######## icache_dm ########
icache_dm, clock distribution:
The bar under the picture is 200 µm long.
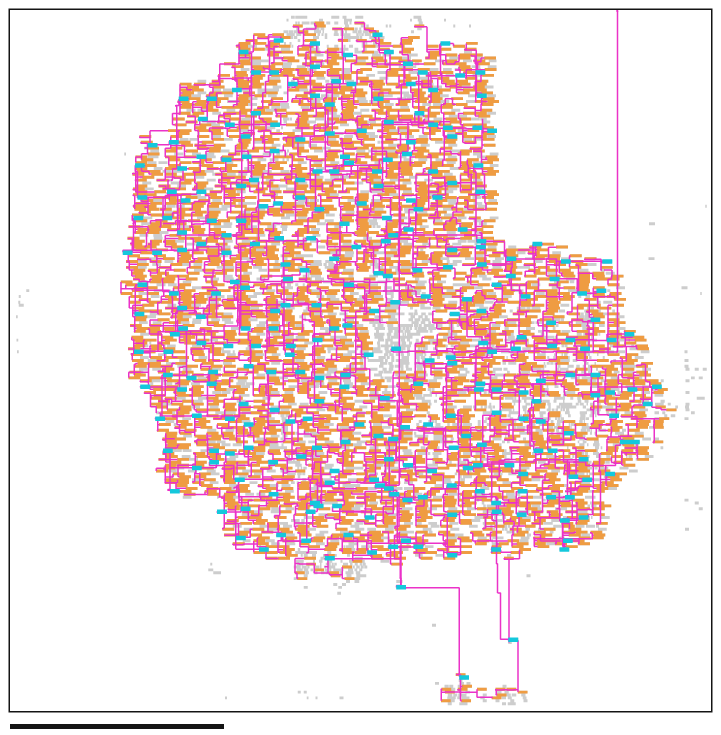

--- config.mk ---
export PLATFORM = sky130hd
export DESIGN_NAME = icache_dm
export DESIGN_NICKNAME = d
export VERILOG_FILES = /design/src/rtl/icache_dm.sv
export SDC_FILE = /design/constraint.sdc
export NUM_CORES = 2
export LEC_CHECK = 0
export CAP_MARGIN = 20
export CORE_MARGIN = 4
export CORE_UTILIZATION = 26
export DETAILED_ROUTE_END_ITERATION = 16
export SLEW_MARGIN = 10
export SYNTH_ARGS = -nofsm -noshare
export SYNTH_HDL_FRONTEND = slang
export SYNTH_SLANG_ARGS = --single-unit
--- constraint.sdc ---
create_clock -name clk_in -period 5.33 [get_ports clk_in]
set_input_delay 0.7995 -clock clk_in [delete_from_list [all_inputs] [get_ports clk_in]]
set_output_delay 0.7995 -clock clk_in [all_outputs]
set_load 0.02 [all_outputs]
--- src/rtl/icache_dm.sv ---
// icache_dm: direct-mapped, one-word-per-line instruction cache between the decoder and memctrl.
// Optional macro ICACHE_STATS_EN adds the hit_cnt/miss_cnt lookup counters.
module icache_dm #(
  parameter int INDEX_WIDTH = 6,
  parameter int ADDR_WIDTH  = 18
) (
  input  logic        clk_in,
  input  logic        rst_in,
  input  logic        rdy_in,
  input  logic        clear,
  input  logic        if_enable,
  input  logic [31:0] if_addr,
  output logic        if_ready,
  output logic [31:0] inst,
  output logic        mem_if_enable,
  output logic [31:0] mem_if_addr,
  input  logic        mem_if_ready,
  input  logic [31:0] mem_inst
`ifdef ICACHE_STATS_EN
  ,
  output logic [31:0] hit_cnt,
  output logic [31:0] miss_cnt
`endif
);

  localparam int LINES     = 1 << INDEX_WIDTH;
  localparam int TAG_WIDTH = ADDR_WIDTH - INDEX_WIDTH - 2;

  typedef enum logic [1:0] {
    IDLE   = 2'd0,
    REFILL = 2'd1,
    RESP   = 2'd2
  } state_t;

  state_t state, state_nxt;

  logic [LINES-1:0]     valid;
  logic [TAG_WIDTH-1:0] tag_arr  [LINES];
  logic [31:0]          data_arr [LINES];

  logic [INDEX_WIDTH-1:0] req_index, req_index_nxt;
  logic [TAG_WIDTH-1:0]   req_tag, req_tag_nxt;
  logic                   req_cacheable, req_cacheable_nxt;

  logic        if_ready_nxt;
  logic [31:0] inst_nxt;
  logic        mem_en_nxt;
  logic [31:0] mem_addr_nxt;
  logic        fill_we;

  logic [INDEX_WIDTH-1:0] index;
  logic [TAG_WIDTH-1:0]   tag;
  logic                   cacheable;
  logic                   hit;
  logic                   unused_addr_bits;

  assign index     = if_addr[INDEX_WIDTH+1:2];
  assign tag       = if_addr[ADDR_WIDTH-1:INDEX_WIDTH+2];
  // The 0x3xxxx window is device space: always fetched, never allocated.
  assign cacheable = (if_addr[17:16] != 2'b11);
  assign hit       = cacheable && valid[index] && (tag_arr[index] == tag);
  assign unused_addr_bits = ^if_addr[1:0];

  always_comb begin
    state_nxt         = state;
    if_ready_nxt      = if_ready;
    inst_nxt          = inst;
    mem_en_nxt        = mem_if_enable;
    mem_addr_nxt      = mem_if_addr;
    req_index_nxt     = req_index;
    req_tag_nxt       = req_tag;
    req_cacheable_nxt = req_cacheable;
    fill_we           = 1'b0;

    if (clear) begin
      // Flush drops any refill in flight; lines already filled stay valid.
      state_nxt    = IDLE;
      if_ready_nxt = 1'b0;
      mem_en_nxt   = 1'b0;
    end else begin
      unique case (state)
        IDLE: begin
          if_ready_nxt = 1'b0;
          if (if_enable) begin
            if (hit) begin
              inst_nxt     = data_arr[index];
              if_ready_nxt = 1'b1;
              state_nxt    = RESP;
            end else begin
              mem_en_nxt        = 1'b1;
              mem_addr_nxt      = {if_addr[31:2], 2'b00};
              req_index_nxt     = index;
              req_tag_nxt       = tag;
              req_cacheable_nxt = cacheable;
              state_nxt         = REFILL;
            end
          end
        end
        REFILL: begin
          if (mem_if_ready) begin
            fill_we      = req_cacheable;
            inst_nxt     = mem_inst;
            if_ready_nxt = 1'b1;
            mem_en_nxt   = 1'b0;
            state_nxt    = RESP;
          end
        end
        RESP: begin
          if_ready_nxt = 1'b0;
          state_nxt    = IDLE;
        end
        default: begin
          state_nxt = IDLE;
        end
      endcase
    end
  end

  always_ff @(posedge clk_in or negedge rst_in) begin
    if (!rst_in) begin
      state         <= IDLE;
      if_ready      <= 1'b0;
      inst          <= '0;
      mem_if_enable <= 1'b0;
      mem_if_addr   <= '0;
      req_index     <= '0;
      req_tag       <= '0;
      req_cacheable <= 1'b0;
      valid         <= '0;
    end else if (rdy_in) begin
      state         <= state_nxt;
      if_ready      <= if_ready_nxt;
      inst          <= inst_nxt;
      mem_if_enable <= mem_en_nxt;
      mem_if_addr   <= mem_addr_nxt;
      req_index     <= req_index_nxt;
      req_tag       <= req_tag_nxt;
      req_cacheable <= req_cacheable_nxt;
      if (fill_we) begin
        valid[req_index] <= 1'b1;
      end
    end
  end

  // Tag/data storage carries no reset so it can map onto plain RAM.
  always_ff @(posedge clk_in) begin
    if (rdy_in && fill_we) begin
      tag_arr[req_index]  <= req_tag;
      data_arr[req_index] <= mem_inst;
    end
  end

`ifdef ICACHE_STATS_EN
  logic lookup;
  assign lookup = (state == IDLE) && if_enable && !clear;

  always_ff @(posedge clk_in or negedge rst_in) begin
    if (!rst_in) begin
      hit_cnt  <= '0;
      miss_cnt <= '0;
    end else if (rdy_in && lookup) begin
      if (hit) begin
        hit_cnt <= hit_cnt + 32'd1;
      end else begin
        miss_cnt <= miss_cnt + 32'd1;
      end
    end
  end
`endif

endmodule

######## mem_access_seq ########
**src/rtl/mem_access_seq_pkg.sv**
```systemverilog
// Shared definitions for the MEM-stage bus access sequencer.
//   - Memory access length codes presented on req_len.
//   - Exception codes reported on exc_code.
//   - Sequencer FSM state encoding.
//   - Helpers that decode the access size and check address alignment.
package mem_access_seq_pkg;

  // Access length codes driven by the MEM stage.
  localparam logic [7:0] MEM_LEN_W = 8'd0;
  localparam logic [7:0] MEM_LEN_H = 8'd1;
  localparam logic [7:0] MEM_LEN_B = 8'd2;

  // Exception codes.
  localparam logic [4:0] EXC_ADEL = 5'd4;  // misaligned load
  localparam logic [4:0] EXC_ADES = 5'd5;  // misaligned store
  localparam logic [4:0] EXC_DBE  = 5'd7;  // bus error (ack timeout)

  typedef enum logic [1:0] {
    MS_IDLE = 2'd0,
    MS_BUS  = 2'd1,
    MS_RESP = 2'd2,
    MS_EXC  = 2'd3
  } ms_state_e;

  typedef enum logic [1:0] {
    SZ_W = 2'd0,
    SZ_H = 2'd1,
    SZ_B = 2'd2
  } mem_size_e;

  // Any unrecognised length code is handled as a full word access.
  function automatic mem_size_e decode_len(input logic [7:0] len);
    case (len)
      MEM_LEN_H: return SZ_H;
      MEM_LEN_B: return SZ_B;
      default:   return SZ_W;
    endcase
  endfunction

  function automatic logic addr_aligned(input mem_size_e sz, input logic [1:0] lo);
    case (sz)
      SZ_W:    return lo == 2'b00;
      SZ_H:    return !lo[0];
      default: return 1'b1;
    endcase
  endfunction

endpackage

```
**src/rtl/mem_access_seq_fmt.sv**
```systemverilog
// mem_lane_fmt: combinational lane formatting for the access sequencer.
//   Store side (driven from the incoming request):
//     st_we, st_len, st_addr_lo, st_wdata -> st_byteen, st_wdata_rep
//     Byte enables and replicated data are zero for loads.
//   Load side (driven from the captured access and the bus read word):
//     ld_len, ld_addr_lo, ld_unsigned, ld_rdata -> ld_data
//     Selects the addressed lane and sign/zero-extends it to 32 bits.
module mem_lane_fmt
  import mem_access_seq_pkg::*;
(
  input  logic        st_we,
  input  logic [7:0]  st_len,
  input  logic [1:0]  st_addr_lo,
  input  logic [31:0] st_wdata,
  output logic [3:0]  st_byteen,
  output logic [31:0] st_wdata_rep,
  input  logic [7:0]  ld_len,
  input  logic [1:0]  ld_addr_lo,
  input  logic        ld_unsigned,
  input  logic [31:0] ld_rdata,
  output logic [31:0] ld_data
);

  mem_size_e   st_size;
  mem_size_e   ld_size;
  logic [7:0]  ld_byte;
  logic [15:0] ld_half;

  always_comb begin
    // NOTE: every output gets a default before the case so no path leaves it
    // unassigned; otherwise synthesis infers a latch.
    st_size      = decode_len(st_len);
    st_byteen    = 4'b1111;
    st_wdata_rep = st_wdata;
    case (st_size)
      SZ_H: begin
        st_byteen    = st_addr_lo[1] ? 4'b1100 : 4'b0011;
        st_wdata_rep = {2{st_wdata[15:0]}};
      end
      SZ_B: begin
        st_byteen    = 4'b0001 << st_addr_lo;
        st_wdata_rep = {4{st_wdata[7:0]}};
      end
      default: ;
    endcase
    if (!st_we) begin
      st_byteen    = 4'b0000;
      st_wdata_rep = 32'h0;
    end
  end

  always_comb begin
    ld_size = decode_len(ld_len);
    ld_byte = 8'(ld_rdata >> {ld_addr_lo, 3'b000});
    ld_half = ld_addr_lo[1] ? ld_rdata[31:16] : ld_rdata[15:0];
    case (ld_size)
      SZ_H:    ld_data = {{16{ld_half[15] & ~ld_unsigned}}, ld_half};
      SZ_B:    ld_data = {{24{ld_byte[7] & ~ld_unsigned}}, ld_byte};
      default: ld_data = ld_rdata;
    endcase
  end

endmodule

```
**src/rtl/mem_access_seq.sv**
```systemverilog
// mem_access_seq: sequences MEM-stage loads/stores onto the single-ported
// data bus with a req/ack handshake.
//   Request side : req_valid, req_we, req_len, req_unsigned, req_addr,
//                  req_wdata, flush (in); stall (out)
//   Result side  : rsp_valid/rsp_rdata (load data or store completion),
//                  exc_valid/exc_code (AdEL, AdES, DBE)
//   Bus side     : bus_req, bus_we, bus_addr, bus_byteen, bus_wdata (out);
//                  bus_ack, bus_rdata (in)
//   reset is asynchronous and active-low.
module mem_access_seq
  import mem_access_seq_pkg::*;
#(
  parameter int TIMEOUT_CYCLES = 16  // legal range 2..255
) (
  input  logic        clk,
  input  logic        reset,
  input  logic        req_valid,
  input  logic        req_we,
  input  logic [7:0]  req_len,
  input  logic        req_unsigned,
  input  logic [31:0] req_addr,
  input  logic [31:0] req_wdata,
  input  logic        flush,
  output logic        stall,
  output logic        rsp_valid,
  output logic [31:0] rsp_rdata,
  output logic        exc_valid,
  output logic [4:0]  exc_code,
  output logic        bus_req,
  output logic        bus_we,
  output logic [31:0] bus_addr,
  output logic [3:0]  bus_byteen,
  output logic [31:0] bus_wdata,
  input  logic        bus_ack,
  input  logic [31:0] bus_rdata
);

  localparam logic [7:0] CNT_LAST = 8'(TIMEOUT_CYCLES - 1);

  // Everything the bus cycle and the load formatting need, captured at accept.
  typedef struct packed {
    logic [31:0] addr;
    logic [7:0]  len;
    logic        we;
    logic        uns;
    logic [3:0]  byteen;
    logic [31:0] wdata;
  } acc_t;

  ms_state_e   state_q, state_d;
  acc_t        acc_q, acc_d;
  logic [7:0]  cnt_q, cnt_d;
  logic [31:0] rdata_q, rdata_d;
  logic [4:0]  code_q, code_d;
  logic        suppress_q, suppress_d;

  logic [3:0]  fmt_byteen;
  logic [31:0] fmt_wdata;
  logic [31:0] fmt_ldata;

  mem_lane_fmt u_fmt (
    .st_we        (req_we),
    .st_len       (req_len),
    .st_addr_lo   (req_addr[1:0]),
    .st_wdata     (req_wdata),
    .st_byteen    (fmt_byteen),
    .st_wdata_rep (fmt_wdata),
    .ld_len       (acc_q.len),
    .ld_addr_lo   (acc_q.addr[1:0]),
    .ld_unsigned  (acc_q.uns),
    .ld_rdata     (bus_rdata),
    .ld_data      (fmt_ldata)
  );

  // State and capture registers.
  // NOTE: the capture registers are reset too, so every bus/result output is
  // a defined 0 straight out of reset rather than whatever the flops power up to.
  always_ff @(posedge clk or negedge reset) begin
    if (!reset) begin
      state_q    <= MS_IDLE;
      acc_q      <= '0;
      cnt_q      <= '0;
      rdata_q    <= '0;
      code_q     <= '0;
      suppress_q <= 1'b0;
    end else begin
      // NOTE: non-blocking so all registers update together from pre-edge values.
      state_q    <= state_d;
      acc_q      <= acc_d;
      cnt_q      <= cnt_d;
      rdata_q    <= rdata_d;
      code_q     <= code_d;
      suppress_q <= suppress_d;
    end
  end

  // Next-state and capture logic.
  always_comb begin
    state_d    = state_q;
    acc_d      = acc_q;
    cnt_d      = cnt_q;
    rdata_d    = rdata_q;
    code_d     = code_q;
    suppress_d = suppress_q;
    case (state_q)
      MS_IDLE: begin
        cnt_d      = '0;
        suppress_d = 1'b0;
        if (req_valid && !flush) begin
          acc_d = '{addr: req_addr, len: req_len, we: req_we, uns: req_unsigned,
                    byteen: fmt_byteen, wdata: fmt_wdata};
          if (addr_aligned(decode_len(req_len), req_addr[1:0])) begin
            state_d = MS_BUS;
          end else begin
            code_d  = req_we ? EXC_ADES : EXC_ADEL;
            state_d = MS_EXC;
          end
        end
      end
      MS_BUS: begin
        // A flush cannot abandon the handshake; it only hides the result.
        if (flush) suppress_d = 1'b1;
        // Ack is tested first so an ack in the limit cycle still completes.
        if (bus_ack) begin
          rdata_d = acc_q.we ? 32'h0 : fmt_ldata;
          cnt_d   = '0;
          state_d = MS_RESP;
        end else if (cnt_q == CNT_LAST) begin
          code_d  = EXC_DBE;
          cnt_d   = '0;
          state_d = MS_EXC;
        end else begin
          cnt_d = cnt_q + 8'd1;
        end
      end
      default: state_d = MS_IDLE;  // RESP / EXC last exactly one cycle
    endcase
  end

  // Outputs.
  always_comb begin
    logic in_bus;
    logic presenting;
    in_bus     = state_q == MS_BUS;
    presenting = !suppress_q && !flush;

    bus_req    = in_bus;
    bus_we     = in_bus & acc_q.we;
    bus_addr   = in_bus ? {acc_q.addr[31:2], 2'b00} : 32'h0;
    bus_byteen = in_bus ? acc_q.byteen : 4'b0000;
    bus_wdata  = in_bus ? acc_q.wdata : 32'h0;

    rsp_valid  = (state_q == MS_RESP) && presenting;
    rsp_rdata  = rsp_valid ? rdata_q : 32'h0;
    exc_valid  = (state_q == MS_EXC) && presenting;
    exc_code   = exc_valid ? code_q : 5'd0;

    // The MEM stage is released in the cycle its result is presented. After a
    // flush the old access is orphaned: stall no longer holds for it, but any
    // new request must wait (including through a suppressed RESP/EXC cycle)
    // until the FSM is back in IDLE.
    stall = !flush &&
            ((req_valid && !(rsp_valid || exc_valid)) || (in_bus && !suppress_q));
  end

endmodule

```
**config.mk**
```make
export PLATFORM = sky130hd
export DESIGN_NAME = mem_access_seq
export DESIGN_NICKNAME = d
export VERILOG_FILES = /design/src/rtl/mem_access_seq_pkg.sv /design/src/rtl/mem_access_seq_fmt.sv /design/src/rtl/mem_access_seq.sv
export SDC_FILE = /design/constraint.sdc
export NUM_CORES = 1
export LEC_CHECK = 0
export CAP_MARGIN = 20
export CORE_MARGIN = 4
export CORE_UTILIZATION = 50
export CTS_CLUSTER_DIAMETER = 120
export CTS_CLUSTER_SIZE = 28
export DETAILED_ROUTE_END_ITERATION = 10
export PLACE_DENSITY = 0.87
export RECOVER_POWER = 25
export SKIP_LAST_GASP = 1
export SYNTH_ARGS = -nofsm -noshare
export SYNTH_HDL_FRONTEND = slang
export SYNTH_SLANG_ARGS = --single-unit
```
**constraint.sdc**
```tcl
create_clock -name clk -period 5.9 [get_ports clk]
set_input_delay 1.18 -clock clk [delete_from_list [all_inputs] [get_ports clk]]
set_output_delay 1.18 -clock clk [all_outputs]
set_load 0.01 [all_outputs]
```

==> layout pictures side by side <==
Routed metal, one color a layer.
(a)
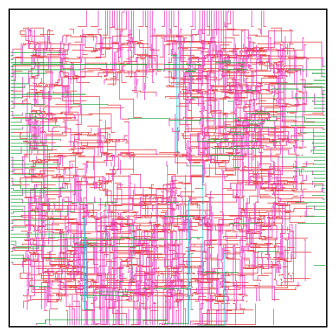
(b)
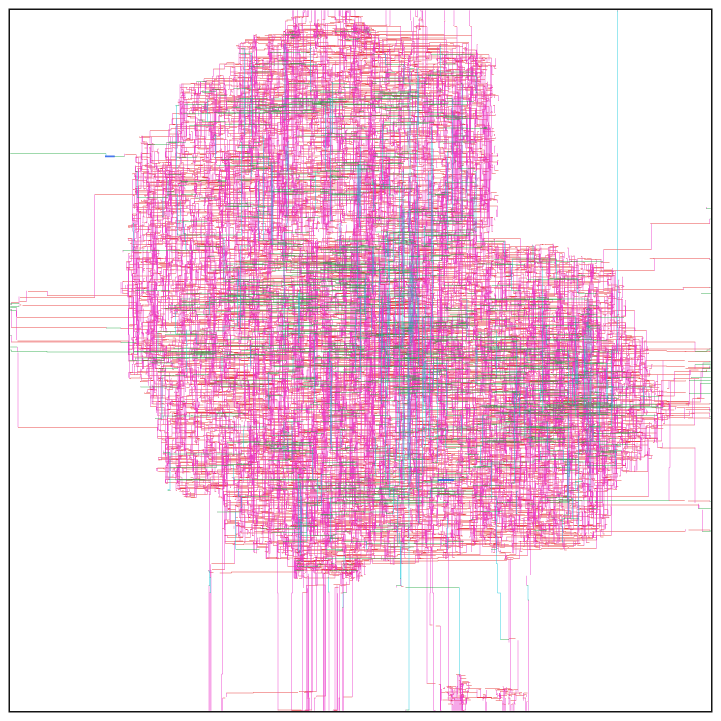
The one with the most wire is (b).
(a): mem_access_seq
(b): icache_dm

icache_dm, ports around the boundary:
Pins as bars across the die edge, other pins in gray.
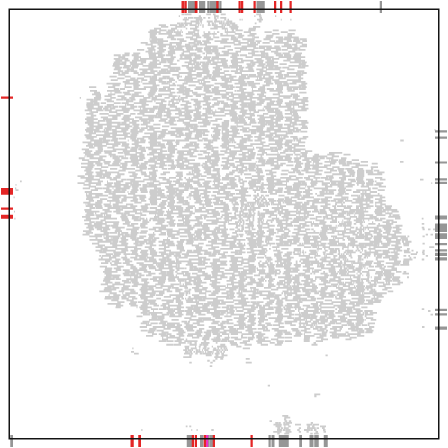
[magenta] `mem_if_enable` | pins: 1 | direction: output | edge: bottom
[red] `mem_inst` | pins: 32 | direction: input | edge: 12 top, 10 left, 10 bottom

## Picture notes: 'clock distribution' of icache_dm
[cyan] clock-net drivers | count: 289
[orange] flip-flops | count: 2819
[magenta] clock wires | length: 32.3 mm
routed clock nets: 290

==> impl_metrics.csv, icache_dm <==
group,metric,value,unit
sta,post-route-period-util,0.896,
drt,firstDrtPassIters,7,
worst_setup_path,path_class,"input pin to register",
clock_network,cts_buffers,289,
flow_run,warnings,35,
layout,layout_top_cell,"edfxtp_1",
layout,fin_area,129000,µm²
layout,logic_area,24200,µm²
synthesis,synth_area,109000,µm²
hold_path,worstHoldStart,"mem_inst[3]",
clock_network,cts-root-buf,"clkbuf_16",
synthesis,ys_chip_area,109000,µm²
worst_setup_path,cp_max_fo,30,
hold_path,hold_end,"data_arr[7][3]$_DFFE_PP_",
worst_setup_path,endpoint,"mem_if_addr[21]$_DFFE_PN0P_",
clock_network,postCtsSetupBuffers,0,
synthesis,synth_warnings,0,
drt,wire_per_inst,28.7,µm
layout,dominant_cells,"registers",
clock_network,clkLatencyLatePin,870,ps
clock_network,cts_resized,0,
pwr,p_leak,39.7,nW
placed_design,hpwl,174000,µm
worst_setup_path,reg2reg_slack,960,ps
synthesis,yosys_cells,4668,
worst_setup_path,crit_buf_inv,7,
layout,flop-count,2819,
layout,fill_cells,39300,
drt,wl_met3,25100,µm
outcome,status,"complete, no violations",
sta,fin_skew,83.9,ps
placed_design,io_buffers,131,
flow_run,cap_violations,0,
layout,logic_gate_count,1573,
worst_setup_path,cp-end-kind,"register",
sta,hold_viol,0,
layout,ff_latch_area,84000,µm²
sta,drv_slew,0,
floorplan,num_io_pins,136,
synthesis,synthArstFlopShare,0.0465,
layout,n_clock_buffer,369,
sta,setup_violations,0,
sta,slew_headroom,0.258,
global_route,grt_pass1_wl,432000,µm
worst_setup_path,critical_path_arrival,5460,ps
layout,seq_area_frac,0.654,
layout,fin_nets,5182,
clock_network,clock_path_buffers,4,
hold_path,hold_depth,1,
synthesis,synthDistinctLibCells,69,
icache_dm: state kept, by name, summed over array words and instances, names as in the netlist:
name and count:
state 2, valid 64, data_arr 2048, req_cacheable 1
req_index 5, mem_if_enable 1, tag_arr 640, if_ready 1
mem_if_addr 16, inst 32, req_tag 9
icache_dm: where the power goes:
group | total (mW) | internal [mW] | switching, mW
clock network | 19.9 | 11.6 | 8.36
logic | 4.43 | 1.58 | 2.85
registers | 25.6 | 25.2 | 0.324
icache_dm: metrics by stage:
stage,TNS (ps),setup slack (ps),utilization
6_report,0,552,0.308
5_1_grt,0,387,0.308
4_1_cts,0,633,0.307
3_5_place_dp,-7620,-221,0.285
3_3_place_gp,-12730,-285,0.285
2_1_floorplan,0,901,-
icache_dm: kinds of logic after synthesis:
group / count (synthesis) / share of synthesized area
and+or+nand+nor: 473 / 0.0241
AOI/OAI and AO/OA: 138 / 0.00877
muxes: 950 / 0.183
xor gates and xnor gates: 7 / 0.000563
DFF: 2819 / 0.771
adders and majority gates: 3 / 0.000344
other: 1 / 0.0000344
buffers and inverters: 277 / 0.0123
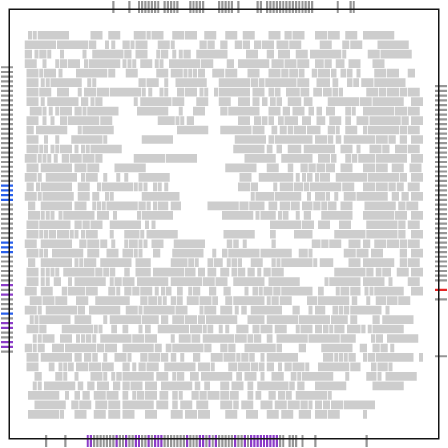
mem_access_seq: ports around the boundary
Pins as bars across the die edge, other pins in gray.
[blue] `req_len` | pins: 8 | direction: input | edge: left
[purple] `bus_wdata` | pins: 32 | direction: output | edge: 26 bottom, 6 left
[red] `bus_ack` | pins: 1 | direction: input | edge: right
all pins by edge: 70 bottom, 61 left, 45 right, 45 top

==> impl_metrics.csv, mem_access_seq <==
group,metric,value,unit
sta,fmax,0.208,GHz
layout,dominant_cells,"multi-input combinational cells",
layout,ff_latch_area,3100,µm²
worst_setup_path,critical_path_arrival,3620,ps
worst_setup_path,required,4720,ps
placed_design,gp_congestion,0.869,
outcome,violations,"capacitance limit, slew limit",
sta,post-route-period-util,0.813,
synthesis,synth_warnings,0,
drt,dr.first_iter.drc_count,443,
sta,drv_slew,118,
flow_run,cap_violations,2,
sta,whs,462,ps
layout,comb_area_frac,0.341,
synthesis,mux_share,0.0182,
outcome,status,"finished, violations left",
worst_setup_path,cp_slowest_cell,"and3_1",
drt,ant_nets,0,
sta,hold_viol,0,
synthesis,ys_sh_xor,0.00797,
layout,final-clk-cell-share,0.0679,
==> mem_access_seq: report_power, final <==
group	switching, mW	internal, mW	total, mW
Sequential	0.187	1.15	1.33
Combinational	0.406	0.444	0.850
Clock	0.365	0.754	1.12
==> mem_access_seq: worst min path at each step <==
stage	to	cells after the start	start
final	acc_q[1]$_DFFE_PN0P_	2	acc_q[1]$_DFFE_PN0P_
after global routing	acc_q[69]$_DFFE_PN0P_	2	acc_q[69]$_DFFE_PN0P_
after CTS	acc_q[4]$_DFFE_PN0P_	2	acc_q[4]$_DFFE_PN0P_
after detailed placement	acc_q[1]$_DFFE_PN0P_	2	acc_q[1]$_DFFE_PN0P_
after global placement	acc_q[1]$_DFFE_PN0P_	2	acc_q[1]$_DFFE_PN0P_
after floorplan	code_q[2]$_DFFE_PN0P_	1	code_q[2]$_DFFE_PN0P_
==> mem_access_seq: layer usage <==
layer | GRT usage | vias up | wire length, µm
met5 | 0 | - | 0
met4 | 0.0819 | 0 | 416
met3 | 0.0926 | 30 | 1550
met2 | 0.401 | 221 | 8980
met1 | 0.325 | 2841 | 7840
li1 | - | 2898 | -

######## pc_sequencer ########
pc_sequencer, ports around the boundary:
Pins as bars across the die edge, other pins in gray.
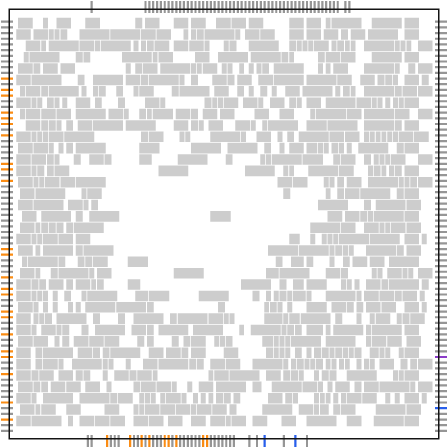

File: src/rtl/pc_sequencer.sv
`default_nettype none
// ============================================================================
// Module      : pc_sequencer
// Description : Fetch controller. Drives the PC block's reset/increment/load
//               controls, runs the imem request/ack handshake at the current
//               PC, and hands fetched words to decode over valid/ready. Also
//               handles branch redirects, halt/resume and a fetch timeout.
// Revision    : 1.0 - initial release
// ============================================================================
module pc_sequencer #(
  parameter int ADDR_W  = 32,
  parameter int DATA_W  = 32,
  parameter int TIMEOUT = 16
) (
  input  logic              clk,
  input  logic              reset,
  input  logic [ADDR_W-1:0] pc_out,
  output logic [ADDR_W-1:0] pc_in,
  output logic              pc_read,
  output logic              pc_inc,
  output logic              pc_reset,
  output logic              imem_req,
  output logic [ADDR_W-1:0] imem_addr,
  input  logic              imem_ack,
  input  logic [DATA_W-1:0] imem_data,
  output logic              instr_valid,
  output logic [DATA_W-1:0] instr,
  output logic [ADDR_W-1:0] instr_pc,
  input  logic              instr_ready,
  input  logic              branch_valid,
  input  logic [ADDR_W-1:0] branch_target,
  input  logic              halt,
  input  logic              resume,
  output logic              fault,
  output logic [2:0]        state_o
);

  // Wait counter only needs to reach TIMEOUT-1.
  localparam int               CNT_W      = $clog2(TIMEOUT);
  localparam logic [CNT_W-1:0] C_CNT_LAST = CNT_W'(TIMEOUT - 1);

  typedef enum logic [2:0] {
    S_RST      = 3'd0,
    S_FETCH    = 3'd1,
    S_ISSUE    = 3'd2,
    S_REDIRECT = 3'd3,
    S_HALT     = 3'd4,
    S_FAULT    = 3'd5
  } state_t;

  state_t            r_state;
  logic              r_pend_br;
  logic [ADDR_W-1:0] r_pend_tgt;
  logic [CNT_W-1:0]  r_cnt;
  logic [DATA_W-1:0] r_instr;
  logic [ADDR_W-1:0] r_instr_pc;
  logic              r_fault;

  logic              w_branch_cap;
  logic              w_squash;
  logic              w_accept;

  // Branch capture window and the issue-stage squash/accept decisions.
  always_comb begin
    w_branch_cap = 1'b0;
    w_squash     = 1'b0;
    w_accept     = 1'b0;
    if (branch_valid &&
        (r_state == S_FETCH || r_state == S_ISSUE || r_state == S_HALT)) begin
      w_branch_cap = 1'b1;
    end
    if (r_state == S_ISSUE) begin
      // A branch (pending or arriving now) wins over decode accepting.
      w_squash = r_pend_br | branch_valid;
      w_accept = ~w_squash & instr_ready;
    end
  end

  assign pc_in       = r_pend_tgt;
  assign pc_read     = (r_state != S_REDIRECT);
  assign pc_inc      = w_accept;
  assign pc_reset    = (r_state == S_RST);
  assign imem_req    = (r_state == S_FETCH);
  assign imem_addr   = imem_req ? pc_out : '0;
  assign instr_valid = (r_state == S_ISSUE);
  assign instr       = r_instr;
  assign instr_pc    = r_instr_pc;
  assign fault       = r_fault;
  assign state_o     = r_state;

  // Sequencer state, pending branch, timeout counter and issue registers.
  always_ff @(posedge clk) begin
    if (reset) begin
      r_state    <= S_RST;
      r_pend_br  <= 1'b0;
      r_pend_tgt <= '0;
      r_cnt      <= '0;
      r_instr    <= '0;
      r_instr_pc <= '0;
      r_fault    <= 1'b0;
    end else begin
      // Latest branch wins; REDIRECT is outside the capture window so the
      // clear below never collides with a capture.
      if (w_branch_cap) begin
        r_pend_br  <= 1'b1;
        r_pend_tgt <= branch_target;
      end
      case (r_state)
        S_RST: begin
          r_state <= S_FETCH;
        end
        S_FETCH: begin
          if (imem_ack) begin
            r_cnt <= '0;
            if (r_pend_br) begin
              // Word fetched from the stale path is dropped.
              r_state <= S_REDIRECT;
            end else begin
              r_instr    <= imem_data;
              r_instr_pc <= pc_out;
              r_state    <= S_ISSUE;
            end
          end else if (r_cnt == C_CNT_LAST) begin
            r_cnt   <= '0;
            r_fault <= 1'b1;
            r_state <= S_FAULT;
          end else begin
            r_cnt <= r_cnt + CNT_W'(1);
          end
        end
        S_ISSUE: begin
          if (w_squash) begin
            r_state <= S_REDIRECT;
          end else if (instr_ready) begin
            r_state <= halt ? S_HALT : S_FETCH;
          end
        end
        S_REDIRECT: begin
          r_pend_br <= 1'b0;
          r_state   <= S_FETCH;
        end
        S_HALT: begin
          if (resume) begin
            r_state <= r_pend_br ? S_REDIRECT : S_FETCH;
          end
        end
        S_FAULT: begin
          r_fault <= 1'b1;
        end
        default: begin
          r_state <= S_RST;
        end
      endcase
    end
  end

endmodule
`default_nettype wire

File: config.mk
export PLATFORM = sky130hd
export DESIGN_NAME = pc_sequencer
export DESIGN_NICKNAME = d
export VERILOG_FILES = /design/src/rtl/pc_sequencer.sv
export SDC_FILE = /design/constraint.sdc
export NUM_CORES = 1
export LEC_CHECK = 0
export ABC_AREA = 1
export CORE_MARGIN = 1
export CORE_UTILIZATION = 40
export DETAILED_ROUTE_END_ITERATION = 8
export GPL_TIMING_DRIVEN = 1
export MAX_ROUTING_LAYER = met4
export PLACE_DENSITY = 0.86
export SYNTH_ARGS = -nofsm -noshare
export SYNTH_HDL_FRONTEND = slang
export SYNTH_SLANG_ARGS = --single-unit
export TNS_END_PERCENT = 100
File: constraint.sdc
create_clock -name clk -period 3.2 [get_ports clk]
set_input_delay 0.64 -clock clk [delete_from_list [all_inputs] [get_ports clk]]
set_output_delay 0.64 -clock clk [all_outputs]
set_load 0.005 [all_outputs]
######## mux4_rr_sched ########
### src/rtl/mux4_rr_sched.sv
// Round-robin scheduler in front of a 4:1 transmission-gate mux.
// One requester at a time owns the mux. A holder is preempted after MAX_HOLD
// cycles when someone else is waiting. Every handover passes through
// GAP_CYCLES dead cycles with the mux disabled, so two gate paths are never
// on while the select lines move.
module mux4_rr_sched #(
   parameter int unsigned MAX_HOLD   = 8,
   parameter int unsigned GAP_CYCLES = 1
) (
   input  logic       clk,
   input  logic       rst,
   input  logic [3:0] req,
   output logic [3:0] gnt,
   output logic       s0,
   output logic       s1,
   output logic       mux_en,
   output logic       busy
);

   typedef enum logic [1:0] {
      IDLE,
      GRANT,
      GAP
   } state_t;

   localparam logic [7:0] HOLD_LAST = 8'(MAX_HOLD - 1);
   localparam logic [3:0] GAP_LAST  = 4'(GAP_CYCLES - 1);

   state_t     state;
   logic [1:0] cur_idx;
   logic [1:0] last_idx;
   logic [7:0] hold_cnt;
   logic [3:0] gap_cnt;

   logic [1:0] pick;
   logic [1:0] cand;
   logic       found;
   logic       release_now;
   logic       preempt_now;

   function automatic logic [3:0] onehot(input logic [1:0] idx);
      return 4'b0001 << idx;
   endfunction

   // Round-robin search starting just after the last winner and wrapping
   // around to the last winner itself, so it only wins when nobody else asks.
   always_comb begin
      pick  = last_idx;
      cand  = last_idx;
      found = 1'b0;
      for (int k = 1; k <= 4; k++) begin
         cand = last_idx + 2'(k);
         if (!found && req[cand]) begin
            pick  = cand;
            found = 1'b1;
         end
      end
   end

   // Exit conditions for the current holder: it let go, or it used up its
   // hold budget while another requester is waiting.
   always_comb begin
      release_now = ~req[cur_idx];
      preempt_now = (hold_cnt == HOLD_LAST) && ((req & ~onehot(cur_idx)) != 4'b0000);
   end

   // Scheduler state machine; every output is a register loaded here.
   always_ff @(posedge clk) begin
      if (rst) begin
         state    <= IDLE;
         cur_idx  <= 2'd0;
         last_idx <= 2'd3;
         hold_cnt <= 8'd0;
         gap_cnt  <= 4'd0;
         gnt      <= 4'b0000;
         s0       <= 1'b0;
         s1       <= 1'b0;
         mux_en   <= 1'b0;
         busy     <= 1'b0;
      end else begin
         case (state)
            IDLE: begin
               if (req != 4'b0000) begin
                  state    <= GRANT;
                  cur_idx  <= pick;
                  last_idx <= pick;
                  hold_cnt <= 8'd0;
                  gnt      <= onehot(pick);
                  s0       <= pick[0];
                  s1       <= pick[1];
                  mux_en   <= 1'b1;
                  busy     <= 1'b1;
               end
            end

            GRANT: begin
               if (release_now || preempt_now) begin
                  state   <= GAP;
                  gap_cnt <= 4'd0;
                  gnt     <= 4'b0000;
                  mux_en  <= 1'b0;
                  busy    <= 1'b1;
               end else if (hold_cnt != HOLD_LAST) begin
                  hold_cnt <= hold_cnt + 8'd1;
               end
            end

            GAP: begin
               if (gap_cnt == GAP_LAST) begin
                  if (req != 4'b0000) begin
                     state    <= GRANT;
                     cur_idx  <= pick;
                     last_idx <= pick;
                     hold_cnt <= 8'd0;
                     gnt      <= onehot(pick);
                     s0       <= pick[0];
                     s1       <= pick[1];
                     mux_en   <= 1'b1;
                     busy     <= 1'b1;
                  end else begin
                     state <= IDLE;
                     busy  <= 1'b0;
                  end
               end else begin
                  gap_cnt <= gap_cnt + 4'd1;
               end
            end

            default: begin
               state  <= IDLE;
               gnt    <= 4'b0000;
               mux_en <= 1'b0;
               busy   <= 1'b0;
            end
         endcase
      end
   end

endmodule
### config.mk
export PLATFORM = sky130hd
export DESIGN_NAME = mux4_rr_sched
export DESIGN_NICKNAME = d
export VERILOG_FILES = /design/src/rtl/mux4_rr_sched.sv
export SDC_FILE = /design/constraint.sdc
export NUM_CORES = 1
export LEC_CHECK = 0
export ABC_AREA = 0
export CAP_MARGIN = 0
export CORE_MARGIN = 3
export CORE_UTILIZATION = 52
export CTS_CLUSTER_DIAMETER = 50
export DETAILED_ROUTE_END_ITERATION = 10
export PLACE_DENSITY_LB_ADDON = 0.3
export RECOVER_POWER = 25
export SYNTH_ARGS = -nofsm -noshare
export SYNTH_HDL_FRONTEND = slang
export SYNTH_SLANG_ARGS = --single-unit
### constraint.sdc
create_clock -name clk -period 4.3 [get_ports clk]
set_clock_uncertainty 0.1 [all_clocks]
set_input_delay 0.86 -clock clk [delete_from_list [all_inputs] [get_ports clk]]
set_output_delay 0.86 -clock clk [all_outputs]
set_load 0.05 [all_outputs]
######## uartb_core_flat ########
File: src/rtl/uartb_pkg.sv
// Shared constants and FSM state types for the uartb UART core.
package uartb_pkg;

    localparam int unsigned DATA_BITS       = 8;
    localparam int unsigned BYTES_PER_BURST = 4;

    typedef enum logic [1:0] {TxIdle, TxStart, TxData, TxStop} tx_state_e;
    typedef enum logic [1:0] {RxIdle, RxStart, RxData, RxStop} rx_state_e;

endpackage

File: src/rtl/uartb_if.sv
// CPU-side register bus of the uartb core: write strobes, data and status.
interface uartb_if;

    logic [31:0] d;
    logic        wrtx;
    logic        wrbaud;
    logic        rd;
    logic [31:0] q;
    logic        dv;
    logic        ferr;
    logic        ovf;
    logic        thre;
    logic        tend;

    modport master (
        output d, wrtx, wrbaud, rd,
        input  q, dv, ferr, ovf, thre, tend
    );

    modport slave (
        input  d, wrtx, wrbaud, rd,
        output q, dv, ferr, ovf, thre, tend
    );

endinterface

File: src/rtl/uartb_baud_tick.sv
// Bit-time down-counter: restart loads an arbitrary first interval, later intervals are div+1.
module uartb_baud_tick #(
    parameter int unsigned W = 9
) (
    input  logic         clk,
    input  logic         rst,
    input  logic         restart,
    input  logic [W-1:0] load,
    input  logic [W-1:0] div,
    output logic         tick
);

    logic [W-1:0] cnt_q, cnt_d;

    // Reloading from div on wrap makes divider changes take effect at a bit boundary.
    always_comb begin
        cnt_d = cnt_q - W'(1);
        if (restart) begin
            cnt_d = load;
        end else if (cnt_q == '0) begin
            cnt_d = div;
        end
    end

    always_ff @(posedge clk) begin
        if (rst) begin
            cnt_q <= '0;
        end else begin
            cnt_q <= cnt_d;
        end
    end

    assign tick = (cnt_q == '0) && !restart;

endmodule

File: src/rtl/uartb_core.sv
// Full-duplex 8N1 UART with programmable divider and 4-byte burst words.
module uartb_core
    import uartb_pkg::*;
#(
    parameter int unsigned DIV_W   = 9,
    parameter int unsigned DIV_RST = 7
) (
    input  logic     clk,
    input  logic     rst,
    uartb_if.slave   bus,
    input  logic     rxd,
    output logic     txd
);

    logic [DIV_W-1:0] div_q;
    logic             mode_q;

    always_ff @(posedge clk) begin
        if (rst) begin
            div_q  <= DIV_W'(DIV_RST);
            mode_q <= 1'b0;
        end else if (bus.wrbaud) begin
            div_q  <= bus.d[DIV_W-1:0];
            mode_q <= bus.d[31];
        end
    end

    // ---------------- transmitter ----------------
    tx_state_e   tx_state_q, tx_state_d;
    logic [2:0]  tx_bit_q, tx_bit_d;
    logic [1:0]  tx_byte_q, tx_byte_d;
    logic [31:0] tx_sh_q, tx_sh_d;
    logic        tx_burst_q, tx_burst_d;
    logic [31:0] hold_q, hold_d;
    logic        hold_mode_q, hold_mode_d;
    logic        hold_full_q, hold_full_d;
    logic        txd_q, txd_d;
    logic        tx_restart, tx_tick, load_sh;

    uartb_baud_tick #(.W(DIV_W)) u_tx_tick (
        .clk     (clk),
        .rst     (rst),
        .restart (tx_restart),
        .load    (div_q),
        .div     (div_q),
        .tick    (tx_tick)
    );

    always_comb begin
        tx_state_d  = tx_state_q;
        tx_bit_d    = tx_bit_q;
        tx_byte_d   = tx_byte_q;
        tx_sh_d     = tx_sh_q;
        tx_burst_d  = tx_burst_q;
        hold_d      = hold_q;
        hold_mode_d = hold_mode_q;
        hold_full_d = hold_full_q;
        tx_restart  = 1'b0;
        load_sh     = 1'b0;
        txd_d       = 1'b1;

        unique case (tx_state_q)
            TxIdle: begin
                if (hold_full_q) begin
                    load_sh    = 1'b1;
                    tx_restart = 1'b1;
                    tx_state_d = TxStart;
                end
            end
            TxStart: begin
                if (tx_tick) begin
                    tx_state_d = TxData;
                    tx_bit_d   = '0;
                end
            end
            TxData: begin
                if (tx_tick) begin
                    // Shifting the whole word brings the next burst byte into [7:0].
                    tx_sh_d = {1'b0, tx_sh_q[31:1]};
                    if (tx_bit_q == 3'(DATA_BITS - 1)) begin
                        tx_state_d = TxStop;
                    end else begin
                        tx_bit_d = tx_bit_q + 3'd1;
                    end
                end
            end
            TxStop: begin
                if (tx_tick) begin
                    if (tx_burst_q && tx_byte_q != 2'(BYTES_PER_BURST - 1)) begin
                        tx_byte_d  = tx_byte_q + 2'd1;
                        tx_state_d = TxStart;
                    end else if (hold_full_q) begin
                        load_sh    = 1'b1;
                        tx_state_d = TxStart;
                    end else begin
                        tx_state_d = TxIdle;
                    end
                end
            end
            default: tx_state_d = TxIdle;
        endcase

        if (load_sh) begin
            tx_sh_d     = hold_q;
            tx_burst_d  = hold_mode_q;
            tx_byte_d   = '0;
            hold_full_d = 1'b0;
        end else if (bus.wrtx && !hold_full_q) begin
            hold_d      = bus.d;
            hold_mode_d = mode_q;
            hold_full_d = 1'b1;
        end

        unique case (tx_state_d)
            TxStart: txd_d = 1'b0;
            TxData:  txd_d = tx_sh_d[0];
            default: txd_d = 1'b1;
        endcase
    end

    always_ff @(posedge clk) begin
        if (rst) begin
            tx_state_q  <= TxIdle;
            tx_bit_q    <= '0;
            tx_byte_q   <= '0;
            tx_sh_q     <= '0;
            tx_burst_q  <= 1'b0;
            hold_q      <= '0;
            hold_mode_q <= 1'b0;
            hold_full_q <= 1'b0;
            txd_q       <= 1'b1;
        end else begin
            tx_state_q  <= tx_state_d;
            tx_bit_q    <= tx_bit_d;
            tx_byte_q   <= tx_byte_d;
            tx_sh_q     <= tx_sh_d;
            tx_burst_q  <= tx_burst_d;
            hold_q      <= hold_d;
            hold_mode_q <= hold_mode_d;
            hold_full_q <= hold_full_d;
            txd_q       <= txd_d;
        end
    end

    assign txd      = txd_q;
    assign bus.thre = !hold_full_q;
    assign bus.tend = (tx_state_q == TxIdle) && !hold_full_q;

    // ---------------- receiver ----------------
    rx_state_e   rx_state_q, rx_state_d;
    logic        rx_s1_q, rx_s2_q, rx_prev_q;
    logic [2:0]  rx_bit_q, rx_bit_d;
    logic [1:0]  rx_byte_q, rx_byte_d;
    logic [7:0]  rx_sh_q, rx_sh_d;
    logic        rx_burst_q, rx_burst_d;
    logic [31:0] rx_buf_q, rx_buf_d;
    logic [31:0] q_q, q_d;
    logic        dv_q, dv_d, ovf_q, ovf_d, ferr_q, ferr_d;
    logic        rx_restart, rx_tick, word_done;

    uartb_baud_tick #(.W(DIV_W)) u_rx_tick (
        .clk     (clk),
        .rst     (rst),
        .restart (rx_restart),
        .load    (div_q >> 1),
        .div     (div_q),
        .tick    (rx_tick)
    );

    always_comb begin
        rx_state_d = rx_state_q;
        rx_bit_d   = rx_bit_q;
        rx_byte_d  = rx_byte_q;
        rx_sh_d    = rx_sh_q;
        rx_burst_d = rx_burst_q;
        rx_buf_d   = rx_buf_q;
        q_d        = q_q;
        ferr_d     = ferr_q;
        rx_restart = 1'b0;
        word_done  = 1'b0;

        unique case (rx_state_q)
            RxIdle: begin
                if (rx_prev_q && !rx_s2_q) begin
                    rx_restart = 1'b1;
                    rx_state_d = RxStart;
                    if (rx_byte_q == '0) begin
                        rx_burst_d = mode_q;
                    end
                end
            end
            RxStart: begin
                if (rx_tick) begin
                    if (rx_s2_q) begin
                        rx_state_d = RxIdle;
                    end else begin
                        rx_state_d = RxData;
                        rx_bit_d   = '0;
                    end
                end
            end
            RxData: begin
                if (rx_tick) begin
                    rx_sh_d = {rx_s2_q, rx_sh_q[7:1]};
                    if (rx_bit_q == 3'(DATA_BITS - 1)) begin
                        rx_state_d = RxStop;
                    end else begin
                        rx_bit_d = rx_bit_q + 3'd1;
                    end
                end
            end
            RxStop: begin
                if (rx_tick) begin
                    ferr_d     = !rx_s2_q;
                    rx_state_d = RxIdle;
                    if (!rx_burst_q) begin
                        q_d       = {24'b0, rx_sh_q};
                        word_done = 1'b1;
                    end else if (rx_byte_q == 2'(BYTES_PER_BURST - 1)) begin
                        q_d       = {rx_sh_q, rx_buf_q[23:0]};
                        word_done = 1'b1;
                        rx_byte_d = '0;
                    end else begin
                        rx_buf_d[{rx_byte_q, 3'b000} +: 8] = rx_sh_q;
                        rx_byte_d = rx_byte_q + 2'd1;
                    end
                end
            end
            default: rx_state_d = RxIdle;
        endcase

        // A read landing with a new word acknowledges the old one, so no overrun.
        dv_d  = word_done | (dv_q & !bus.rd);
        ovf_d = word_done ? (dv_q & !bus.rd) : (ovf_q & !bus.rd);
    end

    always_ff @(posedge clk) begin
        if (rst) begin
            rx_s1_q    <= 1'b1;
            rx_s2_q    <= 1'b1;
            rx_prev_q  <= 1'b1;
            rx_state_q <= RxIdle;
            rx_bit_q   <= '0;
            rx_byte_q  <= '0;
            rx_sh_q    <= '0;
            rx_burst_q <= 1'b0;
            rx_buf_q   <= '0;
            q_q        <= '0;
            dv_q       <= 1'b0;
            ovf_q      <= 1'b0;
            ferr_q     <= 1'b0;
        end else begin
            rx_s1_q    <= rxd;
            rx_s2_q    <= rx_s1_q;
            rx_prev_q  <= rx_s2_q;
            rx_state_q <= rx_state_d;
            rx_bit_q   <= rx_bit_d;
            rx_byte_q  <= rx_byte_d;
            rx_sh_q    <= rx_sh_d;
            rx_burst_q <= rx_burst_d;
            rx_buf_q   <= rx_buf_d;
            q_q        <= q_d;
            dv_q       <= dv_d;
            ovf_q      <= ovf_d;
            ferr_q     <= ferr_d;
        end
    end

    assign bus.q    = q_q;
    assign bus.dv   = dv_q;
    assign bus.ovf  = ovf_q;
    assign bus.ferr = ferr_q;

endmodule

File: src/flat_wrapper.sv
// flat-port wrapper written by rule: the top's interface ports become plain ports
module uartb_core_flat import uartb_pkg::*;
#(
    parameter int unsigned DIV_W   = 9,
    parameter int unsigned DIV_RST = 7
)
  (clk, rst, rxd, txd, bus_d, bus_wrtx, bus_wrbaud, bus_rd, bus_q, bus_dv, bus_ferr, bus_ovf, bus_thre, bus_tend);
  uartb_if bus_i ();
  input  logic clk;
  input  logic rst;
  input  logic rxd;
  output logic txd;
  input wire logic [$bits(bus_i.d)-1:0] bus_d;
  input wire logic [$bits(bus_i.wrtx)-1:0] bus_wrtx;
  input wire logic [$bits(bus_i.wrbaud)-1:0] bus_wrbaud;
  input wire logic [$bits(bus_i.rd)-1:0] bus_rd;
  output wire logic [$bits(bus_i.q)-1:0] bus_q;
  output wire logic [$bits(bus_i.dv)-1:0] bus_dv;
  output wire logic [$bits(bus_i.ferr)-1:0] bus_ferr;
  output wire logic [$bits(bus_i.ovf)-1:0] bus_ovf;
  output wire logic [$bits(bus_i.thre)-1:0] bus_thre;
  output wire logic [$bits(bus_i.tend)-1:0] bus_tend;
  assign bus_i.d = bus_d;
  assign bus_i.wrtx = bus_wrtx;
  assign bus_i.wrbaud = bus_wrbaud;
  assign bus_i.rd = bus_rd;
  assign bus_q = bus_i.q;
  assign bus_dv = bus_i.dv;
  assign bus_ferr = bus_i.ferr;
  assign bus_ovf = bus_i.ovf;
  assign bus_thre = bus_i.thre;
  assign bus_tend = bus_i.tend;
  uartb_core #(.DIV_W(DIV_W), .DIV_RST(DIV_RST)) u_core (.clk(clk), .rst(rst), .bus(bus_i), .rxd(rxd), .txd(txd));
endmodule
File: config.mk
export PLATFORM = sky130hd
export DESIGN_NAME = uartb_core_flat
export DESIGN_NICKNAME = d
export VERILOG_FILES = /design/src/rtl/uartb_pkg.sv /design/src/rtl/uartb_if.sv /design/src/rtl/uartb_baud_tick.sv /design/src/rtl/uartb_core.sv /design/src/flat_wrapper.sv
export SDC_FILE = /design/constraint.sdc
export NUM_CORES = 1
export LEC_CHECK = 0
export CORE_MARGIN = 8
export CORE_UTILIZATION = 57
export DETAILED_ROUTE_END_ITERATION = 10
export GPL_TIMING_DRIVEN = 0
export PLACE_DENSITY = 0.88
export SLEW_MARGIN = 20
export SYNTH_ARGS = -nofsm -noshare
export SYNTH_HDL_FRONTEND = slang
export SYNTH_SLANG_ARGS = --single-unit
File: constraint.sdc
create_clock -name clk -period 2.6 [get_ports clk]
set_input_delay 0.26 -clock clk [delete_from_list [all_inputs] [get_ports clk]]
set_output_delay 0.26 -clock clk [all_outputs]
set_load 0.005 [all_outputs]
######## spi_slave_egress_packer ########
$ cat src/rtl/spi_slave_egress_packer_pkg.sv
// Shared types and helpers for the SPI slave egress path (packer and serializer).
package spi_egress_pkg;

  typedef enum logic [1:0] {
    IDLE = 2'd0,
    HDR  = 2'd1,
    DATA = 2'd2
  } egress_pack_state_t;

  // Byte sent by the serializer whenever the egress FIFO runs dry.
  localparam logic [7:0] IDLE_BYTE_DEFAULT = 8'h3C;

  function automatic int nbytes(input int dw);
    return dw / 8;
  endfunction

  function automatic int len_w(input int dw);
    return $clog2(dw / 8 + 1);
  endfunction

endpackage

$ cat src/rtl/spi_slave_egress_packer.sv
// Packs one wide readout word per frame into an 8-bit AXI-Stream: optional header byte,
// then the word's valid bytes, tlast on the final data byte.
module spi_slave_egress_packer
  import spi_egress_pkg::*;
#(
  parameter int         DATA_WIDTH = 64,
  parameter bit         MSB_FIRST  = 1'b1,
  parameter bit         HEADER_EN  = 1'b1,
  parameter logic [7:0] IDLE_BYTE  = IDLE_BYTE_DEFAULT,
  localparam int        NBYTES     = nbytes(DATA_WIDTH),
  localparam int        LW         = len_w(DATA_WIDTH)
) (
  input  logic                  clk,
  input  logic                  rst,
  input  logic [DATA_WIDTH-1:0] s_axis_tdata,
  input  logic [LW-1:0]         s_axis_tlen,
  input  logic [7:0]            s_axis_tuser,
  input  logic                  s_axis_tvalid,
  output logic                  s_axis_tready,
  output logic [7:0]            m_axis_tdata,
  output logic                  m_axis_tvalid,
  input  logic                  m_axis_tready,
  output logic                  m_axis_tlast,
  output logic [7:0]            m_axis_tuser,
  output logic                  busy,
  output logic [15:0]           frame_count,
  output egress_pack_state_t    dbg_state
);

  // Handshake rule on both sides: a transfer happens on a rising clk edge where
  // valid and ready are both 1; a raised valid holds its payload until that edge.

  egress_pack_state_t    state_q, state_d;
  logic [DATA_WIDTH-1:0] word_q, word_d;
  logic [LW-1:0]         len_q, len_d;
  logic [LW-1:0]         idx_q, idx_d;
  logic                  tvalid_q, tvalid_d;
  logic [7:0]            tdata_q, tdata_d;
  logic                  tlast_q, tlast_d;
  logic [15:0]           cnt_q, cnt_d;
  logic [LW-1:0]         len_in;
  logic [LW-1:0]         idx_nxt;
  logic                  s_hs, m_hs;

  function automatic logic [7:0] sel_byte(input logic [DATA_WIDTH-1:0] w,
                                          input logic [LW-1:0] len,
                                          input logic [LW-1:0] idx);
    logic [LW-1:0] b;
    logic [7:0]    res;
    res = 8'h00;
    b   = MSB_FIRST ? (len - idx - LW'(1)) : idx;
    for (int i = 0; i < NBYTES; i++) begin
      if (b == LW'(i)) res = w[i*8 +: 8];
    end
    return res;
  endfunction

  // Zero or oversize lengths mean a full word.
  assign len_in = ((s_axis_tlen == '0) || (s_axis_tlen > LW'(NBYTES))) ? LW'(NBYTES)
                                                                       : s_axis_tlen;
  assign idx_nxt       = idx_q + LW'(1);
  assign s_axis_tready = (state_q == IDLE) && !rst;
  assign s_hs          = s_axis_tvalid && s_axis_tready;
  assign m_hs          = tvalid_q && m_axis_tready;

  always_comb begin
    state_d  = state_q;
    word_d   = word_q;
    len_d    = len_q;
    idx_d    = idx_q;
    tvalid_d = tvalid_q;
    tdata_d  = tdata_q;
    tlast_d  = tlast_q;
    cnt_d    = cnt_q;
    unique case (state_q)
      IDLE: begin
        if (s_hs) begin
          word_d   = s_axis_tdata;
          len_d    = len_in;
          idx_d    = '0;
          tvalid_d = 1'b1;
          if (HEADER_EN) begin
            state_d = HDR;
            tdata_d = s_axis_tuser;
            tlast_d = 1'b0;
          end else begin
            state_d = DATA;
            tdata_d = sel_byte(s_axis_tdata, len_in, '0);
            tlast_d = (len_in == LW'(1));
          end
        end
      end
      HDR: begin
        if (m_hs) begin
          state_d = DATA;
          tdata_d = sel_byte(word_q, len_q, '0);
          tlast_d = (len_q == LW'(1));
        end
      end
      DATA: begin
        if (m_hs) begin
          if (tlast_q) begin
            state_d  = IDLE;
            tvalid_d = 1'b0;
            tlast_d  = 1'b0;
            tdata_d  = 8'h00;
            cnt_d    = cnt_q + 16'd1;
          end else begin
            idx_d   = idx_nxt;
            tdata_d = sel_byte(word_q, len_q, idx_nxt);
            tlast_d = (idx_nxt == len_q - LW'(1));
          end
        end
      end
      default: state_d = IDLE;
    endcase
  end

  always_ff @(posedge clk) begin
    if (rst) begin
      state_q  <= IDLE;
      word_q   <= '0;
      len_q    <= '0;
      idx_q    <= '0;
      tvalid_q <= 1'b0;
      tdata_q  <= 8'h00;
      tlast_q  <= 1'b0;
      cnt_q    <= 16'd0;
    end else begin
      state_q  <= state_d;
      word_q   <= word_d;
      len_q    <= len_d;
      idx_q    <= idx_d;
      tvalid_q <= tvalid_d;
      tdata_q  <= tdata_d;
      tlast_q  <= tlast_d;
      cnt_q    <= cnt_d;
    end
  end

  assign m_axis_tdata  = tdata_q;
  assign m_axis_tvalid = tvalid_q;
  assign m_axis_tlast  = tlast_q;
  assign m_axis_tuser  = IDLE_BYTE;
  assign busy          = (state_q != IDLE);
  assign frame_count   = cnt_q;
  assign dbg_state     = state_q;

endmodule

$ cat config.mk
export PLATFORM = sky130hd
export DESIGN_NAME = spi_slave_egress_packer
export DESIGN_NICKNAME = d
export VERILOG_FILES = /design/src/rtl/spi_slave_egress_packer_pkg.sv /design/src/rtl/spi_slave_egress_packer.sv
export SDC_FILE = /design/constraint.sdc
export NUM_CORES = 1
export LEC_CHECK = 0
export CAP_MARGIN = 20
export CELL_PAD_IN_SITES_DETAIL_PLACEMENT = 0
export CELL_PAD_IN_SITES_GLOBAL_PLACEMENT = 1
export CORE_ASPECT_RATIO = 2
export CORE_MARGIN = 8
export CORE_UTILIZATION = 39
export CTS_BUF_LIST = sky130_fd_sc_hd__clkbuf_4
export DETAILED_ROUTE_END_ITERATION = 16
export PLACE_DENSITY = 0.79
export SYNTH_ARGS = -nofsm -noshare
export SYNTH_HDL_FRONTEND = slang
export SYNTH_SLANG_ARGS = --single-unit
export TNS_END_PERCENT = 100
$ cat constraint.sdc
create_clock -name clk -period 3.3 [get_ports clk]
set_input_delay 0.66 -clock clk [delete_from_list [all_inputs] [get_ports clk]]
set_output_delay 0.66 -clock clk [all_outputs]
set_load 0.05 [all_outputs]
uartb_core_flat, clock distribution:
The bar under the picture is 50 µm long.
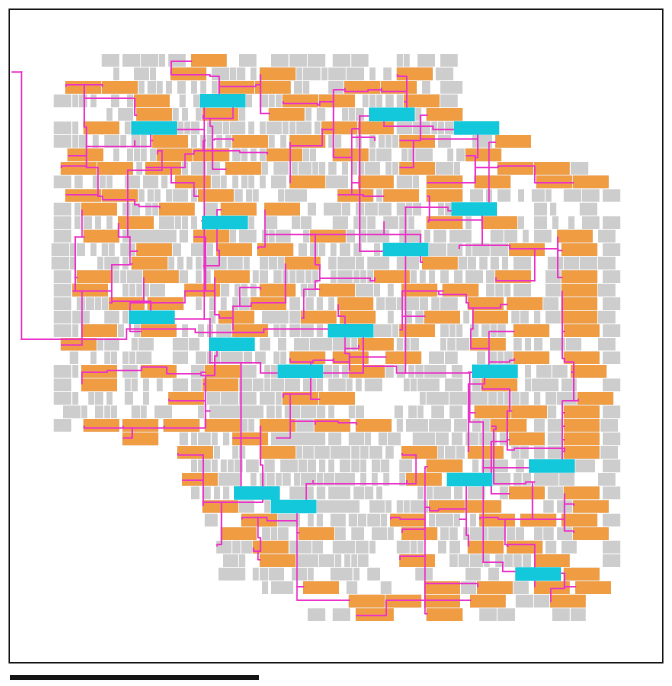
[cyan] clock-net drivers | count: 17
[magenta] clock wires | length: 2020 µm
[orange] flip-flops | count: 181
flops lie: all over the die
routed clock nets: 18

==> impl_metrics.csv, uartb_core_flat <==
group,metric,value,unit
global_route,use_met3,0.0575,
synthesis,synthDistinctLibCells,57,
clock_network,clkLatencyLatePin,440,ps
pwr,seqPwrFrac,0.420,
placed_design,hpwl,12700,µm
global_route,grt_pass1_vias,6555,
sta,whs,364,ps
synthesis,synth_area,7560,µm²
floorplan,chip_area,17200,µm²
layout,final-clk-cell-share,0.0662,
synthesis,ys_sh_xor,0.00927,
outcome,status,"complete, no violations",
layout,syn_to_final_growth,21.3,%
synthesis,mux_share,0.0399,
worst_setup_path,cp-end-kind,"register",
layout,fin_util,0.701,
worst_setup_path,worst_setup_path_start_kind,"register",
worst_setup_path,worstReg2RegEnd,"u_core.rx_bit_q[0]$_SDFFE_PP0P_",
synthesis,synthArstFlopShare,0,
synthesis,ys.flops,181,
worst_setup_path,slowest_delay,510,ps
layout,flop-count,181,
-- uartb_core_flat: flip-flops by register name, indices dropped and copies added, names as in the netlist, 3 cells and up, named ones only --
| name | count |
|---|---|
| u_core.u_rx_tick.cnt_q | 9 |
| u_core.rx_bit_q | 3 |
| u_core.tx_sh_q | 32 |
| u_core.rx_sh_q | 8 |
| u_core.hold_q | 32 |
| u_core.tx_bit_q | 3 |
| u_core.rx_buf_q | 24 |
| u_core.u_tx_tick.cnt_q | 9 |
| u_core.div_q | 9 |
| u_core.bus.q | 32 |
-- uartb_core_flat: cells in the final DEF, fill, tap and decap left out, drive strengths merged, types with 5 or more instances in the layout --
cell,instances
clkdlybuf4s50,74
a21oi,79
mux2i,29
a211oi,19
nand3,34
nor2b,8
buf,21
a311oi,32
xnor2,5
dfxtp,181
ha,23
clkbuf,65
nor2,86
nand2b,12
nor3,13
nand2,182
o21ai,10
inv,17
a22o,24
-- uartb_core_flat: what timing repair did --
| item | 4_1_cts | 5_1_grt |
|---|---|---|
| endpoints found under the setup margin | 2 | 81 |
| pin swaps | 0 | 1 |
| hold buffers | 0 | 0 |
| setup buffers | 1 | 0 |
| resized | 0 | 12 |
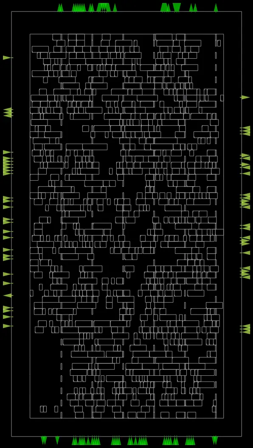
spi_slave_egress_packer: placed standard cells
fill count: 1524
std cell rows: 63
Flops: 100
core area: 14800 µm²

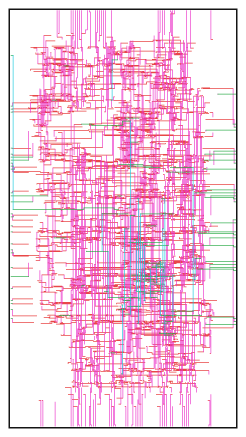
spi_slave_egress_packer: routed metal, one color a layer
[cyan] M4 | wire length: 675 µm
[red] M1 | wire length: 7040 µm
[green] M3 | wire length: 764 µm
[magenta] M2 | wire length: 10300 µm

==> impl_metrics.csv, spi_slave_egress_packer <==
group,metric,value,unit
layout,seq_area_frac,0.276,
pwr,seq-power,1.53,mW
sta,hold_viol,0,
layout,fin_area,7240,µm²
outcome,status,"complete, no violations",
drt,drcViolationCount,0,
layout,logic_area,3510,µm²
global_route,grt_max_degree,64,
pwr,p_int,2.15,mW
pwr,finalPower,3.44,mW
drt,wl,18800,µm
layout,n_all_inverters,18,
floorplan,fp-utilization,0.397,
clock_network,cts.sinks,100,
placed_design,placed_area,7080,µm²
layout,ff_latch_area,2000,µm²
synthesis,ys_top_logic_family,"AND-OR/OR-AND gates",
pwr,clk-power,0.763,mW
worst_setup_path,slowest_delay,840,ps
worst_setup_path,cp_max_fo,7,
sta,rsz0062_at_grt,"no",
pwr,clockPowerShare,0.222,
sta,setup_violations,0,
layout,final-nonclk-buf-share,0.172,
pwr,p_leak,2.46,nW
clock_network,cts_max_level,3,
clock_network,cts_resized,0,
pwr,maxPowerGroup,"registers",
synthesis,synthSimpleGateAreaFrac,0.224,
layout,fin_util,0.489,
worst_setup_path,crit_buf_inv,3,
worst_setup_path,worst_setup_path_start_kind,"register",
global_route,track_usage,0.196,
layout,comb_area_frac,0.485,
hold_path,hold_end,"word_q[5]$_SDFFE_PP0P_",
worst_setup_path,regToRegStartpoint,"idx_q[0]$_SDFFE_PP0P_",
global_route,grt_pass1_wl,29800,µm
sta,finalCriticalPeriod,2970,ps
worst_setup_path,reg2reg_slack,430,ps
pwr,p_per_area,475,nW/µm²
layout,antenna_cells,1,
synthesis,synth_area,5880,µm²
sta,drv_slew,0,
synthesis,ff_type,"dfxtp_1",
placed_design,placed_cells,1015,
synthesis,mux_share,0.0519,
spi_slave_egress_packer: flip-flops by register name, summed over array words and instances, names as in the netlist:
signal and count:
word_q 64, frame_count 16, m_axis_tdata 8, idx_q 4
len_q 4, dbg_state 2, m_axis_tlast 1, m_axis_tvalid 1
spi_slave_egress_packer: cell usage in the layout (no fill, tap or decap), types with 5 or more instances in the layout:
master and n:
nor2b_1 6, xnor2_1 5, a21oi_1 39, clkdlybuf4s50_1 108
mux2_2 9, mux4_2 8, xor2_1 13, buf_4 17
o21ai_0 75, o221ai_1 8, ha_1 13, clkbuf_4 11
a221oi_1 12, nor2_1 42, nand2b_1 15, a31oi_1 15
nand2_1 180, conb_1 8, dfxtp_1 100, nand3_1 13
o22ai_1 8, inv_1 17, o211ai_1 22, o31ai_1 9
spi_slave_egress_packer: kinds of logic after synthesis:
logic type      after synthesis
fa+ha+maj                    14
xor+xnor                     23
mux                          19
flops                       100
compound gates              220
other cells                   2
buf+inv                      77
simple gates                291
spi_slave_egress_packer: metal layers:
metal	vias to the layer above	share of wire	GRT usage
li1	2786	-	-
met1	2613	0.38	0.204
met2	156	0.55	0.366
met3	44	0.041	0.0308
met4	0	0.036	0.0875
met5	-	0	0
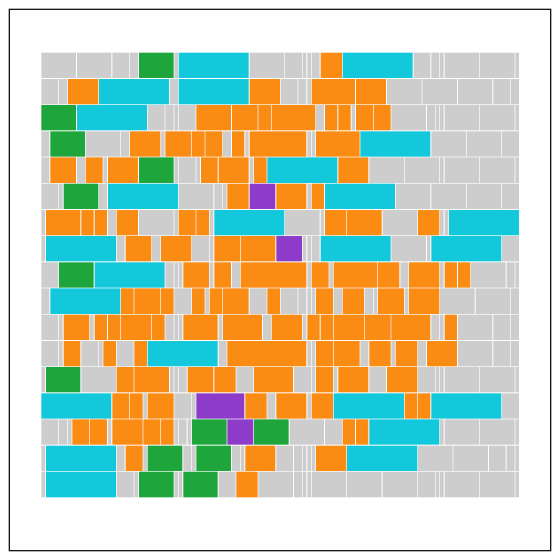
mux4_rr_sched: cell classes on the final placement
Fill, decap, tap and diode cells in gray.
[purple] clock drivers and dummy loads | cells: 4
[green] remaining buffers and delay cells | cells: 13
[cyan] registers | cells: 24
[orange] remaining logic cells | cells: 113

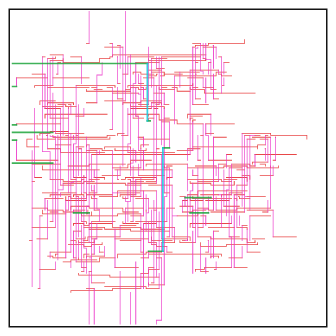
mux4_rr_sched: routed metal, one color a layer
[magenta] M2 | wire length: 1370 µm
[green] M3 | wire length: 54.7 µm
[cyan] M4 | wire length: 28.6 µm
[red] M1 | wire length: 1220 µm

==> impl_metrics.csv, mux4_rr_sched <==
group,metric,value,unit
clock_network,cts_hold_buf,0,
pwr,combPwrFrac,0.262,
pwr,powerComb,0.133,mW
floorplan,chip_area,3140,µm²
global_route,track_usage,0.189,
floorplan,core,2300,µm²
pwr,maxPowerGroup,"registers",
worst_setup_path,required,4400,ps
drt,dr.max_layer_used,"met4",
pwr,seqPwrFrac,0.500,
drt,wire_per_inst,14.7,µm
synthesis,yosysSeqAreaShare,0.369,
outcome,status,"complete, no violations",
pwr,clk-power,0.120,mW
synthesis,ys_chip_area,1300,µm²
floorplan,die_w,56.1,µm
layout,final-instance-count-excl-fill,182,
worst_setup_path,cp_slowest_cell,"dlygate4sd3_1",
synthesis,aoi_share,0.223,
clock_network,postCtsSetupBuffers,0,
worst_setup_path,path_class,"input pin to register",
sta,setup-tns-final,0,ps
global_route,gr-total-overflow,0,
sta,slew_headroom,0.528,
[mux4_rr_sched: final timing paths]
kind	end	cells after the start	slack [ps]	from
hold / removal	busy$_SDFFE_PP0P_	1	390	busy$_SDFFE_PP0P_
hold reg to reg	busy$_SDFFE_PP0P_	1	390	busy$_SDFFE_PP0P_
setup / recovery	hold_cnt[1]$_SDFFE_PP0P_	6	1410	req[3]
setup reg to reg	hold_cnt[1]$_SDFFE_PP0P_	7	2170	gap_cnt[0]$_SDFFE_PP0P_
[mux4_rr_sched: layout make-up]
cell class | instances | area [µm²] | area share
timing repair buffer | 13 | 130 | 0.0891
tap | 28 | 35.0 | 0.0240
inverter | 8 | 30.0 | 0.0206
multi-input combinational | 105 | 748 | 0.512
sequential | 24 | 480 | 0.329
clock buffer | 4 | 36.3 | 0.0249
[mux4_rr_sched: worst max-delay path, delay by kind of cell]
kind            cells  cell delay [ps]
mux                 1              210
buf+inv             1              670
compound gates      2              580
simple gates        2              660
[mux4_rr_sched: flip-flops by register name (all words and copies together), names as in the netlist]
register / flops
hold_cnt: 8
gap_cnt: 4
mux_en: 1
s1: 1
cur_idx: 1
gnt: 4
state: 2
last_idx: 2
busy: 1
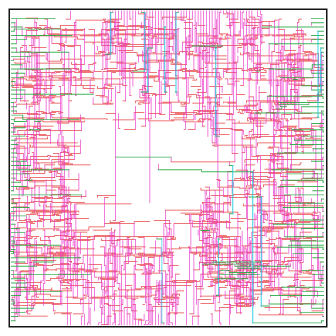
pc_sequencer: routed metal, one color a layer
[magenta] M2 | wire length: 6360 µm
[red] M1 | wire length: 4890 µm
[green] M3 | wire length: 1190 µm
[cyan] M4 | wire length: 310 µm

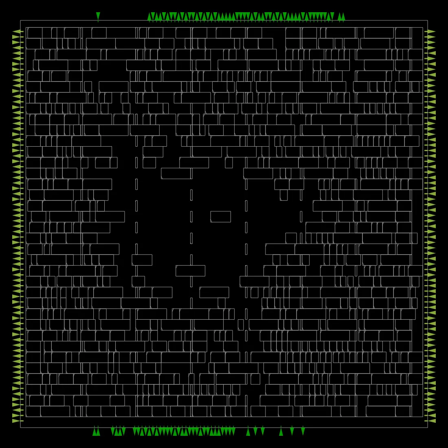
pc_sequencer: placed standard cells
Flops: 105
std cell rows: 36
Layout Cells excl Fill: 897

## Picture notes: 'ports around the boundary' of pc_sequencer
[blue] `state_o` | pins: 3 | direction: output | edge: 2 bottom, 1 right
[orange] `imem_addr` | pins: 32 | direction: output | edge: 23 left, 9 bottom
[purple] `halt` | pins: 1 | direction: input | edge: right
all pins by edge: 73 right, 73 left, 54 top, 40 bottom

==> impl_metrics.csv, pc_sequencer <==
group,metric,value,unit
layout,dominant_cells,"non-clock buffers",
placed_design,gp_congestion,1.00,
worst_setup_path,startpoint,"state_o[2]$_SDFFE_PP0P_",
global_route,track_usage,0.239,
drt,drt-met1-wl,4880,µm
floorplan,core,9770,µm²
synthesis,synthDistinctLibCells,24,
layout,fin_nets,863,
placed_design,hpwl,9410,µm
drt,met2_length,6360,µm
drt,firstDrtPassIters,5,
global_route,grt_pass1_vias,4143,
global_route,antenna_found_initial,0,
clock_network,postCtsSetupBuffers,0,
synthesis,aoi_share,0.175,
global_route,grt_max_degree,61,
hold_path,hold_end,"fault$_SDFFE_PP0P_",
layout,fill_cells,781,
outcome,status,"complete, no violations",
clock_network,clock_path_buffers,2,
layout,fin_util,0.679,
synthesis,edf_count,0,
clock_network,clkLatencyLatePin,350,ps
sta,setup_violations,0,
layout,layout_top_cell,"clkdlybuf4s50_1",
drt,vias,4398,
placed_design,io_buffers,239,
synthesis,netlist_instances,539,
floorplan,taps,133,
worst_setup_path,required,2560,ps
pc_sequencer: cells in the mapped netlist, types with 2 or more instances:
cell,instances,share of area
o21ai_0,85,0.11
buf_4,3,0.0056
nand3_1,12,0.015
buf_6,2,0.0056
nor2_8,2,0.0099
nand2_2,2,0.0031
o21ai_1,13,0.016
clkbuf_1,12,0.011
inv_2,3,0.0028
dfxtp_1,105,0.52
inv_1,44,0.041
nor2_1,170,0.16
a21oi_1,40,0.050
nand2_1,23,0.021
buf_2,14,0.017
pc_sequencer: worst max-delay path, cell delays in order, from the launching register on:
cell and delay (ps):
dfxtp_1 400, inv_2 120, nand2_2 100, nor2_8 170, inv_4 170, nor2_1 190, clkdlybuf4s50_1 520
pc_sequencer: per-layer routing:
metal | vias to the layer above | global-route usage
li1 | 2149 | -
met1 | 2015 | 0.245
met2 | 208 | 0.421
met3 | 26 | 0.0643
met4 | 0 | 0.112
met5 | - | -
pc_sequencer: power by group through the flow:
stage	Clock, mW	Combinational, mW	Sequential (mW)
6_report	0.744	2.18	1.91
3_5_place_dp	0	2.18	1.93
4_1_cts	0.770	2.19	1.91
3_3_place_gp	0	2.11	1.91
2_1_floorplan	0	0.871	1.95
5_1_grt	0.824	2.39	1.95


==> notes/layouts.md <==
Pictures saved along the way, in no particular order.

Placed standard cells.
picture 1
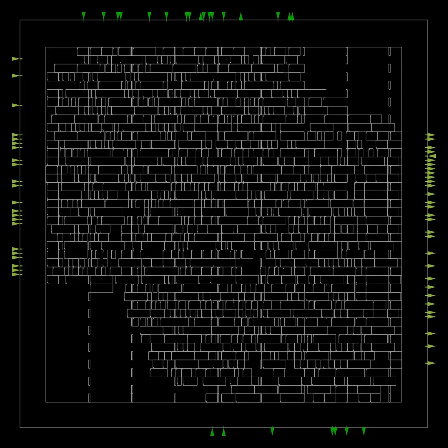
picture 2
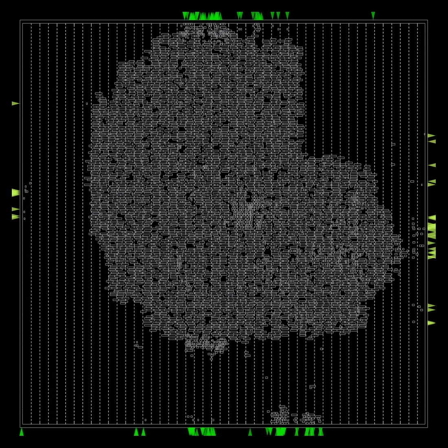
picture 3
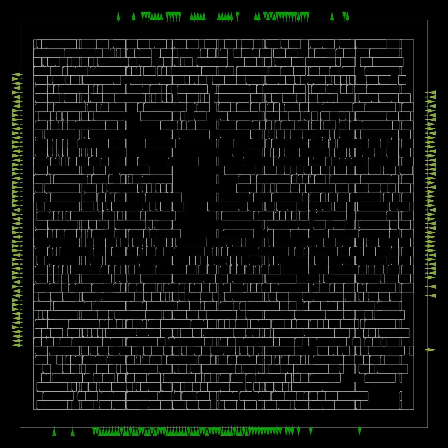
icache_dm: picture 2
mem_access_seq: picture 3
uartb_core_flat: picture 1


==> gallery <==
Clock distribution.
The bar under the picture is 20 µm long.
image #1
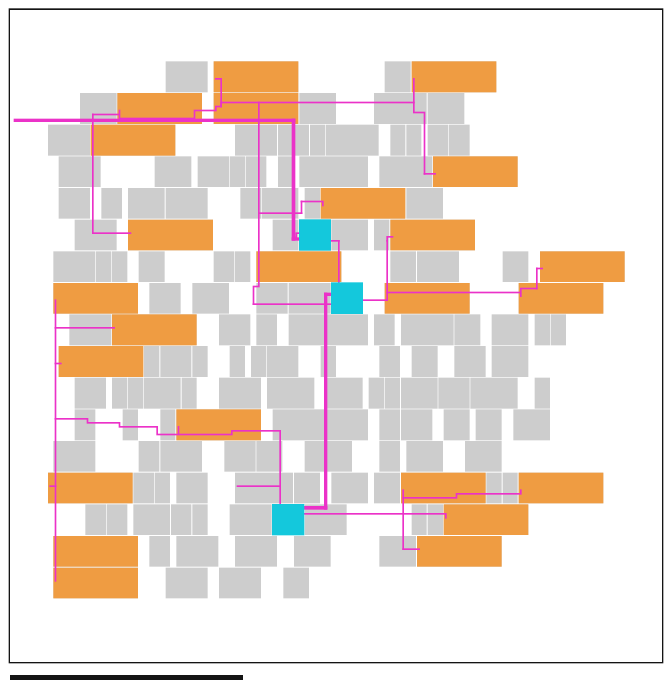
image #2
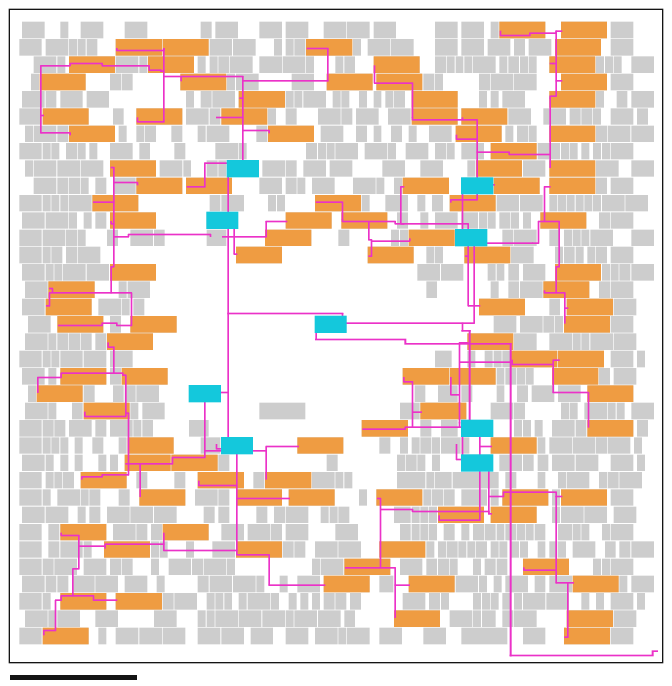
image #3
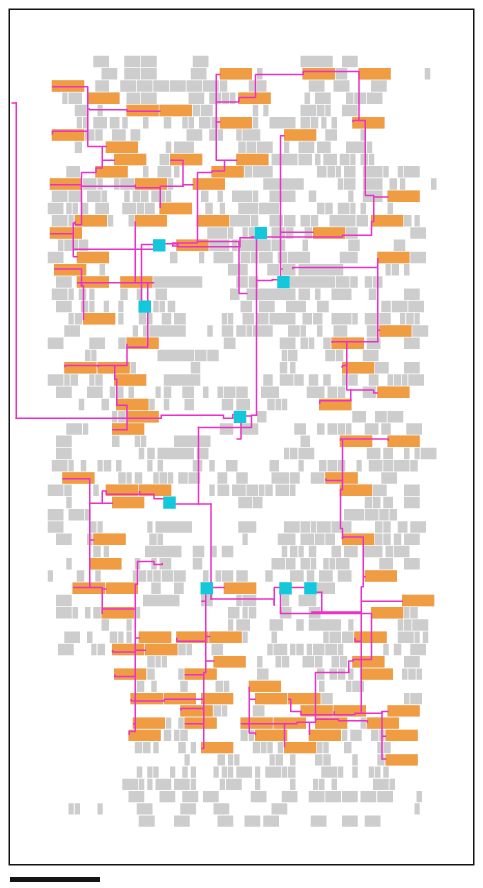
image #4
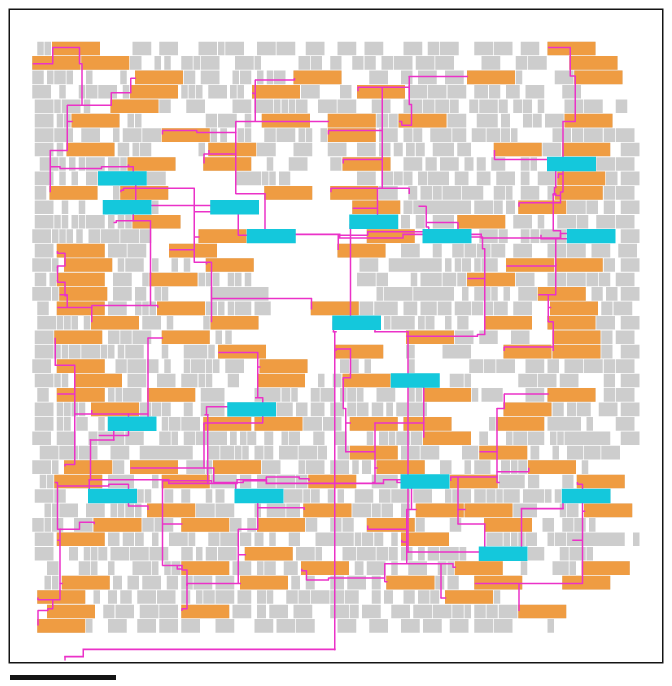
Image #4 comes from mem_access_seq.
Image #3 comes from spi_slave_egress_packer.
Image #1 comes from mux4_rr_sched.
Image #2 comes from pc_sequencer.

Power figures rest on the tool's default switching activity, not on a simulated workload.
